# fifo_gray_ptr_ctrl

Figure 1. Power grid (fifo_gray_ptr_ctrl).
The bar under the picture is 20 um long. Pins as bars on the die edge.
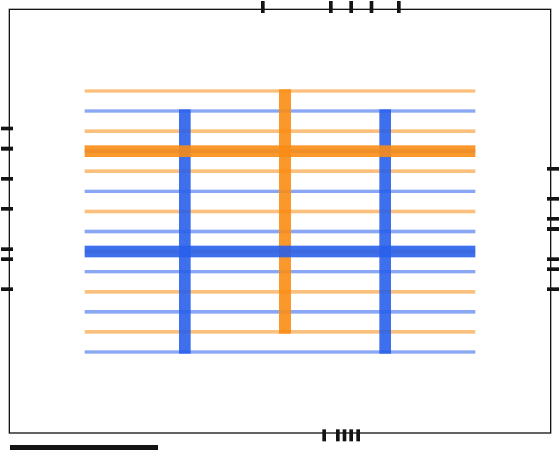

[src/rtl/fifo_cdc_pkg.sv]
// Shared types and helpers for the async-FIFO pointer-domain blocks.
package fifo_cdc_pkg;

  typedef enum logic {WR_SIDE, RD_SIDE} side_e;

  localparam int MIN_SYNC_STAGES = 2;

  // One extra pointer bit beyond the RAM address distinguishes full from empty.
  function automatic int ptr_width(input int addr_w);
    return addr_w + 1;
  endfunction

endpackage

[src/rtl/bin2gray.sv]
// Binary to reflected Gray code conversion, purely combinational.
module bin2gray #(
  parameter int WIDTH = 4
) (
  input  logic [WIDTH-1:0] bin,
  output logic [WIDTH-1:0] gray
);

  assign gray = bin ^ (bin >> 1);

endmodule

[src/rtl/gray2bin.sv]
// Reflected Gray code to binary conversion, purely combinational.
module gray2bin #(
  parameter int WIDTH = 4
) (
  input  logic [WIDTH-1:0] gray,
  output logic [WIDTH-1:0] bin
);

  // Each binary bit is the XOR of all Gray bits at or above it.
  generate
    for (genvar gi = 0; gi < WIDTH; gi++) begin : g_bit
      assign bin[gi] = ^gray[WIDTH-1:gi];
    end
  endgenerate

endmodule

[src/rtl/gray_sync_chain.sv]
// Plain multi-flop synchroniser for a Gray-coded (single-bit-change) bus.
module gray_sync_chain
  import fifo_cdc_pkg::*;
#(
  parameter int WIDTH  = 4,
  parameter int STAGES = 2
) (
  input  logic             clk,
  input  logic             rst_n,
  input  logic [WIDTH-1:0] d,
  output logic [WIDTH-1:0] q
);

  localparam int NST = (STAGES < MIN_SYNC_STAGES) ? MIN_SYNC_STAGES : STAGES;

  logic [NST-1:0][WIDTH-1:0] sync_reg;

  always_ff @(posedge clk or negedge rst_n) begin
    if (!rst_n) begin
      sync_reg <= '0;
    end else begin
      sync_reg <= {sync_reg[NST-2:0], d};
    end
  end

  assign q = sync_reg[NST-1];

endmodule

[src/rtl/fifo_gray_ptr_ctrl.sv]
// One clock-domain side of an async FIFO: local binary/Gray pointer, synchronised
// remote pointer, registered full (write side) or empty (read side) flag, occupancy.
module fifo_gray_ptr_ctrl
  import fifo_cdc_pkg::*;
#(
  parameter int ADDR_WIDTH  = 4,
  parameter int SYNC_STAGES = 2,
  parameter int IS_WRITE    = 1,
  localparam int PW         = ptr_width(ADDR_WIDTH)
) (
  input  logic                  clk,
  input  logic                  rst_n,
  input  logic                  inc,
  input  logic [PW-1:0]         remote_gray,
  output logic                  accept,
  output logic [ADDR_WIDTH-1:0] addr,
  output logic [PW-1:0]         ptr_gray,
  output logic                  flag,
  output logic [PW-1:0]         level
);

  localparam side_e SIDE = (IS_WRITE != 0) ? WR_SIDE : RD_SIDE;

  logic [PW-1:0] ptr_bin_reg;
  logic [PW-1:0] ptr_gray_reg;
  logic          flag_reg;
  logic [PW-1:0] bin_next;
  logic [PW-1:0] gray_next;
  logic [PW-1:0] rsync;
  logic [PW-1:0] rsync_bin;
  logic [PW-1:0] full_cmp;
  logic          flag_next;

  assign accept   = inc & ~flag_reg;
  assign bin_next = ptr_bin_reg + {{(PW-1){1'b0}}, accept};

  bin2gray #(.WIDTH(PW)) u_bin2gray (
    .bin  (bin_next),
    .gray (gray_next)
  );

  gray_sync_chain #(.WIDTH(PW), .STAGES(SYNC_STAGES)) u_sync (
    .clk   (clk),
    .rst_n (rst_n),
    .d     (remote_gray),
    .q     (rsync)
  );

  gray2bin #(.WIDTH(PW)) u_gray2bin (
    .gray (rsync),
    .bin  (rsync_bin)
  );

  // Full when the write pointer is one lap ahead: top two Gray bits inverted.
  assign full_cmp  = {~rsync[PW-1:PW-2], rsync[PW-3:0]};
  assign flag_next = (SIDE == WR_SIDE) ? (gray_next == full_cmp) : (gray_next == rsync);

  always_ff @(posedge clk or negedge rst_n) begin
    if (!rst_n) begin
      ptr_bin_reg  <= '0;
      ptr_gray_reg <= '0;
      flag_reg     <= (SIDE == RD_SIDE);
    end else begin
      ptr_bin_reg  <= bin_next;
      ptr_gray_reg <= gray_next;
      flag_reg     <= flag_next;
    end
  end

  assign addr     = ptr_bin_reg[ADDR_WIDTH-1:0];
  assign ptr_gray = ptr_gray_reg;
  assign flag     = flag_reg;
  assign level    = (SIDE == WR_SIDE) ? (ptr_bin_reg - rsync_bin) : (rsync_bin - ptr_bin_reg);

endmodule

[config.mk]
export PLATFORM = sky130hd
export DESIGN_NAME = fifo_gray_ptr_ctrl
export DESIGN_NICKNAME = d
export VERILOG_FILES = /design/src/rtl/fifo_cdc_pkg.sv /design/src/rtl/bin2gray.sv /design/src/rtl/gray2bin.sv /design/src/rtl/gray_sync_chain.sv /design/src/rtl/fifo_gray_ptr_ctrl.sv
export SDC_FILE = /design/constraint.sdc
export NUM_CORES = 1
export LEC_CHECK = 0
export CAP_MARGIN = 20
export CORE_ASPECT_RATIO = 0.7
export CORE_MARGIN = 10
export CORE_UTILIZATION = 46
export DETAILED_ROUTE_END_ITERATION = 12
export PLACE_DENSITY = 0.76
export SLEW_MARGIN = 40
export SYNTH_ARGS = -nofsm -noshare
export SYNTH_HDL_FRONTEND = slang
export SYNTH_SLANG_ARGS = --single-unit
export TNS_END_PERCENT = 100
[constraint.sdc]
create_clock -name clk -period 3.2 [get_ports clk]
set_input_delay 0.32 -clock clk [delete_from_list [all_inputs] [get_ports clk]]
set_output_delay 0.32 -clock clk [all_outputs]
set_load 0.02 [all_outputs]
# sram_port_arbiter

File: src/rtl/sram_arb_pkg.sv
// rtl/sram_arb_pkg.sv - shared types and constants for the SRAM port arbiter
// Holds the arbiter FSM state encoding, default bus widths and HSIZE codes.
package sram_arb_pkg;

  localparam int unsigned SRAM_ARB_AW_DEFAULT = 20;
  localparam int unsigned SRAM_ARB_DW_DEFAULT = 32;

  localparam logic [2:0] HSIZE_BYTE = 3'b000;
  localparam logic [2:0] HSIZE_HALF = 3'b001;
  localparam logic [2:0] HSIZE_WORD = 3'b010;

  typedef enum logic [1:0] {
    IDLE  = 2'd0,
    ISSUE = 2'd1,
    WAIT  = 2'd2,
    DONE  = 2'd3
  } arb_state_e;

endpackage

File: src/rtl/sram_arb_rr_pick.sv
// rtl/sram_arb_rr_pick.sv - combinational two-way request picker
// Ports:
//   req[1:0]    requests from port 0 / port 1
//   last_grant  port that completed most recently
//   fixed_prio  1 = port 0 wins ties, 0 = port other than last_grant wins
//   valid       at least one request present
//   winner      selected port (meaningful only when valid)
module sram_arb_rr_pick (
  input  logic [1:0] req,
  input  logic       last_grant,
  input  logic       fixed_prio,
  output logic       valid,
  output logic       winner
);

  always_comb begin
    valid  = |req;
    winner = 1'b0;
    case (req)
      2'b10:   winner = 1'b1;
      2'b11:   winner = fixed_prio ? 1'b0 : ~last_grant;
      default: winner = 1'b0;
    endcase
  end

endmodule

File: src/rtl/sram_port_arbiter.sv
// rtl/sram_port_arbiter.sv - two-port arbiter in front of a single SRAM controller
// Serialises requester 0 (AHB-Lite slave side) and requester 1 (DMA/scrub)
// onto one SRAM request interface, one transaction at a time.
// Optional build macro: SRAM_ARB_TIMEOUT_EN (bounded WAIT with error report).
// Ports:
//   HCLK, HRESETN             clock, synchronous active-low reset
//   m0_*, m1_*                requester side: req/write/addr/wdata/size in,
//                             ack/rdata/err out (ack is a one-cycle pulse)
//   ahbsram_*                 registered request fields, ahbsram_req one-cycle pulse
//   sramahb_ack/sramahb_rdata controller completion pulse and read data
//   BUSY                      controller busy, blocks new grants only
//   grant_id                  port of the current or most recent grant
module sram_port_arbiter
  import sram_arb_pkg::*;
#(
  parameter int AW             = SRAM_ARB_AW_DEFAULT,
  parameter int DW             = SRAM_ARB_DW_DEFAULT,
  parameter int FIXED_PRIO     = 0,
  parameter int TIMEOUT_CYCLES = 256
) (
  input  logic          HCLK,
  input  logic          HRESETN,

  input  logic          m0_req,
  input  logic          m0_write,
  input  logic [AW-1:0] m0_addr,
  input  logic [DW-1:0] m0_wdata,
  input  logic [2:0]    m0_size,
  output logic          m0_ack,
  output logic [DW-1:0] m0_rdata,
  output logic          m0_err,

  input  logic          m1_req,
  input  logic          m1_write,
  input  logic [AW-1:0] m1_addr,
  input  logic [DW-1:0] m1_wdata,
  input  logic [2:0]    m1_size,
  output logic          m1_ack,
  output logic [DW-1:0] m1_rdata,
  output logic          m1_err,

  output logic          ahbsram_req,
  output logic          ahbsram_write,
  output logic [AW-1:0] ahbsram_addr,
  output logic [DW-1:0] ahbsram_wdata,
  output logic [2:0]    ahbsram_size,
  input  logic          sramahb_ack,
  input  logic [DW-1:0] sramahb_rdata,
  input  logic          BUSY,

  output logic          grant_id
);

  arb_state_e    state_q, state_d;
  logic          grant_id_q;
  logic          last_grant_q;
  logic [DW-1:0] rdata_q;
  logic          pick_valid;
  logic          pick_winner;
  logic          grant_now;
  logic          done_m0;
  logic          done_m1;

  sram_arb_rr_pick u_pick (
    .req        ({m1_req, m0_req}),
    .last_grant (last_grant_q),
    .fixed_prio (FIXED_PRIO != 0),
    .valid      (pick_valid),
    .winner     (pick_winner)
  );

  // Requests are only looked at in IDLE; DONE always passes through IDLE
  // so a request held into the ack cycle cannot be granted twice.
  assign grant_now = (state_q == IDLE) && pick_valid && !BUSY;

`ifdef SRAM_ARB_TIMEOUT_EN
  localparam int CW = $clog2(TIMEOUT_CYCLES);

  logic [CW-1:0] wait_cnt_q;
  logic          err_q;
  logic          timeout_hit;

  // Counter equals the number of WAIT cycles already spent, so the last
  // allowed WAIT cycle is the one where it reads TIMEOUT_CYCLES-1.
  assign timeout_hit = (state_q == WAIT) && !sramahb_ack &&
                       (wait_cnt_q == CW'(TIMEOUT_CYCLES - 1));

  always_ff @(posedge HCLK) begin
    if (!HRESETN) begin
      wait_cnt_q <= '0;
      err_q      <= 1'b0;
    end else begin
      if (state_q == ISSUE) begin
        wait_cnt_q <= '0;
      end else if (state_q == WAIT) begin
        wait_cnt_q <= wait_cnt_q + 1'b1;
      end
      if (timeout_hit) begin
        err_q <= 1'b1;
      end else if (state_q == DONE) begin
        err_q <= 1'b0;
      end
    end
  end
`endif

  always_comb begin
    state_d = state_q;
    case (state_q)
      IDLE:  if (grant_now) state_d = ISSUE;
      ISSUE: state_d = WAIT;
      WAIT: begin
        if (sramahb_ack) begin
          state_d = DONE;
`ifdef SRAM_ARB_TIMEOUT_EN
        end else if (timeout_hit) begin
          state_d = DONE;
`endif
        end
      end
      DONE:    state_d = IDLE;
      default: state_d = IDLE;
    endcase
  end

  always_ff @(posedge HCLK) begin
    if (!HRESETN) begin
      state_q       <= IDLE;
      grant_id_q    <= 1'b0;
      last_grant_q  <= 1'b1;
      rdata_q       <= '0;
      ahbsram_write <= 1'b0;
      ahbsram_addr  <= '0;
      ahbsram_wdata <= '0;
      ahbsram_size  <= '0;
    end else begin
      state_q <= state_d;
      if (grant_now) begin
        grant_id_q    <= pick_winner;
        ahbsram_write <= pick_winner ? m1_write : m0_write;
        ahbsram_addr  <= pick_winner ? m1_addr  : m0_addr;
        ahbsram_wdata <= pick_winner ? m1_wdata : m0_wdata;
        ahbsram_size  <= pick_winner ? m1_size  : m0_size;
      end
      if ((state_q == WAIT) && sramahb_ack) begin
        rdata_q <= sramahb_rdata;
      end else if (state_q == DONE) begin
        rdata_q <= '0;
        last_grant_q <= grant_id_q;
      end
    end
  end

  assign ahbsram_req = (state_q == ISSUE);
  assign grant_id    = grant_id_q;

  assign done_m0  = (state_q == DONE) && !grant_id_q;
  assign done_m1  = (state_q == DONE) &&  grant_id_q;
  assign m0_ack   = done_m0;
  assign m1_ack   = done_m1;
  assign m0_rdata = done_m0 ? rdata_q : '0;
  assign m1_rdata = done_m1 ? rdata_q : '0;

`ifdef SRAM_ARB_TIMEOUT_EN
  assign m0_err = done_m0 & err_q;
  assign m1_err = done_m1 & err_q;
`else
  assign m0_err = 1'b0;
  assign m1_err = 1'b0;
`endif

endmodule

File: config.mk
export PLATFORM = sky130hd
export DESIGN_NAME = sram_port_arbiter
export DESIGN_NICKNAME = d
export VERILOG_FILES = /design/src/rtl/sram_arb_pkg.sv /design/src/rtl/sram_arb_rr_pick.sv /design/src/rtl/sram_port_arbiter.sv
export SDC_FILE = /design/constraint.sdc
export NUM_CORES = 1
export LEC_CHECK = 0
export CORE_ASPECT_RATIO = 1.1
export CORE_UTILIZATION = 38
export DETAILED_ROUTE_END_ITERATION = 10
export PLACE_DENSITY = 0.91
export SYNTH_ARGS = -nofsm -noshare
export SYNTH_HDL_FRONTEND = slang
export SYNTH_SLANG_ARGS = --single-unit
File: constraint.sdc
create_clock -name HCLK -period 1.87 [get_ports HCLK]
set_input_delay 0.2805 -clock HCLK [delete_from_list [all_inputs] [get_ports HCLK]]
set_output_delay 0.2805 -clock HCLK [all_outputs]
set_load 0.05 [all_outputs]
# parity_serial_tx

==> src/rtl/parity_serial_tx.sv <==
// Serial frame transmitter: start, 8 data bits LSB-first, parity, stop; valid/ready byte intake.
// Optional macro PAR_TX_ODD_PARITY_EN selects odd parity; default is even parity.
module parity_serial_tx #(
  parameter int unsigned CLKS_PER_BIT = 4
) (
  input  logic       clk,
  input  logic       reset,
  input  logic [7:0] data_in,
  input  logic       data_valid,
  output logic       data_ready,
  output logic       tx_out,
  output logic       tx_busy,
  output logic       frame_done
);

  localparam int unsigned CW = (CLKS_PER_BIT > 1) ? $clog2(CLKS_PER_BIT) : 1;

  localparam logic [2:0] S_IDLE   = 3'd0;
  localparam logic [2:0] S_START  = 3'd1;
  localparam logic [2:0] S_DATA   = 3'd2;
  localparam logic [2:0] S_PARITY = 3'd3;
  localparam logic [2:0] S_STOP   = 3'd4;

  logic [2:0]    state_q, state_d;
  logic [CW-1:0] cnt_q, cnt_d;
  logic [2:0]    idx_q, idx_d;
  logic [7:0]    shreg_q, shreg_d;
  logic          par_q, par_d;
  logic          tx_q, tx_d;
  logic          busy_q, busy_d;
  logic          done_q, done_d;
  logic          ready_q, ready_d;
  logic          tc;
  logic          par_in;

`ifdef PAR_TX_ODD_PARITY_EN
  assign par_in = ~(^data_in);
`else
  assign par_in = ^data_in;
`endif

  assign tc = (cnt_q == CW'(CLKS_PER_BIT - 1));

  // Next-state logic; outputs are derived from the next state so they register in step with it
  always_comb begin
    state_d = state_q;
    cnt_d   = cnt_q;
    idx_d   = idx_q;
    shreg_d = shreg_q;
    par_d   = par_q;
    done_d  = 1'b0;
    tx_d    = 1'b1;
    case (state_q)
      S_IDLE: begin
        if (data_valid) begin
          shreg_d = data_in;
          par_d   = par_in;
          cnt_d   = '0;
          state_d = S_START;
        end
      end
      S_START: begin
        if (tc) begin
          cnt_d   = '0;
          idx_d   = 3'd0;
          state_d = S_DATA;
        end else begin
          cnt_d = cnt_q + CW'(1);
        end
      end
      S_DATA: begin
        if (tc) begin
          cnt_d   = '0;
          shreg_d = {1'b0, shreg_q[7:1]};
          if (idx_q == 3'd7) begin
            state_d = S_PARITY;
          end else begin
            idx_d = idx_q + 3'd1;
          end
        end else begin
          cnt_d = cnt_q + CW'(1);
        end
      end
      S_PARITY: begin
        if (tc) begin
          cnt_d   = '0;
          state_d = S_STOP;
        end else begin
          cnt_d = cnt_q + CW'(1);
        end
      end
      S_STOP: begin
        if (tc) begin
          cnt_d   = '0;
          done_d  = 1'b1;
          state_d = S_IDLE;
        end else begin
          cnt_d = cnt_q + CW'(1);
        end
      end
      default: begin
        cnt_d   = '0;
        state_d = S_IDLE;
      end
    endcase

    case (state_d)
      S_START:  tx_d = 1'b0;
      S_DATA:   tx_d = shreg_d[0];
      S_PARITY: tx_d = par_d;
      default:  tx_d = 1'b1;
    endcase
    busy_d  = (state_d != S_IDLE);
    ready_d = (state_d == S_IDLE);
  end

  always_ff @(posedge clk) begin
    if (reset) begin
      state_q <= S_IDLE;
      cnt_q   <= '0;
      idx_q   <= 3'd0;
      shreg_q <= 8'd0;
      par_q   <= 1'b0;
      tx_q    <= 1'b1;
      busy_q  <= 1'b0;
      done_q  <= 1'b0;
      ready_q <= 1'b1;
    end else begin
      state_q <= state_d;
      cnt_q   <= cnt_d;
      idx_q   <= idx_d;
      shreg_q <= shreg_d;
      par_q   <= par_d;
      tx_q    <= tx_d;
      busy_q  <= busy_d;
      done_q  <= done_d;
      ready_q <= ready_d;
    end
  end

  assign data_ready = ready_q;
  assign tx_out     = tx_q;
  assign tx_busy    = busy_q;
  assign frame_done = done_q;

endmodule

==> config.mk <==
export PLATFORM = sky130hd
export DESIGN_NAME = parity_serial_tx
export DESIGN_NICKNAME = d
export VERILOG_FILES = /design/src/rtl/parity_serial_tx.sv
export SDC_FILE = /design/constraint.sdc
export NUM_CORES = 1
export LEC_CHECK = 0
export CORE_UTILIZATION = 36
export CTS_CLUSTER_SIZE = 24
export DETAILED_ROUTE_END_ITERATION = 10
export HOLD_SLACK_MARGIN = 0.1
export PLACE_DENSITY_LB_ADDON = 0.12
export SYNTH_ARGS = -nofsm -noshare
export SYNTH_HDL_FRONTEND = slang
export SYNTH_SLANG_ARGS = --single-unit
export TNS_END_PERCENT = 20
==> constraint.sdc <==
create_clock -name clk -period 2.6 [get_ports clk]
set_input_delay 0.39 -clock clk [delete_from_list [all_inputs] [get_ports clk]]
set_output_delay 0.39 -clock clk [all_outputs]
set_load 0.02 [all_outputs]
# key_debouncer

`src/rtl/key_debouncer.sv`:
```
// Push-button debouncer: 2-FF synchronizer, stability filter and auto-repeat per key.
// Outputs are registered; press/release are single-cycle pulses.
`timescale 1ns/1ps
module key_debouncer #(
  parameter int KEYS          = 2,
  parameter int STABLE_CYCLES = 1_000_000,
  parameter int REPEAT_EN     = 1,
  parameter int REPEAT_DELAY  = 50_000_000,
  parameter int REPEAT_PERIOD = 10_000_000
) (
  input  logic            clk100_i,
  input  logic            rst_i,
  input  logic [KEYS-1:0] key_i,
  output logic [KEYS-1:0] key_level_o,
  output logic [KEYS-1:0] key_press_o,
  output logic [KEYS-1:0] key_release_o
);

  localparam int MAX_A = (STABLE_CYCLES > REPEAT_DELAY) ? STABLE_CYCLES : REPEAT_DELAY;
  localparam int MAX_C = (MAX_A > REPEAT_PERIOD) ? MAX_A : REPEAT_PERIOD;
  localparam int CW    = $clog2(MAX_C + 1);

  localparam logic [CW-1:0] STABLE_LAST = CW'(STABLE_CYCLES - 1);
  localparam logic [CW-1:0] DELAY_LAST  = CW'(REPEAT_DELAY - 1);
  localparam logic [CW-1:0] PERIOD_LAST = CW'(REPEAT_PERIOD - 1);

  typedef enum logic [2:0] {
    IDLE,
    PRESS_WAIT,
    HELD,
    REPEAT,
    RELEASE_WAIT
  } state_t;

  // Raw lines idle high, so the synchronizer resets to "released".
  logic [KEYS-1:0] meta_q, sync_q;

  always_ff @(posedge clk100_i or posedge rst_i) begin
    if (rst_i) begin
      meta_q <= '1;
      sync_q <= '1;
    end else begin
      meta_q <= key_i;
      sync_q <= meta_q;
    end
  end

  for (genvar g = 0; g < KEYS; g++) begin : g_ch
    state_t        state_q, state_d;
    logic [CW-1:0] cnt_q, cnt_d;
    logic          level_q, level_d;
    logic          press_q, press_d;
    logic          release_q, release_d;
    logic          s;

    assign s = ~sync_q[g];

    always_ff @(posedge clk100_i or posedge rst_i) begin
      if (rst_i) begin
        state_q   <= IDLE;
        cnt_q     <= '0;
        level_q   <= 1'b0;
        press_q   <= 1'b0;
        release_q <= 1'b0;
      end else begin
        state_q   <= state_d;
        cnt_q     <= cnt_d;
        level_q   <= level_d;
        press_q   <= press_d;
        release_q <= release_d;
      end
    end

    always_comb begin
      state_d   = state_q;
      cnt_d     = cnt_q;
      level_d   = level_q;
      press_d   = 1'b0;
      release_d = 1'b0;
      unique case (state_q)
        IDLE: begin
          level_d = 1'b0;
          if (s) begin
            state_d = PRESS_WAIT;
            cnt_d   = '0;
          end
        end
        PRESS_WAIT: begin
          if (!s) begin
            state_d = IDLE;
            cnt_d   = '0;
          end else if (cnt_q == STABLE_LAST) begin
            state_d = HELD;
            cnt_d   = '0;
            level_d = 1'b1;
            press_d = 1'b1;
          end else begin
            cnt_d = cnt_q + 1'b1;
          end
        end
        HELD: begin
          if (!s) begin
            state_d = RELEASE_WAIT;
            cnt_d   = '0;
          end else if (REPEAT_EN != 0 && cnt_q == DELAY_LAST) begin
            state_d = REPEAT;
            cnt_d   = '0;
            press_d = 1'b1;
          end else if (cnt_q != '1) begin
            // Saturate so a long hold without repeat never wraps.
            cnt_d = cnt_q + 1'b1;
          end
        end
        REPEAT: begin
          if (!s) begin
            state_d = RELEASE_WAIT;
            cnt_d   = '0;
          end else if (cnt_q == PERIOD_LAST) begin
            cnt_d   = '0;
            press_d = 1'b1;
          end else begin
            cnt_d = cnt_q + 1'b1;
          end
        end
        RELEASE_WAIT: begin
          if (s) begin
            // Bounce back to pressed restarts the repeat delay from zero.
            state_d = HELD;
            cnt_d   = '0;
          end else if (cnt_q == STABLE_LAST) begin
            state_d   = IDLE;
            cnt_d     = '0;
            level_d   = 1'b0;
            release_d = 1'b1;
          end else begin
            cnt_d = cnt_q + 1'b1;
          end
        end
        default: begin
          state_d = IDLE;
          cnt_d   = '0;
          level_d = 1'b0;
        end
      endcase
    end

    assign key_level_o[g]   = level_q;
    assign key_press_o[g]   = press_q;
    assign key_release_o[g] = release_q;
  end

endmodule

```
`config.mk`:
```
export PLATFORM = sky130hd
export DESIGN_NAME = key_debouncer
export DESIGN_NICKNAME = d
export VERILOG_FILES = /design/src/rtl/key_debouncer.sv
export SDC_FILE = /design/constraint.sdc
export NUM_CORES = 1
export LEC_CHECK = 0
export CAP_MARGIN = 0
export CORE_UTILIZATION = 40
export CTS_BUF_LIST = sky130_fd_sc_hd__clkbuf_4
export CTS_CLUSTER_DIAMETER = 120
export CTS_CLUSTER_SIZE = 12
export DETAILED_ROUTE_END_ITERATION = 12
export GPL_ROUTABILITY_DRIVEN = 1
export SLEW_MARGIN = 0
export SYNTH_ARGS = -nofsm -noshare
export SYNTH_HDL_FRONTEND = slang
export SYNTH_SLANG_ARGS = --single-unit
```
`constraint.sdc`:
```
create_clock -name clk100_i -period 3 [get_ports clk100_i]
set_input_delay 0.3 -clock clk100_i [delete_from_list [all_inputs] [get_ports clk100_i]]
set_output_delay 0.3 -clock clk100_i [all_outputs]
set_load 0.05 [all_outputs]
```
# ncl4_sync_sink

===== config.mk =====
export PLATFORM = sky130hd
export DESIGN_NAME = ncl4_sync_sink
export DESIGN_NICKNAME = d
export VERILOG_FILES = /design/src/rtl/ncl4_pkg.sv /design/src/rtl/ncl4_sink_fifo.sv /design/src/rtl/ncl4_sync_sink.sv
export SDC_FILE = /design/constraint.sdc
export NUM_CORES = 1
export LEC_CHECK = 0
export CAP_MARGIN = 20
export CORE_MARGIN = 1.5
export CORE_UTILIZATION = 54
export DETAILED_ROUTE_END_ITERATION = 16
export PLACE_DENSITY = 0.78
export SLEW_MARGIN = 20
export SYNTH_ARGS = -nofsm -noshare
export SYNTH_HDL_FRONTEND = slang
export SYNTH_SLANG_ARGS = --single-unit

===== constraint.sdc =====
create_clock -name clk -period 2.9 [get_ports clk]
set_clock_uncertainty 0.05 [all_clocks]
set_input_delay 0.58 -clock clk [delete_from_list [all_inputs] [get_ports clk]]
set_output_delay 0.58 -clock clk [all_outputs]
set_load 0.02 [all_outputs]

===== src/rtl/ncl4_pkg.sv =====
// Shared types and helpers for the four-rail NCL synchronous sink.
package ncl4_pkg;

    localparam int RAIL_W = 4;
    localparam logic [RAIL_W-1:0] NULL_PATTERN = 4'b0000;

    typedef enum logic {
        WAIT_DATA = 1'b0,
        WAIT_NULL = 1'b1
    } state_t;

    typedef enum logic [1:0] {
        P_NULL    = 2'd0,
        P_DATA    = 2'd1,
        P_ILLEGAL = 2'd2
    } pclass_t;

    // Rail k high decodes to k; non-one-hot inputs decode to 0.
    function automatic logic [1:0] onehot_dec(input logic [RAIL_W-1:0] r);
        logic [1:0] v;
        v = 2'd0;
        case (r)
            4'b0001: v = 2'd0;
            4'b0010: v = 2'd1;
            4'b0100: v = 2'd2;
            4'b1000: v = 2'd3;
            default: v = 2'd0;
        endcase
        return v;
    endfunction

    // All-zero is NULL, exactly one bit is DATA, anything else is illegal.
    function automatic pclass_t classify(input logic [RAIL_W-1:0] r);
        pclass_t c;
        if (r == NULL_PATTERN)
            c = P_NULL;
        else if ((r & (r - 4'd1)) == 4'd0)
            c = P_DATA;
        else
            c = P_ILLEGAL;
        return c;
    endfunction

endpackage


===== src/rtl/ncl4_sink_fifo.sv =====
// Small synchronous FIFO for decoded 2-bit values. Full/empty come from the
// registered level only, so a same-cycle pop never makes room for a push.
module ncl4_sink_fifo #(
    parameter int DEPTH = 4,
    parameter int LW    = $clog2(DEPTH) + 1
) (
    input  logic          clk,
    input  logic          rst_n,
    input  logic          push_i,
    input  logic [1:0]    data_i,
    input  logic          pop_i,
    output logic [1:0]    data_o,
    output logic          valid_o,
    output logic          full_o,
    output logic [LW-1:0] level_o
);

    localparam int PW = $clog2(DEPTH);

    logic [DEPTH-1:0][1:0] mem_q;
    logic [PW-1:0]         wr_ptr_q, rd_ptr_q;
    logic [LW-1:0]         level_q;
    logic                  do_push, do_pop;

    assign full_o  = (level_q == LW'(DEPTH));
    assign valid_o = (level_q != '0);
    assign do_push = push_i && !full_o;
    assign do_pop  = pop_i && valid_o;
    assign data_o  = mem_q[rd_ptr_q];
    assign level_o = level_q;

    // Storage, wrapping pointers and occupancy; contents cleared on reset so the head reads 0.
    always_ff @(posedge clk or negedge rst_n) begin
        if (!rst_n) begin
            mem_q    <= '0;
            wr_ptr_q <= '0;
            rd_ptr_q <= '0;
            level_q  <= '0;
        end else begin
            if (do_push) begin
                mem_q[wr_ptr_q] <= data_i;
                wr_ptr_q        <= wr_ptr_q + PW'(1);
            end
            if (do_pop)
                rd_ptr_q <= rd_ptr_q + PW'(1);
            case ({do_push, do_pop})
                2'b10:   level_q <= level_q + LW'(1);
                2'b01:   level_q <= level_q - LW'(1);
                default: level_q <= level_q;
            endcase
        end
    end

endmodule


===== src/rtl/ncl4_sync_sink.sv =====
// Terminal consumer of a four-rail NCL stream: synchronises the rails, filters
// them for stability, runs the DATA/NULL completion handshake and queues the
// decoded values for a valid/ready consumer.
module ncl4_sync_sink
    import ncl4_pkg::*;
#(
    parameter int DEPTH         = 4,
    parameter int SYNC_STAGES   = 2,
    parameter int STABLE_CYCLES = 2
) (
    input  logic                       clk,
    input  logic                       init_n,
    input  logic [3:0]                 rail_i,
    output logic                       comp_o,
    output logic                       out_valid,
    output logic [1:0]                 out_data,
    input  logic                       out_ready,
    output logic [$clog2(DEPTH):0]     level_o,
    output logic                       err_o
);

    localparam int LW = $clog2(DEPTH) + 1;
    localparam int CW = $clog2(STABLE_CYCLES + 1);

    logic [SYNC_STAGES-1:0][RAIL_W-1:0] sync_q;
    logic [RAIL_W-1:0]                  s, prev_q;
    logic [CW-1:0]                      cnt_q, cnt_d;
    logic                               accepted;
    pclass_t                            pclass;
    state_t                             state_q, state_d;
    logic                               err_q, err_d;
    logic                               push, fifo_full;

    assign s      = sync_q[SYNC_STAGES-1];
    assign pclass = classify(s);

    // Per-rail flop chain; index 0 takes the raw asynchronous rails.
    always_ff @(posedge clk or negedge init_n) begin
        if (!init_n)
            sync_q <= '0;
        else
            sync_q <= {sync_q[SYNC_STAGES-2:0], rail_i};
    end

    // Run length of identical samples including this one, saturating; the
    // pattern stays accepted for as long as it is held.
    always_comb begin
        cnt_d = cnt_q;
        if (s != prev_q)
            cnt_d = CW'(1);
        else if (cnt_q != CW'(STABLE_CYCLES))
            cnt_d = cnt_q + CW'(1);
        accepted = (cnt_d == CW'(STABLE_CYCLES));
    end

    // Previous sample and run-length register for the stability filter.
    always_ff @(posedge clk or negedge init_n) begin
        if (!init_n) begin
            prev_q <= '0;
            cnt_q  <= '0;
        end else begin
            prev_q <= s;
            cnt_q  <= cnt_d;
        end
    end

    // Handshake FSM: a DATA push is held off while the FIFO is full, which
    // keeps comp_o low and stalls the upstream ring.
    always_comb begin
        state_d = state_q;
        err_d   = err_q;
        push    = 1'b0;
        if (accepted) begin
            case (pclass)
                P_DATA: begin
                    if (state_q == WAIT_DATA && !fifo_full) begin
                        push    = 1'b1;
                        state_d = WAIT_NULL;
                    end
                end
                P_NULL: begin
                    if (state_q == WAIT_NULL)
                        state_d = WAIT_DATA;
                end
                default: err_d = 1'b1;
            endcase
        end
    end

    // FSM state and sticky error flag.
    always_ff @(posedge clk or negedge init_n) begin
        if (!init_n) begin
            state_q <= WAIT_DATA;
            err_q   <= 1'b0;
        end else begin
            state_q <= state_d;
            err_q   <= err_d;
        end
    end

    assign comp_o = (state_q == WAIT_NULL);
    assign err_o  = err_q;

    ncl4_sink_fifo #(
        .DEPTH (DEPTH),
        .LW    (LW)
    ) u_fifo (
        .clk     (clk),
        .rst_n   (init_n),
        .push_i  (push),
        .data_i  (onehot_dec(s)),
        .pop_i   (out_ready),
        .data_o  (out_data),
        .valid_o (out_valid),
        .full_o  (fifo_full),
        .level_o (level_o)
    );

endmodule


Figure 2. Signal wires by layer (fifo_gray_ptr_ctrl).
The bar under the picture is 20 um long.
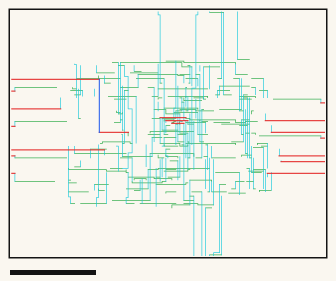
| layer | color | wire length |
|---|---|---|
| metal 2 | cyan | 832 um |
| metal 1 | green | 658 um |
| metal 3 | red | 137 um |
| metal 4 | blue | 12.2 um |
Post-Route WL: 1640 um
Total GRT Usage: 8.22%
Via Count: 595
mean routed wirelength per cell: 13.2 um

## Picture notes: Figure 1
| net | color |
|---|---|
| VSS | blue |
| VDD | orange |
rows: 13
met5 straps: 2
peak supply drop: 0.653 mV
Core Region: 1870 um2
Horiz. Die Dim: 73.2 um

==> results_dict.tcl, fifo_gray_ptr_ctrl <==
# metrics dict for downstream scripts
set metrics [dict create \
    route.met2.wl_um 832 \
    grt_util_met3_pct 3.28 \
    layout_top_cell "dfrtp_1" \
    power.share.switching_pct 42.1 \
    top_cell_area_share_pct 55.0 \
    clk_latency_ns 0.28 \
    critPathMaxFanout 2 \
    cp-start-kind "flop" \
    clock_power_share_pct 7.6 \
    drive_above_1_share_pct 16.7 \
    layout_setup_ws_ns 0.134 \
    r2r-start "flag" \
    seq_area_um2 500 \
    status "finished clean" \
    syn_avg_cell_area_um2 13.4 \
    top_area_cell "dfrtp_1" \
]
## fifo_gray_ptr_ctrl: worst max-delay path, delay by kind of cell, from the launching register on
family	cells	cell delay, ns
xor+xnor	5	0.95
buf+inv	2	0.22
flops	1	0.42
compound gates	2	0.32
fa+ha+maj	2	0.55
## fifo_gray_ptr_ctrl: timing repair
item                                    in CTS  in global routing
endpoints found under the hold margin       20                  0
endpoints found under the setup margin       4                  2
hold buffers                                 1                  0
pin swaps                                    0                  3
resized                                      5                  8
setup buffers                                0                  1
## fifo_gray_ptr_ctrl: power groups by stage
stage / Combinational (W) / Sequential, W / Clock, W
2_1_floorplan: 0.000505 / 0.000466 / 0
3_3_place_gp: 0.000925 / 0.000396 / 0
3_5_place_dp: 0.000944 / 0.000399 / 0
4_1_cts: 0.000905 / 0.000394 / 0.000112
5_1_grt: 0.000979 / 0.000403 / 0.000126
6_report: 0.000899 / 0.000392 / 0.000107
## fifo_gray_ptr_ctrl: through the flow
stage	instances	utilization (%)	area (um2)
4_1_cts	123	66.1	1240
5_1_grt	124	66.8	1250
6_report	124	66.8	1250
2_1_floorplan	68	-	910
3_3_place_gp	119	64.8	1210
3_5_place_dp	119	64.5	1210
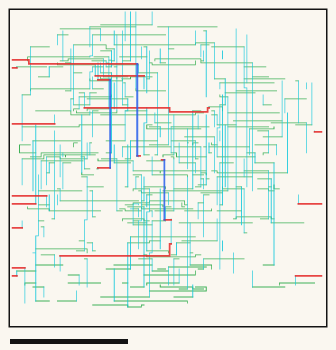
Figure 3: ncl4_sync_sink, signal wires by layer.
The bar under the picture is 20 um long.
| layer | color | wire length |
|---|---|---|
| metal 4 | blue | 40.8 um |
| metal 1 | green | 1,010 um |
| metal 2 | cyan | 991 um |
| metal 3 | red | 111 um |
Via Count: 829
mean routed wirelength per cell: 14.2 um

==> results_dict.tcl, ncl4_sync_sink <==
# metrics dict for downstream scripts
set metrics [dict create \
    status "finished clean" \
    seq_area_um2 776 \
    cp-start-kind "flop" \
    p_per_area_nw_per_um2 811 \
    ys_cells 101 \
    grt_antenna_before_repair 0 \
    die_w_um 53.7 \
    worstReg2RegEnd "u_fifo.level_o[1]" \
    num-nonclk-buffers 16 \
    crit_required_ns 2.27 \
    final.setup.tns_ns 0 \
    pg_comb_w 0.000396 \
    layout_top_cells "dfrtp_1 (31), clkdlybuf4s50_1 (14), inv_1 (8), xor2_1 (8), mux2_2 (8)" \
    setup-violations-final 0 \
    layout_top_cell "dfrtp_1" \
    rsz0062_at_grt "no" \
    cts_setup_buffers 0 \
    final-clk-cell-share_pct 5.25 \
    core-area_um2 2450 \
    power_w 0.00133 \
    syn_inst 101 \
    powerSeq_w 0.000593 \
    ctsHoldBuffers 0 \
    cts_sinks 31 \
    cts_max_level 2 \
    fill_cells 187 \
    endpoint "out_data[0]" \
    warnings 29 \
    ys_seq_share_pct 55.9 \
    syn_avg_cell_area_um2 13.7 \
    n_antenna_cell 0 \
    hold_violations 0 \
    die_y_um 53.7 \
    final_util_pct 67.0 \
    hold_path_depth 0 \
    cts_buffers 5 \
    drive_above_1_share_pct 21.3 \
    clock_power_share_pct 25.8 \
    die-area_um2 2880 \
    cts_tree "done" \
    drt_first_pass_iters 4 \
    numSynthFlops 31 \
    clock_buffers 6 \
    comb_area_share_pct 34.1 \
    gp_routability_congestion 0.707 \
    synth-edff-count 0 \
    slew_headroom_pct 69.1 \
    pwr-share-seq_pct 44.4 \
]
## ncl4_sync_sink: routing by layer
metal  vias up  part of all wire [%]  wire, um  GRT usage [%]
met5         -                     0         0              0
li1        386                     -         -              -
met2        22                    46       991           26.4
met3         6                   5.1       110           7.78
met4         0                   1.9        40           8.97
met1       415                    47      1010           23.3
## ncl4_sync_sink: worst max-delay path, cell delays in order, from the launching register on
cell and delay, ns:
dfrtp_1 0.47, mux4_2 0.52, clkdlybuf4s50_1 0.54
## ncl4_sync_sink: state kept, by name (all words and copies together) (netlist names)
| register | cells |
|---|---|
| s | 4 |
| u_fifo.mem_q | 8 |
| u_fifo.wr_ptr_q | 2 |
| sync_q | 4 |
| comp_o | 1 |
| cnt_q | 2 |
| u_fifo.rd_ptr_q | 2 |
| u_fifo.level_o | 3 |
| prev_q | 4 |
| err_o | 1 |
## ncl4_sync_sink: per-stage QoR
stage          cell area [um2]  hold WS, ns  std cells
2_1_floorplan             1390        0.234        101
3_3_place_gp              1560        0.282        144
3_5_place_dp              1560        0.288        144
4_1_cts                   1650        0.310        152
5_1_grt                   1650        0.316        152
6_report                  1650        0.306        152
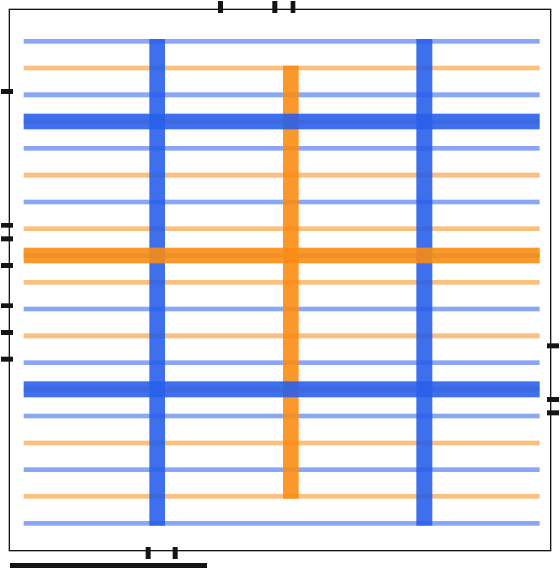
Figure 4: parity_serial_tx, power grid.
The bar under the picture is 20 um long. Pins as bars on the die edge.
| net | color |
|---|---|
| VSS | blue |
| VDD | orange |
met5 straps: 3
signal pins: 15
Core Region: 2570 um2
Die Span Y: 54.9 um
peak supply drop: 0.276 mV
Horiz. Die Dim: 54.9 um

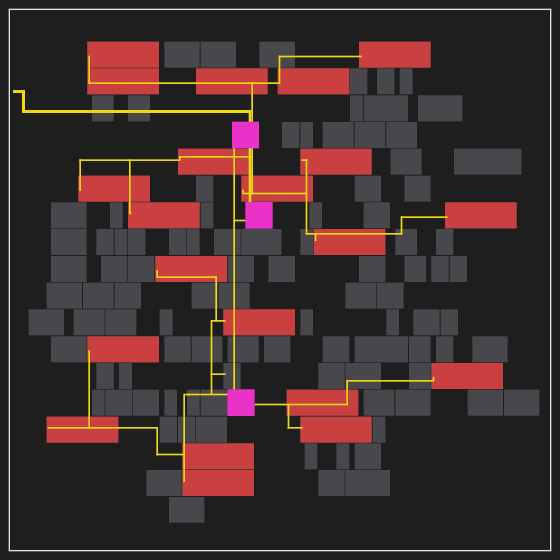
Figure 5: parity_serial_tx, clock distribution.
[flip-flops] red | count: 21
[clock wires] yellow | length: 254 um
[clock drivers] magenta | count: 3
routed clock nets: 4
Clock Power Share: 26.1%
clk latency late pin: 0.30 ns
Clk power: 0.000156 W
Final Skew: 0.000850 ns

==> results_dict.tcl, parity_serial_tx <==
# metrics dict for downstream scripts
set metrics [dict create \
    postSynth.asyncResetShare_pct 0 \
    ant_nets 0 \
    met1_usage_pct 18.0 \
    drive_above_1_share_pct 7.38 \
    critPathMostFrequentCell "ha_1" \
    slowest_delay_ns 0.38 \
    gp_routability_congestion 0.770 \
    tightest_slew_ns 0.721 \
    timing.fmax_mhz 572 \
    r2r-start "idx_q[0]" \
    status "finished clean" \
    slew_violations 0 \
    synth-xor-area-share_pct 6.97 \
    cts_setup_buffers 0 \
    simple_gate_area_share_pct 23.0 \
    numSynthFlops 21 \
]
parity_serial_tx: power breakdown:
group | internal, W | switching [W]
clock network | 0.0000573 | 0.0000986
registers | 0.000337 | 0.0000102
logic | 0.0000499 | 0.0000446
parity_serial_tx: cells in the mapped netlist (2+ instances only):
library cell / number / area, um2
a21oi_1: 12 / 60.1
a22oi_1: 10 / 75.1
buf_2: 4 / 20.0
clkbuf_1: 2 / 7.51
dfxtp_1: 21 / 420
ha_1: 3 / 37.5
nand2_1: 10 / 37.5
nor2_1: 9 / 33.8
nor2b_1: 3 / 18.8
nor3b_1: 2 / 15.0
o2111ai_1: 2 / 17.5
o21bai_1: 2 / 15.0
xnor2_1: 8 / 70.1
parity_serial_tx: worst max-delay path: cells and delay by family (launching register included):
family | cells | cell delay, ns
and+or+nand+nor | 2 | 0.35
AOI/OAI and AO/OA | 2 | 0.55
adders and majority gates | 2 | 0.42
DFF | 1 | 0.34
parity_serial_tx: cell type report:
class	count	area [um2]
repair buffers	16	155
fillers	269	1380
well taps	30	37.5
multi-input cells	81	551
clock buffers	3	22.5
clock inverters	1	5.00
flip-flops and latches	21	420
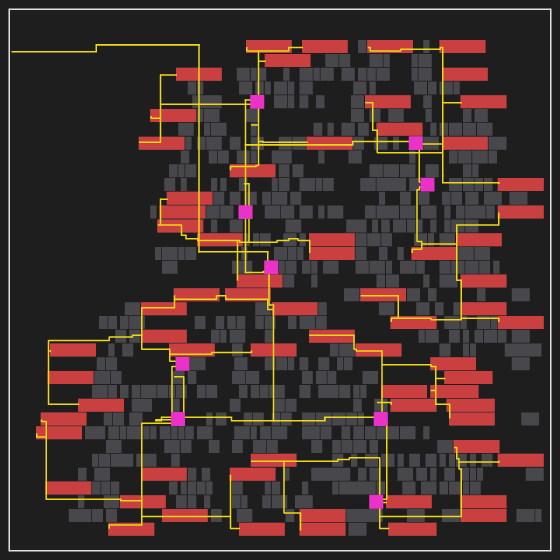
Figure 6: key_debouncer, clock distribution.
[flip-flops] red | count: 68
[clock wires] yellow | length: 1,010 um
[clock drivers] magenta | count: 9
routed clock nets: 10
Final Skew: 0.0179 ns
Clock Power Share: 33.2%
clk latency late pin: 0.43 ns

==> results_dict.tcl, key_debouncer <==
# metrics dict for downstream scripts
set metrics [dict create \
    yosysChipArea_um2 4370 \
    top_layer_used "met4" \
    met1_usage_pct 31.7 \
    ys_top_cells_by_count "dfrtp_1 (64), nand2_1 (59), o21ai_0 (30)" \
    slew_violations 0 \
    slowest_delay_ns 0.50 \
    rsz0062_at_grt "no" \
    cp_num_buf_inv 1 \
    largest_reg_flops 52 \
    hold_violations 0 \
    power.share.switching_pct 26.7 \
    cts_buffers 9 \
    worstReg2RegEnd "g_ch[0].cnt_q[5]" \
    synth-edff-count 0 \
    vias_per_cell 6.26 \
    dp.cells 633 \
    cts_sinks 68 \
    mux_share_pct 0.487 \
    clkTransAtPathRegs_ns 0.11 \
    grt_util_all_layers_pct 21.4 \
    min_path_type "in2async" \
    ant_nets 0 \
    pg_clk_w 0.000520 \
    core-area_um2 10500 \
    switchingPower_w 0.000418 \
    syn_avg_cell_area_um2 8.67 \
    p_per_area_nw_per_um2 332 \
    syn2layout_area_growth_pct 8.16 \
    yosys-top-cells-area "dfrtp_1 (37%), nand2_1 (5.1%), o211ai_1 (4.3%)" \
    critPathMaxFanout 7 \
    crit_required_ns 3.27 \
    top_power_group "sequential cells" \
    grt_antenna_before_repair 0 \
    met2_usage_pct 30.0 \
    simple_gate_area_share_pct 29.6 \
    p_int_w 0.00115 \
    timing.fmax_mhz 371 \
    grt_pass1_vias 3745 \
    die_y_um 107 \
    num_vias 4063 \
    status "finished clean" \
    rows 37 \
    dr_wl_met3_um 793 \
    place_hpwl_um 7840 \
    gr-total-overflow 0 \
    cts_setup_buffers 0 \
]
## key_debouncer: cell type report
type                    instances  area (um2)
fillers                      1041        5740
multi-input cells             381        2390
flip-flops and latches         68        1710
repair buffers                 34         303
well taps                     136         170
clock buffers                  12        90.1
inverters                      14        52.6
clock inverters                 4        16.3
## key_debouncer: through the flow
step,setup slack [ns],cell area [um2],total power [W]
floorplan,0.613,4370,0.00103
global placement,0.462,4620,0.00106
global route,0.177,4720,0.00164
detailed placement,0.367,4620,0.00107
CTS,0.344,4720,0.00159
finish,0.306,4720,0.00157
## key_debouncer: how the worst max path moves through the flow
stage	to	slack, ns	cells after the start	start
after CTS	g_ch[0].cnt_q[5]	0.34	7	g_ch[0].cnt_q[24]
after global placement	g_ch[0].cnt_q[10]	0.46	7	g_ch[0].cnt_q[24]
after global routing	g_ch[0].cnt_q[5]	0.18	7	g_ch[0].cnt_q[24]
final	g_ch[0].cnt_q[5]	0.31	7	g_ch[0].cnt_q[24]
after detailed placement	g_ch[1].cnt_q[0]	0.37	8	g_ch[1].cnt_q[23]
after floorplan	g_ch[0].cnt_q[12]	0.61	8	g_ch[0].cnt_q[11]
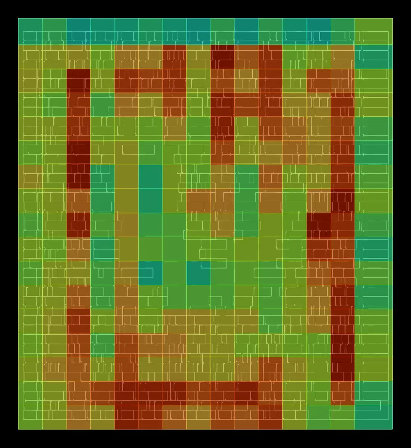
Figure 7: sram_port_arbiter, congestion heat map.
met2 usage: 46.7%
Total GRT Usage: 26.3%
Final Util: 75.0%
grt met1 use: 28.6%
mean routed wirelength per cell: 17.1 um

==> results_dict.tcl, sram_port_arbiter <==
# metrics dict for downstream scripts
set metrics [dict create \
    grt_pass1_vias 5178 \
    drt_first_pass_iters 5 \
    inverters 6 \
    grt_max_degree 49 \
    cts_buffers 9 \
    top_logic_kind "AND-OR/OR-AND gates" \
    switchingPower_w 0.00358 \
    whs_ns 0.499 \
    dominant_cells "buffers" \
    final_area_um2 8770 \
    p_leak_nw 3.38 \
    status "finished clean" \
    clock_buffers 12 \
    rr_worst_depth 6 \
    clkTransAtPathRegs_ns 0.07 \
    fill_cells 768 \
    r2r_slack_ns 0.22 \
    synth-edff-count 0 \
    ys_cells 568 \
    clock_power_share_pct 23.0 \
    powerSeq_w 0.00268 \
    dominantRegCellSynth "dfxtp_1" \
]
sram_port_arbiter: layout by cell type (no fill, tap or decap), types with 4 or more instances in the layout:
cell type / Yosys / routed
and3_1: 32 / 32
inv_1: 4 / 4
buf_4: 4 / 17
a311oi_2: 40 / 40
and2_2: 0 / 4
nand2_1: 147 / 147
a311oi_1: 16 / 16
dfxtp_1: 92 / 90
and2_4: 1 / 29
buf_12: 0 / 79
nand3_1: 32 / 32
clkdlybuf4s50_1: 0 / 202
clkbuf_16: 0 / 9
a21oi_1: 88 / 88
sram_port_arbiter: worst min-delay path by stage:
| stage | from | cells after the start | to |
|---|---|---|---|
| 4_1_cts | sramahb_rdata[5] | 3 | rdata_q[5] |
| 2_1_floorplan | HRESETN | 1 | grant_id |
| 3_3_place_gp | rdata_q[31] | 2 | rdata_q[31] |
| 5_1_grt | sramahb_rdata[5] | 3 | rdata_q[5] |
| 6_report | sramahb_rdata[30] | 3 | rdata_q[30] |
| 3_5_place_dp | rdata_q[31] | 2 | rdata_q[31] |
sram_port_arbiter: timing repair:
item | 4_1_cts | 5_1_grt
cloned | 2 | 0
pin swaps | 1 | 1
setup endpoints to repair | 65 | 38
gates resized | 27 | 10
setup buffers | 4 | 0

## Gallery

Cells colored by class.
panel A
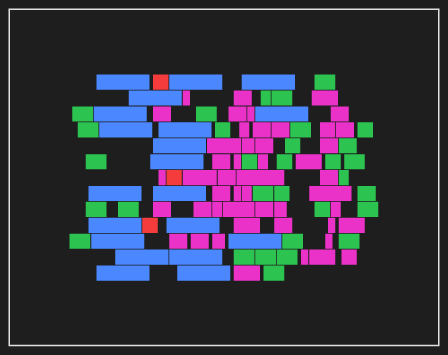
panel B
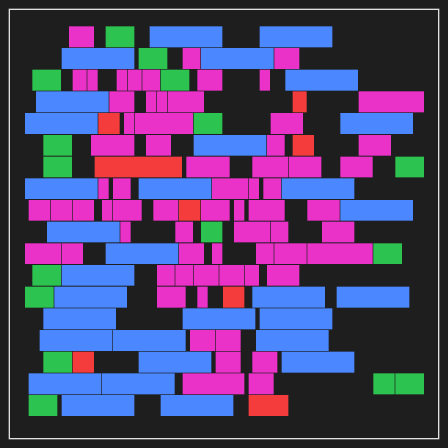
panel C
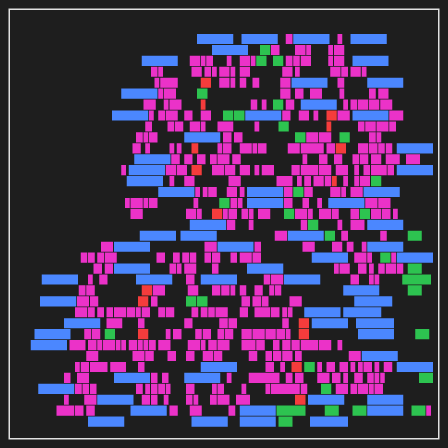
panel D
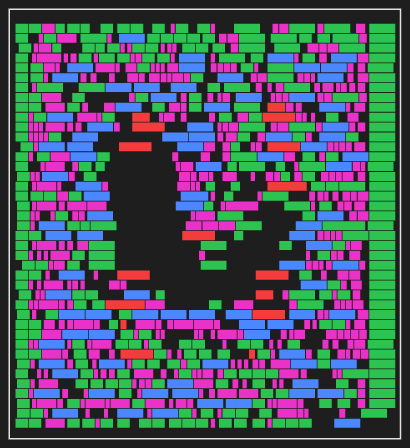
panel E
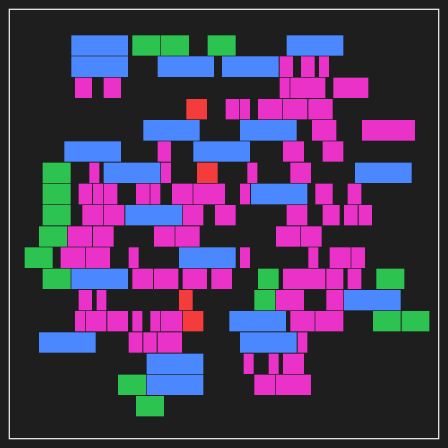
- fifo_gray_ptr_ctrl = panel A
- sram_port_arbiter = panel D
- key_debouncer = panel C
- parity_serial_tx = panel E
- ncl4_sync_sink = panel B
The one with the most cells is panel D.


# router_fsm_np

Figure 8. Power grid (router_fsm_np).
The bar under the picture is 20 um long. Pins as bars on the die edge.
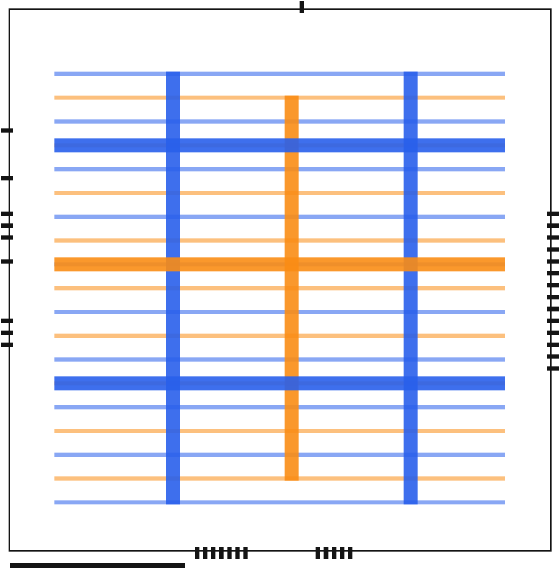

[config.mk]
export PLATFORM = sky130hd
export DESIGN_NAME = router_fsm_np
export DESIGN_NICKNAME = d
export VERILOG_FILES = /design/src/rtl/router_fsm_np.sv
export SDC_FILE = /design/constraint.sdc
export NUM_CORES = 1
export LEC_CHECK = 0
export CAP_MARGIN = 20
export CORE_MARGIN = 5
export CORE_UTILIZATION = 52
export DETAILED_ROUTE_END_ITERATION = 8
export GPL_TIMING_DRIVEN = 0
export PLACE_DENSITY = 0.84
export SYNTH_ARGS = -nofsm -noshare
export SYNTH_HDL_FRONTEND = slang
export SYNTH_SLANG_ARGS = --single-unit
[constraint.sdc]
create_clock -name clock -period 3.5 [get_ports clock]
set_clock_uncertainty 0.05 [all_clocks]
set_input_delay 0.525 -clock clock [delete_from_list [all_inputs] [get_ports clock]]
set_output_delay 0.525 -clock clock [all_outputs]
set_load 0.005 [all_outputs]
[src/rtl/router_fsm_np.sv]
// Parametrised router control FSM: header decode, load/stall/parity sequencing,
// invalid-address drop, bounded wait-for-empty timeout and a saturating drop counter.
module router_fsm_np #(
  parameter int NUM_PORTS    = 3,
  parameter int ADDR_W       = 3,
  parameter int WAIT_TIMEOUT = 64,
  parameter int DROP_CNT_W   = 8
) (
  input  logic                  clock,
  input  logic                  reset,
  input  logic                  packet_valid,
  input  logic [ADDR_W-1:0]     data_in,
  input  logic [NUM_PORTS-1:0]  fifo_empty,
  input  logic                  fifo_full,
  input  logic [NUM_PORTS-1:0]  soft_reset,
  input  logic                  parity_done,
  input  logic                  low_packet_valid,
  output logic [NUM_PORTS-1:0]  dest_sel,
  output logic                  busy,
  output logic                  detect_add,
  output logic                  lfd_state,
  output logic                  ld_state,
  output logic                  laf_state,
  output logic                  full_state,
  output logic                  write_enb_reg,
  output logic                  rst_int_reg,
  output logic                  drop_state,
  output logic                  timeout_pulse,
  output logic [DROP_CNT_W-1:0] drop_count
);

  // A zero timeout still needs a legal one-bit counter.
  localparam int WCW = (WAIT_TIMEOUT > 0) ? $clog2(WAIT_TIMEOUT + 1) : 1;

  typedef enum logic [3:0] {
    DECODE,
    WAIT_EMPTY,
    LOAD_FIRST,
    LOAD_DATA,
    FIFO_FULL,
    LOAD_AFTER_FULL,
    LOAD_PARITY,
    CHECK_PARITY,
    DROP
  } state_t;

  state_t                state, next_state;
  logic [ADDR_W-1:0]     dest_addr;
  logic                  dest_vld;
  logic [WCW-1:0]        wait_cnt;
  logic                  latch_hdr, clr_vld;

  logic [NUM_PORTS-1:0]  hdr_onehot, dest_onehot;
  logic                  hdr_valid, hdr_empty, sel_empty, sel_soft, timeout_hit;

  assign hdr_onehot  = NUM_PORTS'(1) << data_in;
  assign dest_onehot = NUM_PORTS'(1) << dest_addr;
  assign hdr_valid   = data_in < ADDR_W'(NUM_PORTS);
  assign hdr_empty   = |(fifo_empty & hdr_onehot);
  assign sel_empty   = |(fifo_empty & dest_onehot);
  assign sel_soft    = dest_vld && |(soft_reset & dest_onehot);
  assign timeout_hit = (WAIT_TIMEOUT != 0) && (wait_cnt == WCW'(WAIT_TIMEOUT - 1));
  assign dest_sel    = dest_vld ? dest_onehot : '0;

  always_ff @(posedge clock) begin
    if (reset) begin
      state      <= DECODE;
      dest_addr  <= '0;
      dest_vld   <= 1'b0;
      wait_cnt   <= '0;
      drop_count <= '0;
    end else begin
      state <= next_state;
      if (latch_hdr) begin
        dest_addr <= data_in;
        dest_vld  <= 1'b1;
      end else if (clr_vld) begin
        dest_vld  <= 1'b0;
      end
      wait_cnt <= (state == WAIT_EMPTY) ? wait_cnt + WCW'(1) : '0;
      if (next_state == DROP && state != DROP && drop_count != '1)
        drop_count <= drop_count + 1'b1;
    end
  end

  // Soft reset of the selected port overrides every other transition outside DECODE/DROP.
  always_comb begin
    next_state    = state;
    busy          = 1'b0;
    detect_add    = 1'b0;
    lfd_state     = 1'b0;
    ld_state      = 1'b0;
    laf_state     = 1'b0;
    full_state    = 1'b0;
    write_enb_reg = 1'b0;
    rst_int_reg   = 1'b0;
    drop_state    = 1'b0;
    timeout_pulse = 1'b0;
    latch_hdr     = 1'b0;
    clr_vld       = 1'b0;

    if (state != DECODE && state != DROP && sel_soft) begin
      next_state = DECODE;
      clr_vld    = 1'b1;
    end else begin
      case (state)
        DECODE: begin
          if (packet_valid) begin
            if (hdr_valid) begin
              detect_add = 1'b1;
              latch_hdr  = 1'b1;
              next_state = hdr_empty ? LOAD_FIRST : WAIT_EMPTY;
            end else begin
              clr_vld    = 1'b1;
              next_state = DROP;
            end
          end
        end
        WAIT_EMPTY: begin
          busy = 1'b1;
          if (sel_empty) begin
            next_state = LOAD_FIRST;
          end else if (timeout_hit) begin
            timeout_pulse = 1'b1;
            next_state    = DROP;
          end
        end
        LOAD_FIRST: begin
          lfd_state  = 1'b1;
          busy       = 1'b1;
          next_state = LOAD_DATA;
        end
        LOAD_DATA: begin
          ld_state      = 1'b1;
          write_enb_reg = 1'b1;
          if (fifo_full)          next_state = FIFO_FULL;
          else if (!packet_valid) next_state = LOAD_PARITY;
        end
        FIFO_FULL: begin
          full_state = 1'b1;
          busy       = 1'b1;
          if (!fifo_full) next_state = LOAD_AFTER_FULL;
        end
        LOAD_AFTER_FULL: begin
          laf_state     = 1'b1;
          busy          = 1'b1;
          write_enb_reg = 1'b1;
          if (parity_done)           next_state = DECODE;
          else if (low_packet_valid) next_state = LOAD_PARITY;
          else                       next_state = LOAD_DATA;
        end
        LOAD_PARITY: begin
          busy          = 1'b1;
          write_enb_reg = 1'b1;
          next_state    = CHECK_PARITY;
        end
        CHECK_PARITY: begin
          busy        = 1'b1;
          rst_int_reg = 1'b1;
          next_state  = fifo_full ? FIFO_FULL : DECODE;
        end
        DROP: begin
          drop_state = 1'b1;
          if (!packet_valid) next_state = DECODE;
        end
        default: next_state = DECODE;
      endcase
    end
  end

endmodule

# music_box_mode_arbiter_flat

## src/rtl/music_box_mode_arbiter_if.sv

```systemverilog
// Mode arbiter bus: button/done/abort/clear controls in, arbitration status out.
// The controller side (master) drives the controls; the arbiter (slave) drives status.
`timescale 1ns/1ps
interface music_box_mode_arbiter_if #(
    parameter int unsigned NUM_MODES = 4,
    parameter int unsigned CNT_W     = 16
);
    logic                 tick_1khz;
    logic [NUM_MODES-1:0] request_n;
    logic [NUM_MODES-1:0] mode_done;
    logic                 abort_n;
    logic                 error_clear;
    logic [3:0]           state_code;
    logic [NUM_MODES-1:0] mode_active;
    logic                 mode_start;
    logic [CNT_W-1:0]     elapsed_ms;
    logic                 error_flag;

    modport master (
        output tick_1khz, request_n, mode_done, abort_n, error_clear,
        input  state_code, mode_active, mode_start, elapsed_ms, error_flag
    );

    modport slave (
        input  tick_1khz, request_n, mode_done, abort_n, error_clear,
        output state_code, mode_active, mode_start, elapsed_ms, error_flag
    );
endinterface

```

## src/rtl/music_box_mode_arbiter.sv

```systemverilog
// Music box mode arbiter: grants one mode at a time (lowest button index wins),
// times the running mode in ms ticks and traps overruns in an ERROR state.
`timescale 1ns/1ps
module music_box_mode_arbiter #(
    parameter int unsigned NUM_MODES  = 4,
    parameter int unsigned TIMEOUT_MS = 60000,
    parameter int unsigned CNT_W      = 16
) (
    input  logic                          clock_50Mhz,
    input  logic                          reset_n,
    music_box_mode_arbiter_if.slave       bus
);
    localparam int unsigned    IDX_W        = 3;
    localparam logic [3:0]     CODE_IDLE    = 4'd0;
    localparam logic [3:0]     CODE_ERROR   = 4'd8;
    localparam logic [CNT_W-1:0] TIMEOUT_LAST = CNT_W'(TIMEOUT_MS - 1);

    typedef enum logic [1:0] {
        S_IDLE,
        S_ACTIVE,
        S_RELEASE,
        S_ERROR
    } state_e;

    state_e               state_q, state_d;
    logic [3:0]           state_code_q, state_code_d;
    logic [NUM_MODES-1:0] mode_active_q, mode_active_d;
    logic                 mode_start_q, mode_start_d;
    logic [CNT_W-1:0]     elapsed_q, elapsed_d;
    logic                 error_flag_q, error_flag_d;

    logic                 all_released;
    logic                 done_hit;
    logic                 timeout_hit;
    logic [IDX_W-1:0]     win_idx;
    logic [NUM_MODES-1:0] win_oh;

    // Lowest asserted request index wins; scanning downward leaves the lowest last.
    always_comb begin
        win_idx = '0;
        win_oh  = '0;
        for (int i = int'(NUM_MODES) - 1; i >= 0; i--) begin
            if (!bus.request_n[i]) begin
                win_idx    = IDX_W'(i);
                win_oh     = '0;
                win_oh[i]  = 1'b1;
            end
        end
    end

    assign all_released = &bus.request_n;
    // mode_active_q is one-hot on the latched mode, so it selects only done[k].
    assign done_hit     = |(bus.mode_done & mode_active_q);
    assign timeout_hit  = (TIMEOUT_MS != 0) && bus.tick_1khz && (elapsed_q == TIMEOUT_LAST);

    always_comb begin
        state_d       = state_q;
        state_code_d  = state_code_q;
        mode_active_d = mode_active_q;
        mode_start_d  = 1'b0;
        elapsed_d     = elapsed_q;
        error_flag_d  = error_flag_q;

        case (state_q)
            S_IDLE: begin
                if (!all_released) begin
                    state_d       = S_ACTIVE;
                    state_code_d  = 4'(win_idx) + 4'd1;
                    mode_active_d = win_oh;
                    mode_start_d  = 1'b1;
                    elapsed_d     = '0;
                end
            end
            S_ACTIVE: begin
                if (bus.tick_1khz && (elapsed_q != '1)) begin
                    elapsed_d = elapsed_q + CNT_W'(1);
                end
                if (!bus.abort_n || done_hit) begin
                    state_d       = S_RELEASE;
                    state_code_d  = CODE_IDLE;
                    mode_active_d = '0;
                end else if (timeout_hit) begin
                    state_d       = S_ERROR;
                    state_code_d  = CODE_ERROR;
                    mode_active_d = '0;
                    error_flag_d  = 1'b1;
                end
            end
            S_RELEASE: begin
                // Wait for every button to let go so a held button cannot retrigger.
                if (all_released && bus.abort_n) begin
                    state_d = S_IDLE;
                end
            end
            S_ERROR: begin
                if (bus.error_clear && all_released) begin
                    state_d       = S_IDLE;
                    state_code_d  = CODE_IDLE;
                    error_flag_d  = 1'b0;
                end
            end
            default: begin
                state_d       = S_IDLE;
                state_code_d  = CODE_IDLE;
                mode_active_d = '0;
                error_flag_d  = 1'b0;
            end
        endcase
    end

    always_ff @(posedge clock_50Mhz or negedge reset_n) begin
        if (!reset_n) begin
            state_q       <= S_IDLE;
            state_code_q  <= CODE_IDLE;
            mode_active_q <= '0;
            mode_start_q  <= 1'b0;
            elapsed_q     <= '0;
            error_flag_q  <= 1'b0;
        end else begin
            state_q       <= state_d;
            state_code_q  <= state_code_d;
            mode_active_q <= mode_active_d;
            mode_start_q  <= mode_start_d;
            elapsed_q     <= elapsed_d;
            error_flag_q  <= error_flag_d;
        end
    end

    assign bus.state_code  = state_code_q;
    assign bus.mode_active = mode_active_q;
    assign bus.mode_start  = mode_start_q;
    assign bus.elapsed_ms  = elapsed_q;
    assign bus.error_flag  = error_flag_q;
endmodule

```

## src/flat_wrapper.sv

```systemverilog
// flat-port wrapper written by rule: the top's interface ports become plain ports
module music_box_mode_arbiter_flat 
#(
    parameter int unsigned NUM_MODES  = 4,
    parameter int unsigned TIMEOUT_MS = 60000,
    parameter int unsigned CNT_W      = 16
)
  (clock_50Mhz, reset_n, bus_tick_1khz, bus_request_n, bus_mode_done, bus_abort_n, bus_error_clear, bus_state_code, bus_mode_active, bus_mode_start, bus_elapsed_ms, bus_error_flag);
  music_box_mode_arbiter_if #(.NUM_MODES(NUM_MODES), .CNT_W(CNT_W)) bus_i ();
  input  logic clock_50Mhz;
  input  logic reset_n;
  input wire logic [$bits(bus_i.tick_1khz)-1:0] bus_tick_1khz;
  input wire logic [$bits(bus_i.request_n)-1:0] bus_request_n;
  input wire logic [$bits(bus_i.mode_done)-1:0] bus_mode_done;
  input wire logic [$bits(bus_i.abort_n)-1:0] bus_abort_n;
  input wire logic [$bits(bus_i.error_clear)-1:0] bus_error_clear;
  output wire logic [$bits(bus_i.state_code)-1:0] bus_state_code;
  output wire logic [$bits(bus_i.mode_active)-1:0] bus_mode_active;
  output wire logic [$bits(bus_i.mode_start)-1:0] bus_mode_start;
  output wire logic [$bits(bus_i.elapsed_ms)-1:0] bus_elapsed_ms;
  output wire logic [$bits(bus_i.error_flag)-1:0] bus_error_flag;
  assign bus_i.tick_1khz = bus_tick_1khz;
  assign bus_i.request_n = bus_request_n;
  assign bus_i.mode_done = bus_mode_done;
  assign bus_i.abort_n = bus_abort_n;
  assign bus_i.error_clear = bus_error_clear;
  assign bus_state_code = bus_i.state_code;
  assign bus_mode_active = bus_i.mode_active;
  assign bus_mode_start = bus_i.mode_start;
  assign bus_elapsed_ms = bus_i.elapsed_ms;
  assign bus_error_flag = bus_i.error_flag;
  music_box_mode_arbiter #(.NUM_MODES(NUM_MODES), .TIMEOUT_MS(TIMEOUT_MS), .CNT_W(CNT_W)) u_core (.clock_50Mhz(clock_50Mhz), .reset_n(reset_n), .bus(bus_i));
endmodule
```

## config.mk

```make
export PLATFORM = sky130hd
export DESIGN_NAME = music_box_mode_arbiter_flat
export DESIGN_NICKNAME = d
export VERILOG_FILES = /design/src/rtl/music_box_mode_arbiter_if.sv /design/src/rtl/music_box_mode_arbiter.sv /design/src/flat_wrapper.sv
export SDC_FILE = /design/constraint.sdc
export NUM_CORES = 1
export LEC_CHECK = 0
export ABC_CLOCK_PERIOD_IN_PS = 2950
export CORE_ASPECT_RATIO = 1.4
export CORE_MARGIN = 4
export CORE_UTILIZATION = 53
export DETAILED_ROUTE_END_ITERATION = 12
export GPL_ROUTABILITY_DRIVEN = 0
export GPL_TIMING_DRIVEN = 0
export PLACE_DENSITY = 0.87
export SYNTH_ARGS = -nofsm -noshare
export SYNTH_HDL_FRONTEND = slang
export SYNTH_SLANG_ARGS = --single-unit
```

## constraint.sdc

```tcl
create_clock -name clock_50Mhz -period 2.95 [get_ports clock_50Mhz]
set_input_delay 0.4425 -clock clock_50Mhz [delete_from_list [all_inputs] [get_ports clock_50Mhz]]
set_output_delay 0.4425 -clock clock_50Mhz [all_outputs]
set_load 0.1 [all_outputs]
```

# irq_priority_controller

==> config.mk <==
export PLATFORM = sky130hd
export DESIGN_NAME = irq_priority_controller
export DESIGN_NICKNAME = d
export VERILOG_FILES = /design/src/rtl/irq_priority_controller.sv
export SDC_FILE = /design/constraint.sdc
export NUM_CORES = 1
export LEC_CHECK = 0
export CAP_MARGIN = 20
export CELL_PAD_IN_SITES_DETAIL_PLACEMENT = 1
export CELL_PAD_IN_SITES_GLOBAL_PLACEMENT = 1
export CORE_UTILIZATION = 28
export CTS_CLUSTER_SIZE = 16
export DETAILED_ROUTE_END_ITERATION = 10
export GPL_ROUTABILITY_DRIVEN = 0
export HOLD_SLACK_MARGIN = 0.08
export PLACE_DENSITY_LB_ADDON = 0.1
export SLEW_MARGIN = 0
export SYNTH_ARGS = -nofsm -noshare
export SYNTH_HDL_FRONTEND = slang
export SYNTH_SLANG_ARGS = --single-unit
==> constraint.sdc <==
create_clock -name clk -period 1.16 [get_ports clk]
set_input_delay 0.232 -clock clk [delete_from_list [all_inputs] [get_ports clk]]
set_output_delay 0.232 -clock clk [all_outputs]
set_load 0.01 [all_outputs]
==> src/rtl/irq_priority_controller.sv <==
// Captures rising edges on four request lines into a pending register and
// hands out the highest-priority unmasked pending line over valid/ready.
module irq_priority_controller #(
   parameter int NUM_REQ = 4,
   parameter int ID_W    = 2
) (
   input  logic               clk,
   input  logic               rst,
   input  logic [NUM_REQ-1:0] req_in,
   input  logic [NUM_REQ-1:0] mask,
   input  logic               irq_ready,
   output logic               irq_valid,
   output logic [ID_W-1:0]    irq_id,
   output logic [NUM_REQ-1:0] pending,
   output logic               overrun
);

   typedef enum logic {
      IDLE,
      PRESENT
   } state_t;

   state_t             state;
   state_t             state_next;
   logic [NUM_REQ-1:0] req_q;
   logic [NUM_REQ-1:0] edge_v;
   logic [NUM_REQ-1:0] clear_v;
   logic [NUM_REQ-1:0] pending_next;
   logic [NUM_REQ-1:0] eligible;
   logic               overrun_next;
   logic               valid_next;
   logic [ID_W-1:0]    id_next;

   // A fresh edge on a bit being acknowledged wins, so the set is OR-ed in last.
   always_comb begin
      edge_v  = req_in & ~req_q;
      clear_v = '0;
      if (irq_valid && irq_ready) begin
         clear_v[irq_id] = 1'b1;
      end
      pending_next = (pending & ~clear_v) | edge_v;
      overrun_next = |(edge_v & pending & ~clear_v);
   end

   always_comb begin
      state_next = state;
      valid_next = irq_valid;
      id_next    = irq_id;
      eligible   = pending & ~mask;
      case (state)
         IDLE: begin
            valid_next = 1'b0;
            if (|eligible) begin
               // Ascending scan: the highest set index is assigned last and wins.
               for (int i = 0; i < NUM_REQ; i++) begin
                  if (eligible[i]) begin
                     id_next = ID_W'(i);
                  end
               end
               valid_next = 1'b1;
               state_next = PRESENT;
            end
         end
         PRESENT: begin
            if (irq_ready) begin
               valid_next = 1'b0;
               state_next = IDLE;
            end
         end
      endcase
   end

   always_ff @(posedge clk) begin
      if (rst) begin
         state     <= IDLE;
         req_q     <= '0;
         pending   <= '0;
         irq_valid <= 1'b0;
         irq_id    <= '0;
         overrun   <= 1'b0;
      end else begin
         state     <= state_next;
         req_q     <= req_in;
         pending   <= pending_next;
         irq_valid <= valid_next;
         irq_id    <= id_next;
         overrun   <= overrun_next;
      end
   end

endmodule

Figure 9. Congestion heat map (router_fsm_np).
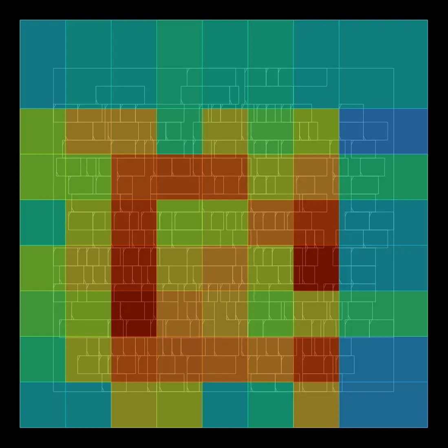
met3 Resource Use GR: 2.27%
met2 usage: 34.5%
Most Used Layer, Global Route: met2
mean routed wirelength per cell: 14.4 um
Total GRT Usage: 20.9%

## Picture notes: Figure 8
| net | color |
|---|---|
| VDD | orange |
| VSS | blue |
rows: 18
met4 straps: 3
peak supply drop: 0.292 mV
Die Span Y: 61.7 um
Horiz. Die Dim: 61.7 um

==> results_dict.tcl, router_fsm_np <==
# metrics dict for downstream scripts
set metrics [dict create \
    syn2layout_area_growth_pct 29.2 \
    dp_slack_ns 0.308 \
    slowest_stage "clkdlybuf4s50_1" \
    yosys-top-cells-area "dfxtp_1 (33%), nor2_1 (6.8%), a21oi_1 (4.7%)" \
    num_vias 1417 \
    r2r_slack_ns 1.22 \
    top_cell_area_share_pct 33.1 \
    num-nonclk-buffers 42 \
    ff_count 23 \
    rsz0062_at_grt "no" \
    end_kind "output pin" \
    hold_start "wait_cnt[0]" \
    layout_top_cell "clkdlybuf4s50_1" \
    cts_tree "done" \
    synth-edff-count 0 \
    cts_sinks 23 \
    dominant_cells "multi-input combinational cells" \
    seq_area_um2 460 \
    pin_count 36 \
    setup-violations-final 0 \
    pg_clk_w 0.000123 \
    dr_wl_met3_um 241 \
    clk_latency_ns 0.31 \
    dp.cells 242 \
    synth_nets 195 \
    worstReg2RegEnd "drop_count[5]" \
    fill_cells 217 \
    top_layer_used "met4" \
    synth_cell_types 43 \
    status "finished clean" \
    die-area_um2 3810 \
    critPathMaxFanout 4 \
    slew_headroom_pct 67.8 \
]
router_fsm_np: cell families after synthesis:
family | count (synthesis) | share of synthesized area (%)
AOI/OAI and AO/OA | 37 | 18.3
muxes | 7 | 5.49
and+or+nand+nor | 88 | 33.3
buffers and inverters | 16 | 4.86
DFF | 23 | 33.1
xor gates and xnor gates | 5 | 3.15
adders and majority gates | 2 | 1.80
router_fsm_np: synthesized netlist by cell type (all sizes together) (2+ instances only):
master,number
nand2b,4
nor2,25
nand3b,2
inv,8
or4,2
o31ai,2
nand3,6
and3,2
a21oi,13
a211oi,2
o21ai,9
nor4,2
nor4bb,3
o21bai,2
or3,2
nor3,8
mux2,5
or2,2
dfxtp,23
nor3b,5
ha,2
and2,2
nor2b,4
clkbuf,7
a32oi,2
xnor2,2
xor2,3
mux2i,2
nand2,16
router_fsm_np: per-stage QoR:
stage | util (%) | hold WS, ns
floorplan | - | 0.363
global placement | 70.1 | 0.373
detailed placement | 70.1 | 0.406
CTS | 71.2 | 0.427
global route | 71.2 | 0.446
finish | 71.2 | 0.419
router_fsm_np: state kept, by name, indices dropped and copies added (netlist names):
name / cells
drop_count: 8
state: 4
dest_vld: 1
dest_addr: 3
wait_cnt: 7
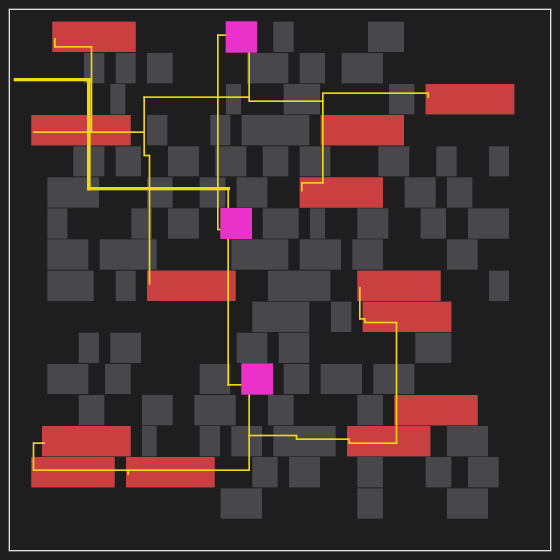
Figure 10: irq_priority_controller, clock distribution.
[clock wires] yellow | length: 207 um
[clock drivers] magenta | count: 3
[flip-flops] red | count: 13
flops lie: all over the die
Final Skew: 0.00389 ns
clk latency late pin: 0.28 ns
Clock Power Share: 26.6%
Clk power: 0.000285 W

==> results_dict.tcl, irq_priority_controller <==
# metrics dict for downstream scripts
set metrics [dict create \
    status "complete, but fails checks" \
    violations "negative setup slack" \
    setup-violations-final 1 \
    period_needed_ns 1.18 \
    top_area_cell "dfxtp_1" \
    powerSeq_w 0.000523 \
    met1_usage_pct 18.2 \
    drt_first_pass_iters 2 \
    cp_num_buf_inv 1 \
    dp.cells 117 \
    clkTransAtPathRegs_ns 0.08 \
    vias_per_cell 4.68 \
    simple_gate_area_share_pct 29.9 \
    core-area_um2 1940 \
    synth_top_cell_by_count "dfxtp_1" \
    met2_usage_pct 27.9 \
    ys_top_cells_by_count "dfxtp_1 (13), nand2b_1 (11), a21oi_1 (8)" \
    ys_cells 61 \
    grt_pass1_wl_um 2440 \
    grt_util_met3_pct 3.46 \
    slew_violations 0 \
    postSynth.asyncResetShare_pct 0 \
    layout_setup_ws_ns -0.0170 \
    crit_path_cell_trace "clkdlybuf4s50_1, and2b_4, a2111oi_2, o22ai_1" \
    grt_max_degree 11 \
]
==> irq_priority_controller: flip-flops by register name, indices dropped and copies added, names as in the netlist <==
name       flops
pending        4
irq_valid      1
overrun        1
state          1
req_q          4
irq_id         2
==> irq_priority_controller: layout make-up <==
cell class | count | area (um2)
flip-flops and latches | 13 | 270
fillers | 232 | 1010
repair buffers | 31 | 259
clock buffers | 4 | 26.3
well taps | 27 | 33.8
multi-input cells | 47 | 344
==> irq_priority_controller: cells by family after synthesis <==
family                 after synthesis
AND/OR/NAND/NOR                     28
AND-OR/OR-AND                       18
flip-flops                          13
multiplexers                         1
buffers and inverters                1
==> irq_priority_controller: per-layer routing <==
| metal | up-vias | part of all wire [%] |
|---|---|---|
| met2 | 12 | 52 |
| li1 | 283 | - |
| met1 | 274 | 44 |
| met4 | 0 | 0.57 |
| met5 | - | 0 |
| met3 | 2 | 3.2 |
==> irq_priority_controller: worst paths after layout <==
path	from	endpoint	slack (ns)	depth (start not counted)
worst max-delay path	req_in[1]	overrun	-0.02	4
worst min-delay path	irq_ready	irq_valid	0.34	3
worst max register to register	irq_id[1]	overrun	0.01	5
worst min register to register	req_q[0]	pending[0]	0.50	2
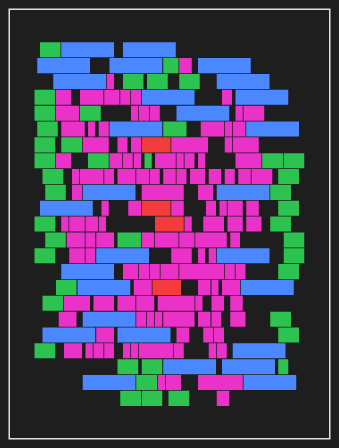
Figure 11: music_box_mode_arbiter_flat, cells colored by class.
| class | color | cells | share of their area |
|---|---|---|---|
| combinational and other logic | magenta | 124 | 43% |
| clock drivers and dummy loads | red | 4 | 2.7% |
| other buffers and delay cells | green | 42 | 20% |
| flops | blue | 28 | 34% |
Core Rows: 23
flop share of the area: 33.4%
Design Area, Final: 2100 um2
Core Region: 2910 um2
Final Util: 72.2%

==> results_dict.tcl, music_box_mode_arbiter_flat <==
# metrics dict for downstream scripts
set metrics [dict create \
    arrival_ns 2.03 \
    drt_first_pass_iters 5 \
    hold_violations 0 \
    finalCritPeriodShare_pct 83.8 \
    num-nonclk-buffers 42 \
    ctsHoldBuffers 0 \
    initCoreUtil_pct 55.8 \
    status "finished clean" \
    drive_above_1_share_pct 13.1 \
    inverters 4 \
    timing.fmax_mhz 404 \
    logic_gates 120 \
    die_w_um 54.8 \
    slowest_delay_ns 1.21 \
    num_vias 1477 \
    grt_util_all_layers_pct 22.7 \
    comb_area_share_pct 41.5 \
    instances_no_fill 235 \
    clkTransAtPathRegs_ns 0.10 \
    cts_resized 0 \
    ir_drop_mv 0.790 \
    rr_worst_depth 6 \
    numSynthFlops 28 \
    end_kind "output pin" \
    aoi_share_pct 19.6 \
    seq_area_um2 701 \
    dp_slack_ns 0.636 \
]
==> music_box_mode_arbiter_flat: layout by cell type, fill, tap and decap left out, types with 3 or more instances in the layout <==
master,instances
nand2b_1,3
a21o_1,5
nor2_1,6
o22ai_1,3
inv_1,3
nor3_1,7
a21oi_1,5
nor3b_1,3
dfrtp_1,28
nand4_1,4
clkdlybuf4s50_1,37
mux2_1,4
clkbuf_8,4
a22oi_1,3
nand2_1,17
a22o_1,4
o21ai_0,5
nand3_1,11
==> music_box_mode_arbiter_flat: where the power goes <==
group	leakage, nW	total [W]	switching (W)	internal, W
clock	0.0288	0.000243	0.000124	0.000120
combinational	0.526	0.000814	0.000602	0.000212
sequential	0.377	0.000526	0.0000741	0.000452
==> music_box_mode_arbiter_flat: per-layer routing <==
metal | vias up | wire length, um | GRT usage, %
li1 | 683 | - | -
met1 | 717 | 1520 | 25.2
met2 | 66 | 2210 | 40.4
met3 | 11 | 249 | 3.25
met4 | 0 | 97 | 10.8
met5 | - | 0 | 0

==> layout pictures side by side <==
Signal wires by layer.
(a)
The bar under the picture is 20 um long.
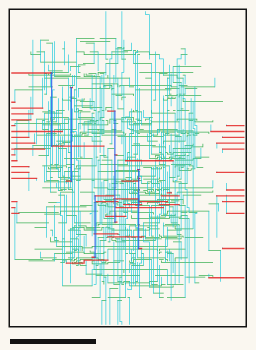
(b)
The bar under the picture is 10 um long.
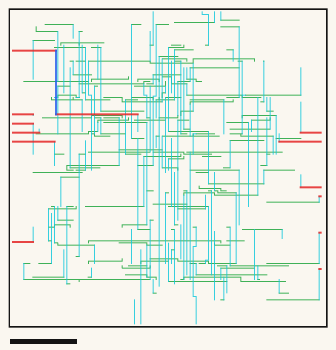
(c)
The bar under the picture is 20 um long.
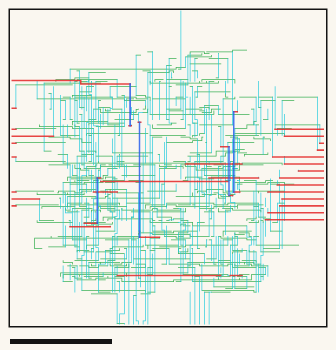
- most wire: (a)
- smallest die: (b)
(c): router_fsm_np
(b): irq_priority_controller
(a): music_box_mode_arbiter_flat

Key to (c):
| layer | color | wire length |
|---|---|---|
| metal 2 | cyan | 1,650 um |
| metal 3 | red | 242 um |
| metal 4 | blue | 64.6 um |
| metal 1 | green | 1,580 um |


# mem_access_ahb

Figure 12. Power grid (mem_access_ahb).
The bar under the picture is 100 um long. Pins as bars on the die edge.
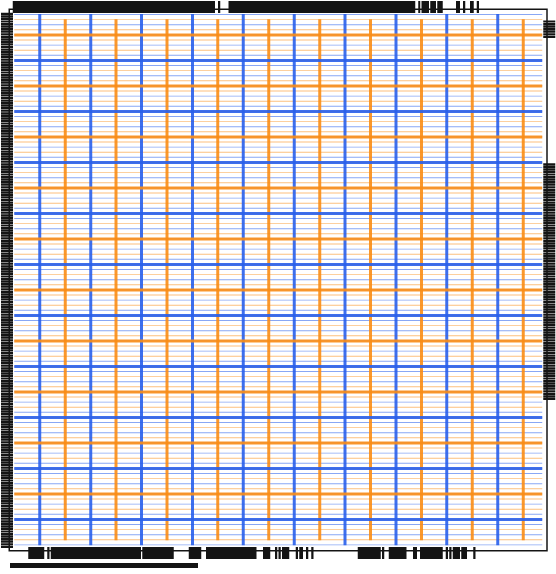

[src/rtl/mem_access_pkg.sv]
// Shared encodings for the AHB-lite MEM stage: bus transfer types,
// access sizes, FSM states and an alignment helper.
package mem_access_pkg;

    localparam logic [1:0] HTRANS_IDLE   = 2'b00;
    localparam logic [1:0] HTRANS_NONSEQ = 2'b10;

    localparam logic [1:0] SZ_B = 2'd0;
    localparam logic [1:0] SZ_H = 2'd1;
    localparam logic [1:0] SZ_W = 2'd2;
    localparam logic [1:0] SZ_D = 2'd3;

    typedef enum logic [1:0] {
        S_IDLE,
        S_ADDR,
        S_DATA
    } state_e;

    function automatic logic misaligned(input logic [1:0] sz,
                                        input logic [2:0] a);
        case (sz)
            SZ_B:    return 1'b0;
            SZ_H:    return a[0];
            SZ_W:    return |a[1:0];
            default: return |a;
        endcase
    endfunction

endpackage

[src/rtl/mem_lane_align.sv]
// Byte-lane steering for stores and lane extract plus sign/zero
// extension for loads, parametrised by XLEN (32 or 64).
module mem_lane_align
    import mem_access_pkg::*;
#(
    parameter int XLEN = 64
) (
    input  logic [1:0]                size_i,
    input  logic                      unsigned_i,
    input  logic [$clog2(XLEN/8)-1:0] offset_i,
    input  logic [XLEN-1:0]           wdata_i,
    input  logic [XLEN-1:0]           rdata_i,
    output logic [XLEN-1:0]           wlane_o,
    output logic [XLEN-1:0]           rdata_o
);

    logic [XLEN-1:0] sh;
    logic [63:0]     sh64;
    logic [63:0]     ext;

    assign wlane_o = wdata_i << {offset_i, 3'b000};
    assign sh      = rdata_i >> {offset_i, 3'b000};
    assign sh64    = 64'(sh);

    // Extension is done at 64 bits; the top never passes SZ_D at XLEN=32.
    always_comb begin
        ext = sh64;
        unique case (size_i)
            SZ_B: ext = {{56{~unsigned_i & sh64[7]}}, sh64[7:0]};
            SZ_H: ext = {{48{~unsigned_i & sh64[15]}}, sh64[15:0]};
            SZ_W: ext = {{32{~unsigned_i & sh64[31]}}, sh64[31:0]};
            default: ext = sh64;
        endcase
    end

    assign rdata_o = ext[XLEN-1:0];

endmodule

[src/rtl/mem_access_ahb.sv]
// MEM pipeline stage: one load/store per instruction over an AHB-lite master.
// Optional `MEM_ACCESS_MISALIGN_TRAP_EN adds misalign_o and suppresses misaligned accesses.
module mem_access_ahb
    import mem_access_pkg::*;
#(
    parameter int XLEN   = 64,
    parameter int ADDR_W = 64
) (
    input  logic              CLK,
    input  logic              RST_N,
    input  logic              EN,
    input  logic              LOAD,
    input  logic [2:0]        FUNCT3,
    input  logic [4:0]        rd_i,
    input  logic [ADDR_W-1:0] address,
    input  logic [XLEN-1:0]   value,
    input  logic [XLEN-1:0]   alu_res,
    input  logic              write_back,
    input  logic              branch_flag_i,
    input  logic [XLEN-1:0]   branch_offset_i,
    input  logic [ADDR_W-1:0] PC_i,
    input  logic [XLEN-1:0]   HRDATA,
    input  logic              HREADY,
    output logic [ADDR_W-1:0] HADDR,
    output logic [XLEN-1:0]   HWDATA,
    output logic              HWRITE,
    output logic [1:0]        HTRANS,
    output logic [2:0]        HSIZE,
    output logic [XLEN-1:0]   res,
    output logic [4:0]        rd_o,
    output logic              mem_write_back_en,
    output logic              take_branch,
    output logic [XLEN-1:0]   branch_offset_o,
    output logic [ADDR_W-1:0] PC_o,
`ifdef MEM_ACCESS_MISALIGN_TRAP_EN
    output logic              misalign_o,
`endif
    output logic              busy
);

    localparam int LANE_W = $clog2(XLEN/8);

    state_e            state_q, state_d;
    logic [ADDR_W-1:0] haddr_q, haddr_d;
    logic [XLEN-1:0]   hwdata_q, hwdata_d;
    logic              hwrite_q, hwrite_d;
    logic [1:0]        htrans_q, htrans_d;
    logic [2:0]        hsize_q, hsize_d;
    logic [XLEN-1:0]   res_q, res_d;
    logic [4:0]        rd_q, rd_d;
    logic              wb_q, wb_d;
    logic              tb_q, tb_d;
    logic [XLEN-1:0]   boff_q, boff_d;
    logic [ADDR_W-1:0] pc_q, pc_d;
    logic              uns_q, uns_d;
    logic [4:0]        rdi_q, rdi_d;
    logic              wbi_q, wbi_d;
    logic [XLEN-1:0]   alu_q, alu_d;
    logic [XLEN-1:0]   val_q, val_d;

    logic [1:0]        sz_eff;
    logic              mis;
    logic              accept;
    logic [XLEN-1:0]   wlane;
    logic [XLEN-1:0]   rext;

    // A doubleword at XLEN=32 degrades to a word access.
    assign sz_eff = (XLEN == 32 && FUNCT3[1:0] == SZ_D) ? SZ_W : FUNCT3[1:0];

`ifdef MEM_ACCESS_MISALIGN_TRAP_EN
    logic mis_q;
    assign mis = misaligned(sz_eff, address[2:0]);
    always_ff @(posedge CLK or negedge RST_N) begin
        if (!RST_N) mis_q <= 1'b0;
        else        mis_q <= state_q == S_IDLE && EN && !tb_q && mis;
    end
    assign misalign_o = mis_q;
`else
    assign mis = 1'b0;
`endif

    assign accept = state_q == S_IDLE && EN && !tb_q && !mis;
    assign busy   = RST_N && (state_q != S_IDLE || accept);

    mem_lane_align #(.XLEN(XLEN)) u_align (
        .size_i     (hsize_q[1:0]),
        .unsigned_i (uns_q),
        .offset_i   (haddr_q[LANE_W-1:0]),
        .wdata_i    (val_q),
        .rdata_i    (HRDATA),
        .wlane_o    (wlane),
        .rdata_o    (rext)
    );

    always_comb begin
        state_d  = state_q;
        haddr_d  = haddr_q;
        hwdata_d = hwdata_q;
        hwrite_d = hwrite_q;
        htrans_d = htrans_q;
        hsize_d  = hsize_q;
        res_d    = res_q;
        rd_d     = '0;
        wb_d     = 1'b0;
        tb_d     = 1'b0;
        boff_d   = boff_q;
        pc_d     = pc_q;
        uns_d    = uns_q;
        rdi_d    = rdi_q;
        wbi_d    = wbi_q;
        alu_d    = alu_q;
        val_d    = val_q;
        unique case (state_q)
            S_IDLE: begin
                pc_d     = PC_i;
                boff_d   = branch_offset_i;
                htrans_d = HTRANS_IDLE;
                if (accept) begin
                    state_d  = S_ADDR;
                    htrans_d = HTRANS_NONSEQ;
                    haddr_d  = address;
                    hwrite_d = ~LOAD;
                    hsize_d  = {1'b0, sz_eff};
                    uns_d    = FUNCT3[2];
                    rdi_d    = rd_i;
                    wbi_d    = write_back;
                    alu_d    = alu_res;
                    val_d    = value;
                end else if (!tb_q && !EN) begin
                    res_d = alu_res;
                    rd_d  = rd_i;
                    wb_d  = write_back;
                    tb_d  = branch_flag_i && alu_res == XLEN'(1);
                end
            end
            S_ADDR: begin
                if (HREADY) begin
                    state_d  = S_DATA;
                    htrans_d = HTRANS_IDLE;
                    if (hwrite_q) hwdata_d = wlane;
                end
            end
            S_DATA: begin
                if (HREADY) begin
                    state_d = S_IDLE;
                    res_d   = hwrite_q ? alu_q : rext;
                    rd_d    = rdi_q;
                    wb_d    = wbi_q;
                end
            end
            default: state_d = S_IDLE;
        endcase
    end

    always_ff @(posedge CLK or negedge RST_N) begin
        if (!RST_N) begin
            state_q  <= S_IDLE;
            haddr_q  <= '0;
            hwdata_q <= '0;
            hwrite_q <= 1'b0;
            htrans_q <= HTRANS_IDLE;
            hsize_q  <= '0;
            res_q    <= '0;
            rd_q     <= '0;
            wb_q     <= 1'b0;
            tb_q     <= 1'b0;
            boff_q   <= '0;
            pc_q     <= '0;
            uns_q    <= 1'b0;
            rdi_q    <= '0;
            wbi_q    <= 1'b0;
            alu_q    <= '0;
            val_q    <= '0;
        end else begin
            state_q  <= state_d;
            haddr_q  <= haddr_d;
            hwdata_q <= hwdata_d;
            hwrite_q <= hwrite_d;
            htrans_q <= htrans_d;
            hsize_q  <= hsize_d;
            res_q    <= res_d;
            rd_q     <= rd_d;
            wb_q     <= wb_d;
            tb_q     <= tb_d;
            boff_q   <= boff_d;
            pc_q     <= pc_d;
            uns_q    <= uns_d;
            rdi_q    <= rdi_d;
            wbi_q    <= wbi_d;
            alu_q    <= alu_d;
            val_q    <= val_d;
        end
    end

    a_no_dword_xlen32: assert property (@(posedge CLK) disable iff (!RST_N)
        !(accept && XLEN == 32 && FUNCT3[1:0] == SZ_D));

    assign HADDR             = haddr_q;
    assign HWDATA            = hwdata_q;
    assign HWRITE            = hwrite_q;
    assign HTRANS            = htrans_q;
    assign HSIZE             = hsize_q;
    assign res               = res_q;
    assign rd_o              = rd_q;
    assign mem_write_back_en = wb_q;
    assign take_branch       = tb_q;
    assign branch_offset_o   = boff_q;
    assign PC_o              = pc_q;

endmodule

[config.mk]
export PLATFORM = sky130hd
export DESIGN_NAME = mem_access_ahb
export DESIGN_NICKNAME = d
export VERILOG_FILES = /design/src/rtl/mem_access_pkg.sv /design/src/rtl/mem_lane_align.sv /design/src/rtl/mem_access_ahb.sv
export SDC_FILE = /design/constraint.sdc
export NUM_CORES = 1
export LEC_CHECK = 0
export CORE_AREA = 2 2 284 286
export CTS_CLUSTER_DIAMETER = 150
export DETAILED_ROUTE_END_ITERATION = 10
export DIE_AREA = 0 0 286 288
export DONT_BUFFER_PORTS = 1
export PLACE_DENSITY_LB_ADDON = 0.12
export SYNTH_ARGS = -nofsm -noshare
export SYNTH_HDL_FRONTEND = slang
export SYNTH_SLANG_ARGS = --single-unit
[constraint.sdc]
create_clock -name CLK -period 4.3 [get_ports CLK]
set_input_delay 1.075 -clock CLK [delete_from_list [all_inputs] [get_ports CLK]]
set_output_delay 1.075 -clock CLK [all_outputs]
set_load 0.01 [all_outputs]
# load_store_unit

File: src/rtl/load_store_unit.sv
// Load/store initiator: valid/ready word requests, 2-edge store / 3-edge load at zero wait.
// Stalls the pipeline until the request and any response complete; errors retire in one DONE cycle.
module load_store_unit #(
    parameter int ADDR_WIDTH = 32,
    parameter int TIMEOUT    = 255
) (
    input  logic                  clk,
    input  logic                  rst,
    input  logic                  in_valid,
    input  logic                  in_load,
    input  logic                  in_store,
    input  logic [2:0]            in_funct3,
    input  logic [ADDR_WIDTH-1:0] in_addr,
    input  logic [31:0]           in_wdata,
    input  logic [4:0]            in_rd,
    output logic                  stall,
    output logic                  mem_req_valid,
    output logic                  mem_req_we,
    output logic [ADDR_WIDTH-3:0] mem_req_addr,
    output logic [3:0]            mem_req_be,
    output logic [31:0]           mem_req_wdata,
    input  logic                  mem_req_ready,
    input  logic                  mem_rsp_valid,
    input  logic [31:0]           mem_rsp_rdata,
    output logic                  wb_valid,
    output logic [4:0]            wb_rd,
    output logic [31:0]           wb_data,
    output logic                  misalign_err,
    output logic                  illegal_err,
    output logic                  bus_err,
    output logic [ADDR_WIDTH-1:0] err_addr
);

    typedef enum logic [1:0] {S_IDLE, S_REQ, S_WAIT_RSP, S_DONE} state_t;

    localparam logic [7:0] LP_TIMEOUT = 8'(TIMEOUT);

    state_t                r_state;
    state_t                w_next_state;
    logic [7:0]            r_cnt;
    logic [ADDR_WIDTH-1:0] r_addr;
    logic [4:0]            r_rd;
    logic [2:0]            r_funct3;
    logic                  r_is_load;

    logic                  w_start;
    logic                  w_illegal;
    logic                  w_misalign;
    logic                  w_fault;
    logic [7:0]            w_cnt_inc;
    logic                  w_timeout;
    logic [3:0]            w_be;
    logic [31:0]           w_wdata;
    logic [7:0]            w_byte;
    logic [15:0]           w_half;
    logic [31:0]           w_load_data;

    assign w_start    = in_valid & (in_load | in_store);
    assign w_illegal  = (in_load & in_store)
                      | (in_load & ((in_funct3 == 3'b011) | (in_funct3 == 3'b110) | (in_funct3 == 3'b111)))
                      | (in_store & (in_funct3[2] | (in_funct3[1:0] == 2'b11)));
    assign w_misalign = ((in_funct3[1:0] == 2'b10) & (in_addr[1:0] != 2'b00))
                      | ((in_funct3[1:0] == 2'b01) & in_addr[0]);
    assign w_fault    = w_illegal | w_misalign;
    assign w_cnt_inc  = r_cnt + 8'd1;
    assign w_timeout  = (w_cnt_inc == LP_TIMEOUT);

    // Store lanes come from the byte offset; loads always fetch the whole word.
    always_comb begin
        w_be    = 4'b1111;
        w_wdata = in_wdata;
        if (in_store) begin
            case (in_funct3[1:0])
                2'b00: begin
                    w_be    = 4'b0001 << in_addr[1:0];
                    w_wdata = {4{in_wdata[7:0]}};
                end
                2'b01: begin
                    w_be    = 4'b0011 << in_addr[1:0];
                    w_wdata = {2{in_wdata[15:0]}};
                end
                default: begin
                    w_be    = 4'b1111;
                    w_wdata = in_wdata;
                end
            endcase
        end
    end

    always_comb begin
        w_byte = mem_rsp_rdata[7:0];
        case (r_addr[1:0])
            2'b00: w_byte = mem_rsp_rdata[7:0];
            2'b01: w_byte = mem_rsp_rdata[15:8];
            2'b10: w_byte = mem_rsp_rdata[23:16];
            2'b11: w_byte = mem_rsp_rdata[31:24];
            default: w_byte = mem_rsp_rdata[7:0];
        endcase
        w_half = r_addr[1] ? mem_rsp_rdata[31:16] : mem_rsp_rdata[15:0];
        case (r_funct3)
            3'b000: w_load_data = {{24{w_byte[7]}}, w_byte};
            3'b100: w_load_data = {24'd0, w_byte};
            3'b001: w_load_data = {{16{w_half[15]}}, w_half};
            3'b101: w_load_data = {16'd0, w_half};
            default: w_load_data = mem_rsp_rdata;
        endcase
    end

    always_comb begin
        w_next_state = r_state;
        stall        = 1'b0;
        case (r_state)
            S_IDLE: begin
                if (w_start) begin
                    stall        = 1'b1;
                    w_next_state = w_fault ? S_DONE : S_REQ;
                end
            end
            S_REQ: begin
                stall = 1'b1;
                if (mem_req_ready) begin
                    w_next_state = r_is_load ? S_WAIT_RSP : S_DONE;
                end
            end
            S_WAIT_RSP: begin
                stall = 1'b1;
                if (mem_rsp_valid | w_timeout) begin
                    w_next_state = S_DONE;
                end
            end
            S_DONE: w_next_state = S_IDLE;
            default: w_next_state = S_IDLE;
        endcase
    end

    always_ff @(posedge clk) begin
        if (rst) begin
            r_state <= S_IDLE;
        end else begin
            r_state <= w_next_state;
        end
    end

    always_ff @(posedge clk) begin
        if (rst) begin
            r_cnt         <= 8'd0;
            r_addr        <= '0;
            r_rd          <= 5'd0;
            r_funct3      <= 3'd0;
            r_is_load     <= 1'b0;
            mem_req_valid <= 1'b0;
            mem_req_we    <= 1'b0;
            mem_req_addr  <= '0;
            mem_req_be    <= 4'd0;
            mem_req_wdata <= 32'd0;
            wb_valid      <= 1'b0;
            wb_rd         <= 5'd0;
            wb_data       <= 32'd0;
            misalign_err  <= 1'b0;
            illegal_err   <= 1'b0;
            bus_err       <= 1'b0;
            err_addr      <= '0;
        end else begin
            case (r_state)
                S_IDLE: begin
                    if (w_start) begin
                        if (w_fault) begin
                            illegal_err  <= w_illegal;
                            misalign_err <= ~w_illegal & w_misalign;
                            err_addr     <= in_addr;
                        end else begin
                            r_addr        <= in_addr;
                            r_rd          <= in_rd;
                            r_funct3      <= in_funct3;
                            r_is_load     <= in_load;
                            mem_req_valid <= 1'b1;
                            mem_req_we    <= in_store;
                            mem_req_addr  <= in_addr[ADDR_WIDTH-1:2];
                            mem_req_be    <= w_be;
                            mem_req_wdata <= w_wdata;
                        end
                    end
                end
                S_REQ: begin
                    if (mem_req_ready) begin
                        mem_req_valid <= 1'b0;
                        r_cnt         <= 8'd0;
                    end
                end
                S_WAIT_RSP: begin
                    r_cnt <= w_cnt_inc;
                    // A response on the timeout cycle still wins over the abort.
                    if (mem_rsp_valid) begin
                        wb_valid <= 1'b1;
                        wb_rd    <= r_rd;
                        wb_data  <= w_load_data;
                    end else if (w_timeout) begin
                        bus_err  <= 1'b1;
                        err_addr <= r_addr;
                    end
                end
                S_DONE: begin
                    r_cnt        <= 8'd0;
                    wb_valid     <= 1'b0;
                    misalign_err <= 1'b0;
                    illegal_err  <= 1'b0;
                    bus_err      <= 1'b0;
                    err_addr     <= '0;
                end
                default: ;
            endcase
        end
    end

endmodule

File: config.mk
export PLATFORM = sky130hd
export DESIGN_NAME = load_store_unit
export DESIGN_NICKNAME = d
export VERILOG_FILES = /design/src/rtl/load_store_unit.sv
export SDC_FILE = /design/constraint.sdc
export NUM_CORES = 1
export LEC_CHECK = 0
export ABC_AREA = 1
export CAP_MARGIN = 15
export CORE_ASPECT_RATIO = 0.7
export CORE_MARGIN = 5
export CORE_UTILIZATION = 46
export DETAILED_ROUTE_END_ITERATION = 12
export PLACE_DENSITY = 0.8
export SETUP_SLACK_MARGIN = 0.05
export SYNTH_ARGS = -nofsm -noshare
export SYNTH_HDL_FRONTEND = slang
export SYNTH_SLANG_ARGS = --single-unit
File: constraint.sdc
create_clock -name clk -period 2.7 [get_ports clk]
set_clock_uncertainty 0.05 [all_clocks]
set_input_delay 0.27 -clock clk [delete_from_list [all_inputs] [get_ports clk]]
set_output_delay 0.27 -clock clk [all_outputs]
set_load 0.02 [all_outputs]
# wb_master_bridge

==> src/rtl/wb_master_bridge.sv <==
// Single-transfer Wishbone B4 classic initiator for internal valid/ready requesters.
// Latency: accept -> cyc next cycle; ack/err/timeout -> rsp_valid next cycle; 3 cycles minimum per transfer.
// Backpressure: req_ready only in IDLE; the response is held until rsp_ready_i, one transfer in flight.
module wb_master_bridge #(
    parameter int unsigned TIMEOUT  = 255,
    parameter logic [31:0] ERR_DATA = 32'hDEAD_BEEF
) (
    input  logic        clk_i,
    input  logic        rst_i,
    input  logic        req_valid_i,
    output logic        req_ready_o,
    input  logic        req_we_i,
    input  logic [31:0] req_adr_i,
    input  logic [31:0] req_dat_i,
    input  logic [3:0]  req_sel_i,
    output logic        rsp_valid_o,
    input  logic        rsp_ready_i,
    output logic [31:0] rsp_dat_o,
    output logic        rsp_err_o,
    output logic        rsp_timeout_o,
    output logic        wb_cyc_o,
    output logic        wb_stb_o,
    output logic        wb_we_o,
    output logic [31:0] wb_adr_o,
    output logic [31:0] wb_dat_o,
    output logic [3:0]  wb_sel_o,
    input  logic [31:0] wb_dat_i,
    input  logic        wb_ack_i,
    input  logic        wb_err_i
);

    typedef enum logic [1:0] {
        S_IDLE = 2'd0,
        S_BUS  = 2'd1,
        S_RESP = 2'd2
    } state_t;

    // Last counter value before the cycle is abandoned; cyc stays up for exactly TIMEOUT cycles.
    localparam logic [7:0] CNT_LAST = 8'(TIMEOUT - 1);

    state_t      state_q, state_d;
    logic [7:0]  cnt_q, cnt_d;
    logic        cyc_q, cyc_d;
    logic        stb_q, stb_d;
    logic        we_q, we_d;
    logic [31:0] adr_q, adr_d;
    logic [31:0] dat_q, dat_d;
    logic [3:0]  sel_q, sel_d;
    logic        rsp_valid_q, rsp_valid_d;
    logic [31:0] rsp_dat_q, rsp_dat_d;
    logic        rsp_err_q, rsp_err_d;
    logic        rsp_timeout_q, rsp_timeout_d;

    always_comb begin
        state_d       = state_q;
        cnt_d         = cnt_q;
        cyc_d         = cyc_q;
        stb_d         = stb_q;
        we_d          = we_q;
        adr_d         = adr_q;
        dat_d         = dat_q;
        sel_d         = sel_q;
        rsp_valid_d   = rsp_valid_q;
        rsp_dat_d     = rsp_dat_q;
        rsp_err_d     = rsp_err_q;
        rsp_timeout_d = rsp_timeout_q;

        case (state_q)
            S_IDLE: begin
                if (req_valid_i) begin
                    adr_d   = req_adr_i;
                    dat_d   = req_dat_i;
                    sel_d   = req_sel_i;
                    we_d    = req_we_i;
                    cyc_d   = 1'b1;
                    stb_d   = 1'b1;
                    cnt_d   = 8'd0;
                    state_d = S_BUS;
                end
            end
            S_BUS: begin
                if (wb_err_i || wb_ack_i || (cnt_q == CNT_LAST)) begin
                    cyc_d       = 1'b0;
                    stb_d       = 1'b0;
                    we_d        = 1'b0;
                    rsp_valid_d = 1'b1;
                    state_d     = S_RESP;
                    // err beats ack, and a real ack beats a coincident timeout
                    if (wb_err_i) begin
                        rsp_err_d     = 1'b1;
                        rsp_timeout_d = 1'b0;
                        rsp_dat_d     = we_q ? 32'd0 : ERR_DATA;
                    end else if (wb_ack_i) begin
                        rsp_err_d     = 1'b0;
                        rsp_timeout_d = 1'b0;
                        rsp_dat_d     = we_q ? 32'd0 : wb_dat_i;
                    end else begin
                        rsp_err_d     = 1'b1;
                        rsp_timeout_d = 1'b1;
                        rsp_dat_d     = we_q ? 32'd0 : ERR_DATA;
                    end
                end else begin
                    cnt_d = cnt_q + 8'd1;
                end
            end
            S_RESP: begin
                if (rsp_ready_i) begin
                    rsp_valid_d = 1'b0;
                    state_d     = S_IDLE;
                end
            end
            default: begin
                state_d = S_IDLE;
            end
        endcase
    end

    always_ff @(posedge clk_i or posedge rst_i) begin
        if (rst_i) begin
            state_q       <= S_IDLE;
            cnt_q         <= 8'd0;
            cyc_q         <= 1'b0;
            stb_q         <= 1'b0;
            we_q          <= 1'b0;
            adr_q         <= 32'd0;
            dat_q         <= 32'd0;
            sel_q         <= 4'd0;
            rsp_valid_q   <= 1'b0;
            rsp_dat_q     <= 32'd0;
            rsp_err_q     <= 1'b0;
            rsp_timeout_q <= 1'b0;
        end else begin
            state_q       <= state_d;
            cnt_q         <= cnt_d;
            cyc_q         <= cyc_d;
            stb_q         <= stb_d;
            we_q          <= we_d;
            adr_q         <= adr_d;
            dat_q         <= dat_d;
            sel_q         <= sel_d;
            rsp_valid_q   <= rsp_valid_d;
            rsp_dat_q     <= rsp_dat_d;
            rsp_err_q     <= rsp_err_d;
            rsp_timeout_q <= rsp_timeout_d;
        end
    end

    assign req_ready_o   = (state_q == S_IDLE);
    assign wb_cyc_o      = cyc_q;
    assign wb_stb_o      = stb_q;
    assign wb_we_o       = we_q;
    assign wb_adr_o      = adr_q;
    assign wb_dat_o      = dat_q;
    assign wb_sel_o      = sel_q;
    assign rsp_valid_o   = rsp_valid_q;
    assign rsp_dat_o     = rsp_dat_q;
    assign rsp_err_o     = rsp_err_q;
    assign rsp_timeout_o = rsp_timeout_q;

endmodule

==> config.mk <==
export PLATFORM = sky130hd
export DESIGN_NAME = wb_master_bridge
export DESIGN_NICKNAME = d
export VERILOG_FILES = /design/src/rtl/wb_master_bridge.sv
export SDC_FILE = /design/constraint.sdc
export NUM_CORES = 1
export LEC_CHECK = 0
export ABC_AREA = 1
export CAP_MARGIN = 0
export CORE_MARGIN = 1
export CORE_UTILIZATION = 42
export CTS_CLUSTER_SIZE = 24
export DETAILED_ROUTE_END_ITERATION = 10
export PLACE_DENSITY = 0.81
export SLEW_MARGIN = 30
export SYNTH_ARGS = -nofsm -noshare
export SYNTH_HDL_FRONTEND = slang
export SYNTH_SLANG_ARGS = --single-unit
==> constraint.sdc <==
create_clock -name clk_i -period 5.4 [get_ports clk_i]
set_clock_uncertainty 0.2 [all_clocks]
set_input_delay 1.62 -clock clk_i [delete_from_list [all_inputs] [get_ports clk_i]]
set_output_delay 1.62 -clock clk_i [all_outputs]
set_load 0.02 [all_outputs]
# bus_read_ctrl

### src/rtl/bus_read_ctrl.sv
// Read-side bus controller: accepts upstream read requests, runs the as/ds/da handshake
// toward the bus manager and returns captured data or a timeout error downstream.
module bus_read_ctrl #(
    parameter int unsigned ADDR_W      = 8,
    parameter int unsigned DATA_W      = 16,
    parameter int unsigned TIMEOUT_CYC = 16
) (
    input  logic              clk,
    input  logic              rst,
    input  logic              req_valid,
    output logic              req_ready,
    input  logic [ADDR_W-1:0] req_addr,
    output logic              rsp_valid,
    input  logic              rsp_ready,
    output logic [DATA_W-1:0] rsp_data,
    output logic              rsp_err,
    output logic [ADDR_W-1:0] bus_addr,
    output logic              bus_as,
    output logic              bus_rw,
    output logic              bus_ds,
    input  logic              bus_da,
    input  logic [DATA_W-1:0] bus_data,
    output logic [7:0]        err_cnt
);

    localparam int unsigned TW = $clog2(TIMEOUT_CYC);
    localparam logic [TW-1:0] TLast = TW'(TIMEOUT_CYC - 1);

    typedef enum logic [2:0] {StIdle, StAddr, StData, StRel, StResp} state_e;

    state_e            state_q;
    logic [TW-1:0]     timer_q;
    logic              req_ready_q;
    logic              rsp_valid_q;
    logic [DATA_W-1:0] rsp_data_q;
    logic              rsp_err_q;
    logic [ADDR_W-1:0] addr_q;
    logic              as_q;
    logic              rw_q;
    logic              ds_q;
    logic [7:0]        err_cnt_q;

    always_ff @(posedge clk or negedge rst) begin
        if (!rst) begin
            state_q     <= StIdle;
            timer_q     <= '0;
            req_ready_q <= 1'b0;
            rsp_valid_q <= 1'b0;
            rsp_data_q  <= '0;
            rsp_err_q   <= 1'b0;
            addr_q      <= '0;
            as_q        <= 1'b0;
            rw_q        <= 1'b0;
            ds_q        <= 1'b0;
            err_cnt_q   <= '0;
        end else begin
            unique case (state_q)
                StIdle: begin
                    // req_ready is low on the first edge after reset, so no handshake then
                    if (req_valid && req_ready_q) begin
                        addr_q      <= req_addr;
                        req_ready_q <= 1'b0;
                        as_q        <= 1'b1;
                        rw_q        <= 1'b1;
                        state_q     <= StAddr;
                    end else begin
                        req_ready_q <= 1'b1;
                    end
                end
                StAddr: begin
                    ds_q    <= 1'b1;
                    timer_q <= '0;
                    state_q <= StData;
                end
                StData: begin
                    if (bus_da) begin
                        rsp_data_q <= bus_data;
                        rsp_err_q  <= 1'b0;
                        as_q       <= 1'b0;
                        rw_q       <= 1'b0;
                        ds_q       <= 1'b0;
                        timer_q    <= '0;
                        state_q    <= StRel;
                    end else if (timer_q == TLast) begin
                        rsp_data_q <= '0;
                        rsp_err_q  <= 1'b1;
                        err_cnt_q  <= (err_cnt_q == 8'hFF) ? err_cnt_q : err_cnt_q + 8'd1;
                        as_q       <= 1'b0;
                        rw_q       <= 1'b0;
                        ds_q       <= 1'b0;
                        timer_q    <= '0;
                        state_q    <= StRel;
                    end else begin
                        timer_q <= timer_q + TW'(1);
                    end
                end
                StRel: begin
                    if (!bus_da) begin
                        rsp_valid_q <= 1'b1;
                        state_q     <= StResp;
                    end else if (timer_q == TLast) begin
                        // Stuck acknowledge; count it only if DATA did not already time out
                        rsp_data_q  <= '0;
                        rsp_err_q   <= 1'b1;
                        if (!rsp_err_q && err_cnt_q != 8'hFF) begin
                            err_cnt_q <= err_cnt_q + 8'd1;
                        end
                        rsp_valid_q <= 1'b1;
                        state_q     <= StResp;
                    end else begin
                        timer_q <= timer_q + TW'(1);
                    end
                end
                StResp: begin
                    if (rsp_ready) begin
                        rsp_valid_q <= 1'b0;
                        req_ready_q <= 1'b1;
                        state_q     <= StIdle;
                    end
                end
                default: state_q <= StIdle;
            endcase
        end
    end

    assign req_ready = req_ready_q;
    assign rsp_valid = rsp_valid_q;
    assign rsp_data  = rsp_data_q;
    assign rsp_err   = rsp_err_q;
    assign bus_addr  = addr_q;
    assign bus_as    = as_q;
    assign bus_rw    = rw_q;
    assign bus_ds    = ds_q;
    assign err_cnt   = err_cnt_q;

endmodule

### config.mk
export PLATFORM = sky130hd
export DESIGN_NAME = bus_read_ctrl
export DESIGN_NICKNAME = d
export VERILOG_FILES = /design/src/rtl/bus_read_ctrl.sv
export SDC_FILE = /design/constraint.sdc
export NUM_CORES = 1
export LEC_CHECK = 0
export CORE_MARGIN = 4
export CORE_UTILIZATION = 40
export CTS_BUF_LIST = sky130_fd_sc_hd__clkbuf_2 sky130_fd_sc_hd__clkbuf_4 sky130_fd_sc_hd__clkbuf_8
export DETAILED_ROUTE_END_ITERATION = 7
export PLACE_DENSITY = 0.77
export SLEW_MARGIN = 15
export SYNTH_ARGS = -nofsm -noshare
export SYNTH_HDL_FRONTEND = slang
export SYNTH_SLANG_ARGS = --single-unit
### constraint.sdc
create_clock -name clk -period 2.57 [get_ports clk]
set_clock_uncertainty 0.05 [all_clocks]
set_input_delay 0.514 -clock clk [delete_from_list [all_inputs] [get_ports clk]]
set_output_delay 0.514 -clock clk [all_outputs]
set_load 0.03 [all_outputs]

==> layout pictures side by side <==
Power grid.
picture 1
The bar under the picture is 20 um long. Pins as bars on the die edge.
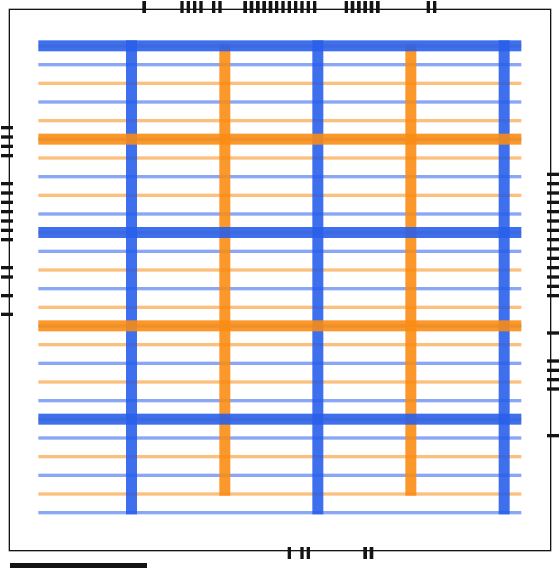
picture 2
The bar under the picture is 50 um long. Pins as bars on the die edge.
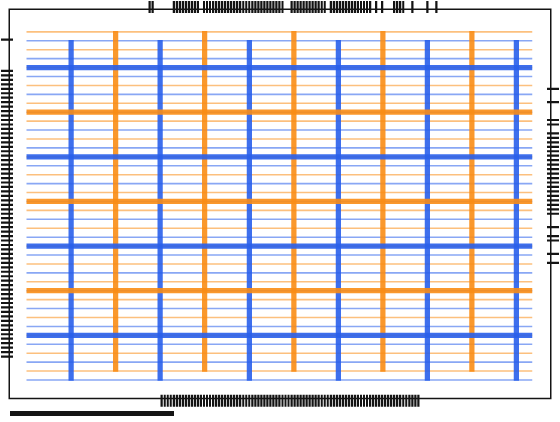
picture 3
The bar under the picture is 20 um long. Pins as bars on the die edge.
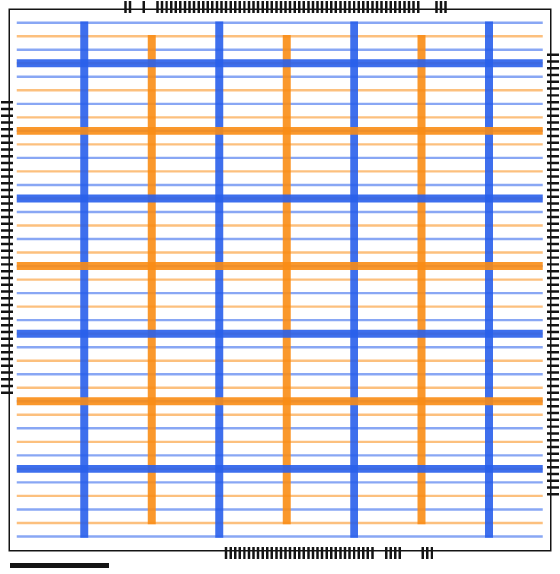
picture 2 -> load_store_unit
picture 1 -> bus_read_ctrl
picture 3 -> wb_master_bridge
- largest die: picture 2
- most pins: picture 2

Key to picture 3:
| net | color |
|---|---|
| VDD | orange |
| VSS | blue |
met4 straps: 7
met5 straps: 7
rows: 38

Figure 13. Signal wires by layer (mem_access_ahb).
The bar under the picture is 100 um long.
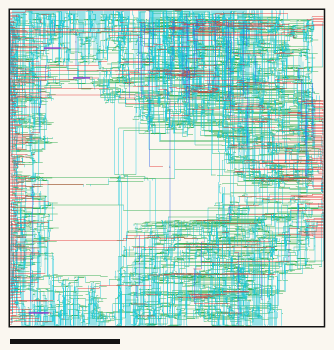
| layer | color | wire length |
|---|---|---|
| metal 1 | green | 36.7 mm |
| metal 3 | red | 8,710 um |
| metal 4 | blue | 2,000 um |
| metal 2 | cyan | 42.7 mm |
| metal 5 | purple | 44.2 um |
mean routed wirelength per cell: 27.9 um
Post-Route WL: 90,100 um
Total GRT Usage: 20.9%
Via Count: 17,000

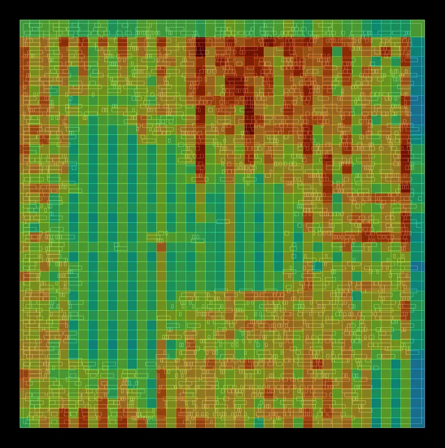
Figure 14: mem_access_ahb, congestion heat map.
met3 Resource Use GR: 7.29%
grt met1 use: 27.0%
Most Used Layer, Global Route: met2
Final Util: 31.3%
met2 usage: 33.6%

About Figure 12:
| net | color |
|---|---|
| VDD | orange |
| VSS | blue |
met1 rails: 105
met5 straps: 20
signal pins: 733
rows: 104
Horiz. Die Dim: 286 um
Core Region: 79,600 um2

==> results_dict.tcl, mem_access_ahb <==
# metrics dict for downstream scripts
set metrics [dict create \
    top_cell_area_share_pct 53.1 \
    slew_headroom_pct 14.4 \
    worstReg2RegEnd "res[27]" \
    rows 104 \
    warnings 41 \
    yosysChipArea_um2 22100 \
    clk_latency_ns 0.63 \
    slowest_stage "a21boi_0" \
    pg_comb_w 0.00808 \
    cp_num_buf_inv 0 \
    vias_per_cell 5.25 \
    cts_max_level 2 \
    grt_pass1_vias 17000 \
    r2r-start "HADDR[1]" \
    synth_top_cell_by_count "nand2_1" \
    syn_inst 2198 \
    fin_nets 2521 \
    dr_wl_met3_um 8710 \
    status "finished clean" \
    ys_seq_share_pct 53.1 \
    endpoint "busy" \
    p_int_w 0.0127 \
    powerSeq_w 0.00945 \
    critPathMaxFanout 469 \
    p_leak_nw 11.2 \
    pin_count 733 \
    final.setup.tns_ns 0 \
    root_buffer "clkbuf_16" \
    top_area_cell "dfrtp_1" \
    cts_resized 0 \
    synthesis.area_um2 22100 \
]
-- mem_access_ahb: layout make-up --
cell class / instances / area (um2) / area share [%]
Tap cell: 1060 / 1330 / 5.32
Antenna cell: 5 / 12.5 / 0.0502
Inverter: 16 / 60.1 / 0.241
Multi-Input combinational cell: 1547 / 9610 / 38.5
Timing Repair Buffer: 34 / 355 / 1.43
Clock inverter: 16 / 203 / 0.813
Clock buffer: 86 / 1640 / 6.59
Sequential cell: 468 / 11700 / 47.0
-- mem_access_ahb: routing by layer --
layer / up-vias / GRT usage (%)
li1: 7482 / -
met1: 8527 / 27.0
met2: 812 / 33.6
met3: 131 / 7.29
met4: 6 / 5.05
met5: - / 0
-- mem_access_ahb: logic make-up after synthesis --
| kind of cell | Yosys count | share of synthesized area (%) |
|---|---|---|
| mux | 271 | 13.9 |
| buf+inv | 184 | 3.62 |
| simple gates | 862 | 16.4 |
| other cells | 1 | 0.0170 |
| flops | 468 | 53.1 |
| compound gates | 412 | 13.0 |
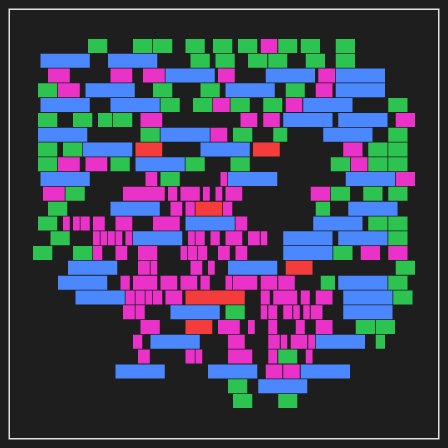
Figure 15: bus_read_ctrl, cells colored by class.
| class | color | cells | share of their area |
|---|---|---|---|
| combinational and other logic | magenta | 111 | 29% |
| flops | blue | 44 | 41% |
| clock drivers and dummy loads | red | 6 | 3.7% |
| other buffers and delay cells | green | 70 | 26% |
Final Util: 57.6%
Core Region: 4790 um2
Core Rows: 25
flop share of the area: 39.9%
Design Area, Final: 2760 um2

==> results_dict.tcl, bus_read_ctrl <==
# metrics dict for downstream scripts
set metrics [dict create \
    status "finished clean" \
    die_y_um 78.7 \
    dp_slack_ns 0.256 \
    slew_violations 0 \
    critical-path-top-delay-family "buffers and inverters" \
    pwr-share-comb_pct 48.6 \
    yosys_warnings 0 \
    finalCritPeriodShare_pct 78.9 \
    yosysChipArea_um2 2000 \
    power_w 0.00314 \
    p_per_area_nw_per_um2 1140 \
    syn_avg_cell_area_um2 12.1 \
    warnings 26 \
    fill_cells 417 \
    clock_power_share_pct 15.9 \
    final.setup.tns_ns 0 \
    simple_gate_area_share_pct 13.6 \
    cts_setup_buffers 0 \
    dominantRegCellSynth "dfrtp_1" \
]
==> bus_read_ctrl: power groups by stage <==
stage / Clock, W / Combinational, W / Sequential [W]
floorplan: 0 / 0.000659 / 0.00147
global placement: 0 / 0.00151 / 0.00113
detailed placement: 0 / 0.00154 / 0.00113
CTS: 0.000511 / 0.00154 / 0.00112
global route: 0.000545 / 0.00163 / 0.00116
finish: 0.000498 / 0.00152 / 0.00112
==> bus_read_ctrl: layer usage <==
layer	global-route usage (%)	share of wire, %	vias to the layer above	wire (um)
li1	-	-	721	-
met1	18.6	42	751	1820
met2	25.1	49	50	2100
met3	5.39	7.6	6	326
met4	4.37	1.1	0	48
met5	0	0	-	0
==> bus_read_ctrl: Yosys cell counts, types with 2 or more instances <==
master,n,area [um2]
buf_6,7,78.8
o21ai_0,7,35.0
xor2_1,7,61.3
inv_1,5,18.8
ha_1,2,25.0
nand2b_1,5,31.3
nand3_1,8,40.0
a22o_1,10,87.6
and3_1,2,12.5
nor2_1,12,45.0
mux2_2,8,90.1
dfrtp_1,44,1100
buf_4,2,15.0
a22o_2,7,70.1
a21oi_1,6,30.0
nand2_1,8,30.0
nor3_1,3,15.0
or2_2,2,12.5
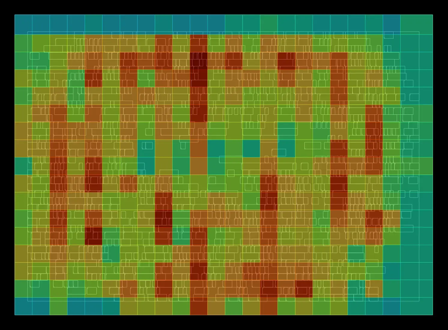
Figure 16: load_store_unit, congestion heat map.
Total GRT Usage: 25.3%
met2 usage: 39.1%

==> results_dict.tcl, load_store_unit <==
# metrics dict for downstream scripts
set metrics [dict create \
    clkTransAtPathRegs_ns 0.07 \
    wl_per_cell_um 16.4 \
    syn_avg_cell_area_um2 7.02 \
    drive_above_1_share_pct 5.45 \
    layout_top_cell "clkdlybuf4s50_1" \
    initCoreUtil_pct 47.0 \
    gr-total-overflow 0 \
    status "finished clean" \
    layout_top_cells "clkdlybuf4s50_1 (251), nand2_1 (220), dfxtp_1 (162), nor2_1 (134), inv_1 (115)" \
    power.share.switching_pct 38.8 \
    drt_iter0_drc 810 \
    wirelength_met1_um 10900 \
    grt_pass1_vias 7582 \
    gp_routability_congestion 0.896 \
    die_w_um 165 \
    drv_cap 0 \
    yosys_warnings 0 \
    setup-violations-final 0 \
    grt_pass1_wl_um 39900 \
    switchingPower_w 0.00400 \
    postSynth.asyncResetShare_pct 0 \
    final.setup.tns_ns 0 \
    cts_sinks 162 \
    ir_drop_mv 0.480 \
    dr_wl_met3_um 2230 \
    num_vias 7953 \
    yosys-top-cells-area "dfxtp_1 (42%), nand2_1 (11%), o21ai_0 (6.8%)" \
    critPathMaxFanout 6 \
    top_power_group "combinational cells" \
    warnings 31 \
    cts_resized 1 \
    route.met2.wl_um 11400 \
    pg_comb_w 0.00449 \
    top_area_cell "dfxtp_1" \
    grt_antenna_before_repair 0 \
    rsz0062_at_grt "no" \
    met1_usage_pct 34.0 \
    dp_slack_ns 0.226 \
    cts_max_level 4 \
    hold_violations 0 \
    final_util_pct 66.1 \
    top_regs "err_addr: 32 flops, mem_req_wdata: 32 flops, wb_data: 32 flops" \
    end_kind "output pin" \
    ys_seq_share_pct 42.2 \
    n_antenna_cell 0 \
    dp.cells 1495 \
]
==> load_store_unit: metrics by stage <==
| step | instance area (um2) | total power [W] |
|---|---|---|
| 2_1_floorplan | 7690 | 0.00604 |
| 3_3_place_gp | 10200 | 0.00762 |
| 3_5_place_dp | 10200 | 0.00769 |
| 4_1_cts | 10800 | 0.0104 |
| 5_1_grt | 10800 | 0.0110 |
| 6_report | 10800 | 0.0103 |
==> load_store_unit: critical path, cell delays in order (launching register included) <==
cell and delay [ns]:
dfxtp_1 0.34, inv_1 0.16, ha_2 0.26, inv_1 0.08, nor2_1 0.17, inv_1 0.12
a21oi_1 0.23, dlygate4sd2_1 0.37
==> load_store_unit: area by class of cell <==
class	count	area, um2	area share [%]
multi-input combinational	710	3450	32.0
sequential	162	3240	30.0
timing repair buffer	275	2720	25.2
clock buffer	21	470	4.35
inverter	123	463	4.28
tap	225	282	2.61
clock inverter	11	175	1.62
==> load_store_unit: path summary, 6_finish.rpt <==
path	startpoint	end	slack (ns)
setup / recovery	r_state[0]	stall	0.22
hold / removal	in_wdata[26]	mem_req_wdata[26]	0.37
setup reg to reg	r_cnt[1]	err_addr[5]	0.41
hold reg to reg	mem_req_we	mem_req_we	0.42
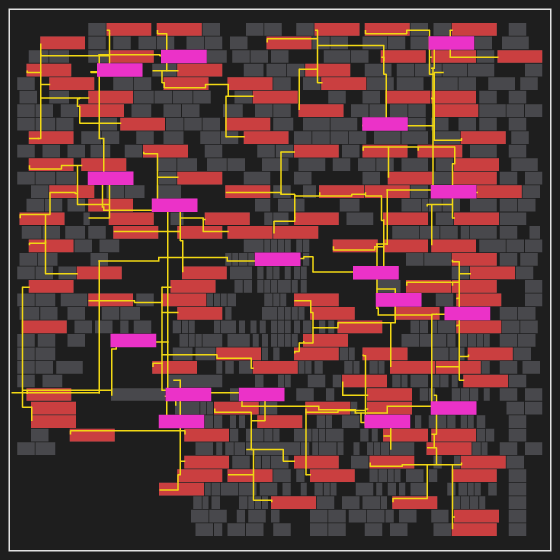
Figure 17: wb_master_bridge, clock distribution.
[flip-flops] red | count: 115
[clock wires] yellow | length: 1,440 um
[clock drivers] magenta | count: 17
flops lie: all over the die
routed clock nets: 18
Clock Power Share: 23.8%
clk latency late pin: 0.41 ns
Clk power: 0.00117 W

==> results_dict.tcl, wb_master_bridge <==
# metrics dict for downstream scripts
set metrics [dict create \
    cts_sinks 115 \
    seq_area_um2 2880 \
    drt_iter0_drc 234 \
    ys_top_cells_by_count "dfrtp_1 (115), nand2_1 (82), mux2_2 (36)" \
    numPortBuffers 213 \
    cts_resized 0 \
    grt_max_degree 71 \
    yosys-top-cells-area "dfrtp_1 (60%), mux2_4 (10%), mux2_2 (8.5%)" \
    worstHoldEndpoint "rsp_err_o" \
    tightest_slew_ns 0.773 \
    wirelength_met1_um 4840 \
    layout_top_cells "clkdlybuf4s50_1 (213), dfrtp_1 (115), nand2_1 (82), mux2_2 (36), o21ai_0 (33)" \
    cp-start-kind "flop" \
    setup-violations-final 0 \
    synth_cell_types 21 \
    critPathMaxFanout 4 \
    status "finished clean" \
    drcViolationCount 0 \
    slowest_delay_ns 0.63 \
    synth_nets 503 \
    dp_slack_ns 1.72 \
    drt_first_pass_iters 4 \
    met2_usage_pct 36.3 \
    final.setup.tns_ns 0 \
]
wb_master_bridge: critical path, delay by kind of cell (launching register included):
family        cells  cell delay [ns]
buf+inv           1             0.63
flops             1             0.45
simple gates      1             0.17
wb_master_bridge: registers in the layout, summed over array words and instances, names as in the netlist, 2 cells and up:
register,flops
wb_adr_o,32
rsp_dat_o,32
state_q,2
wb_dat_o,32
wb_sel_o,4
cnt_q,8
wb_master_bridge: area by class of cell:
cell class                 instances  share of cell area [%]
clock inverter                     3                    1.18
tap                              140                    2.30
clock buffer                      27                    7.00
timing repair buffer             217                    28.4
multi-input combinational        246                    22.6
inverter                          13                   0.674
sequential                       115                    37.8
wb_master_bridge: power by group through the flow:
| stage | logic (W) | registers (W) | clock network, W |
|---|---|---|---|
| after floorplan | 0.000746 | 0.00197 | 0 |
| after detailed placement | 0.00224 | 0.00151 | 0 |
| final | 0.00224 | 0.00150 | 0.00117 |
| after global placement | 0.00220 | 0.00148 | 0 |
| after global routing | 0.00238 | 0.00155 | 0.00123 |
| after CTS | 0.00226 | 0.00150 | 0.00119 |


==> notes/layouts.md <==
Pictures saved along the way, in no particular order.

Signal wires by layer.
Plate I
The bar under the picture is 20 um long.
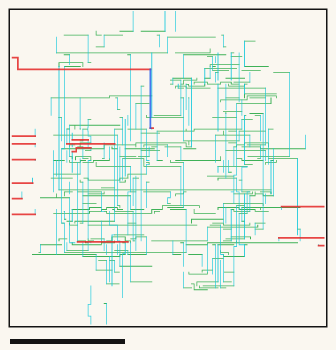
Plate II
The bar under the picture is 20 um long.
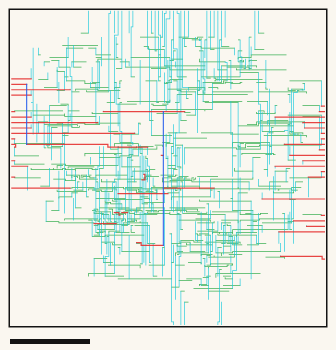
Plate III
The bar under the picture is 20 um long.
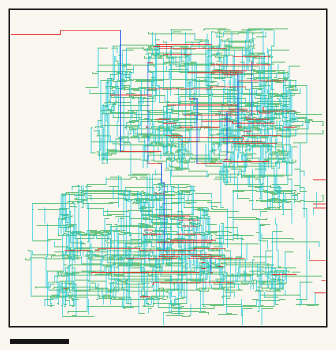
Plate IV
The bar under the picture is 50 um long.
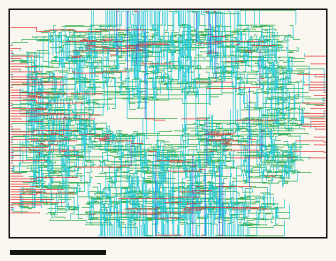
Plate V
The bar under the picture is 20 um long.
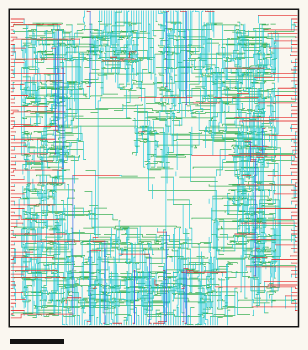
Plate VI
The bar under the picture is 20 um long.
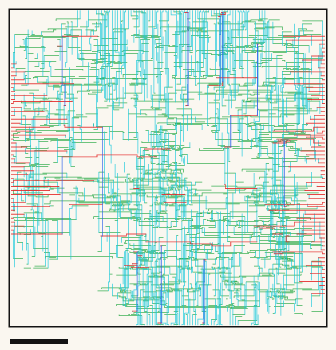
Plate I comes from parity_serial_tx.
Plate VI comes from wb_master_bridge.
Plate II comes from bus_read_ctrl.
Plate III comes from key_debouncer.
Plate V comes from sram_port_arbiter.
Plate IV comes from load_store_unit.

Key to Plate III:
| layer | color | wire length |
|---|---|---|
| metal 3 | red | 794 um |
| metal 2 | cyan | 5,030 um |
| metal 4 | blue | 183 um |
| metal 1 | green | 5,470 um |


==> layout pictures side by side <==
Clock distribution.
shot_01.png
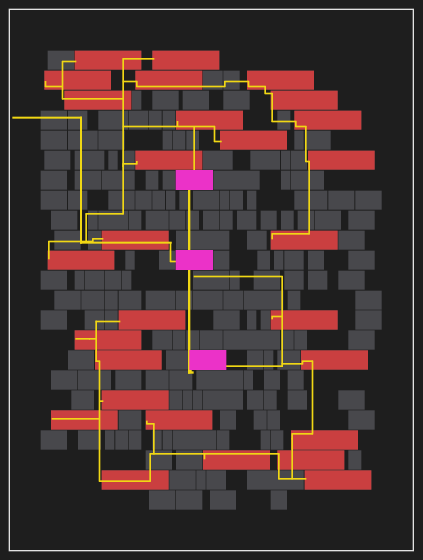
shot_02.png
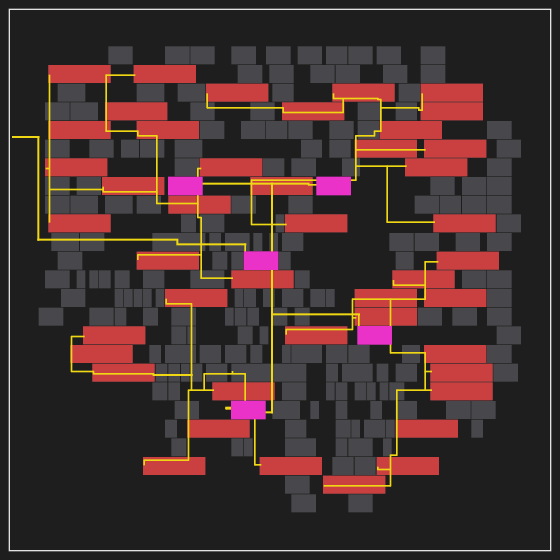
shot_03.png
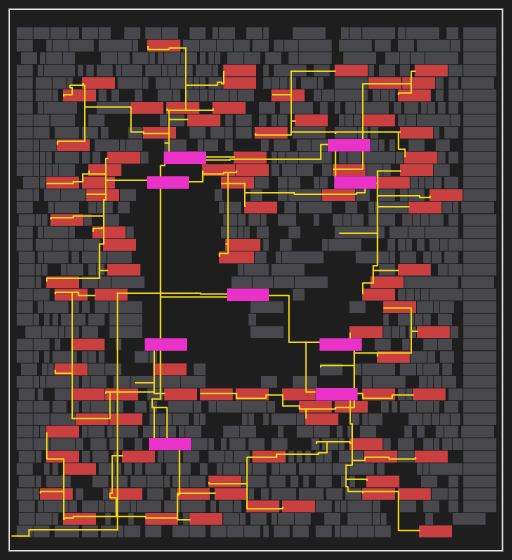
shot_04.png
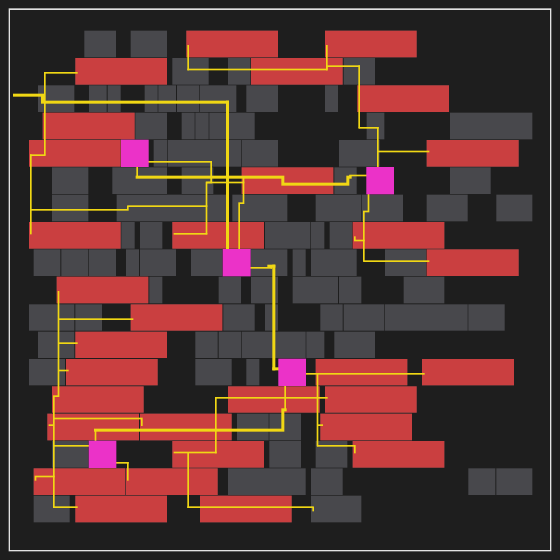
shot_05.png
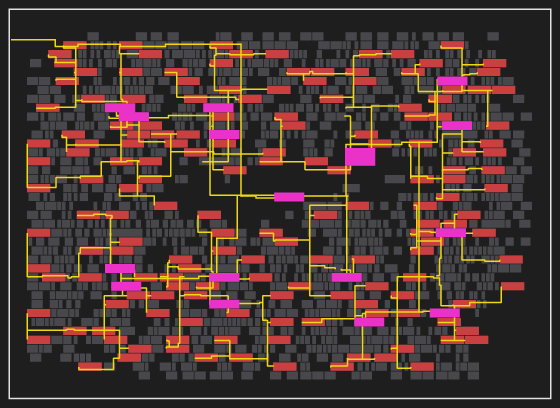
shot_06.png
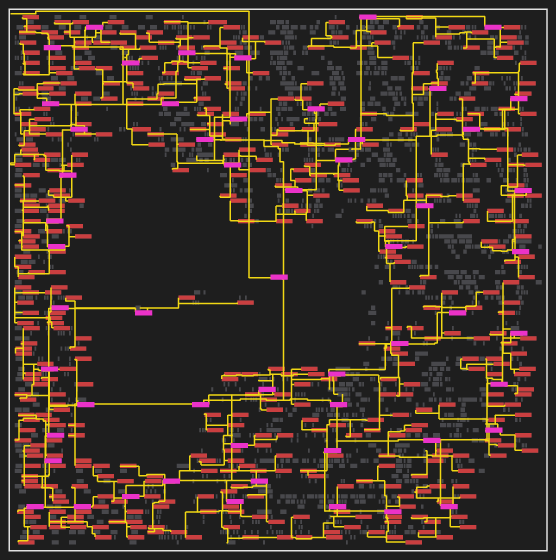
shot_03.png: sram_port_arbiter
shot_02.png: bus_read_ctrl
shot_04.png: ncl4_sync_sink
shot_05.png: load_store_unit
shot_01.png: music_box_mode_arbiter_flat
shot_06.png: mem_access_ahb
The one with the most sequential cells is shot_06.png.

Key to shot_04.png:
[flip-flops] red | count: 31
[clock wires] yellow | length: 354 um
[clock drivers] magenta | count: 5
routed clock nets: 6

Power and IR drop assume default switching activity.
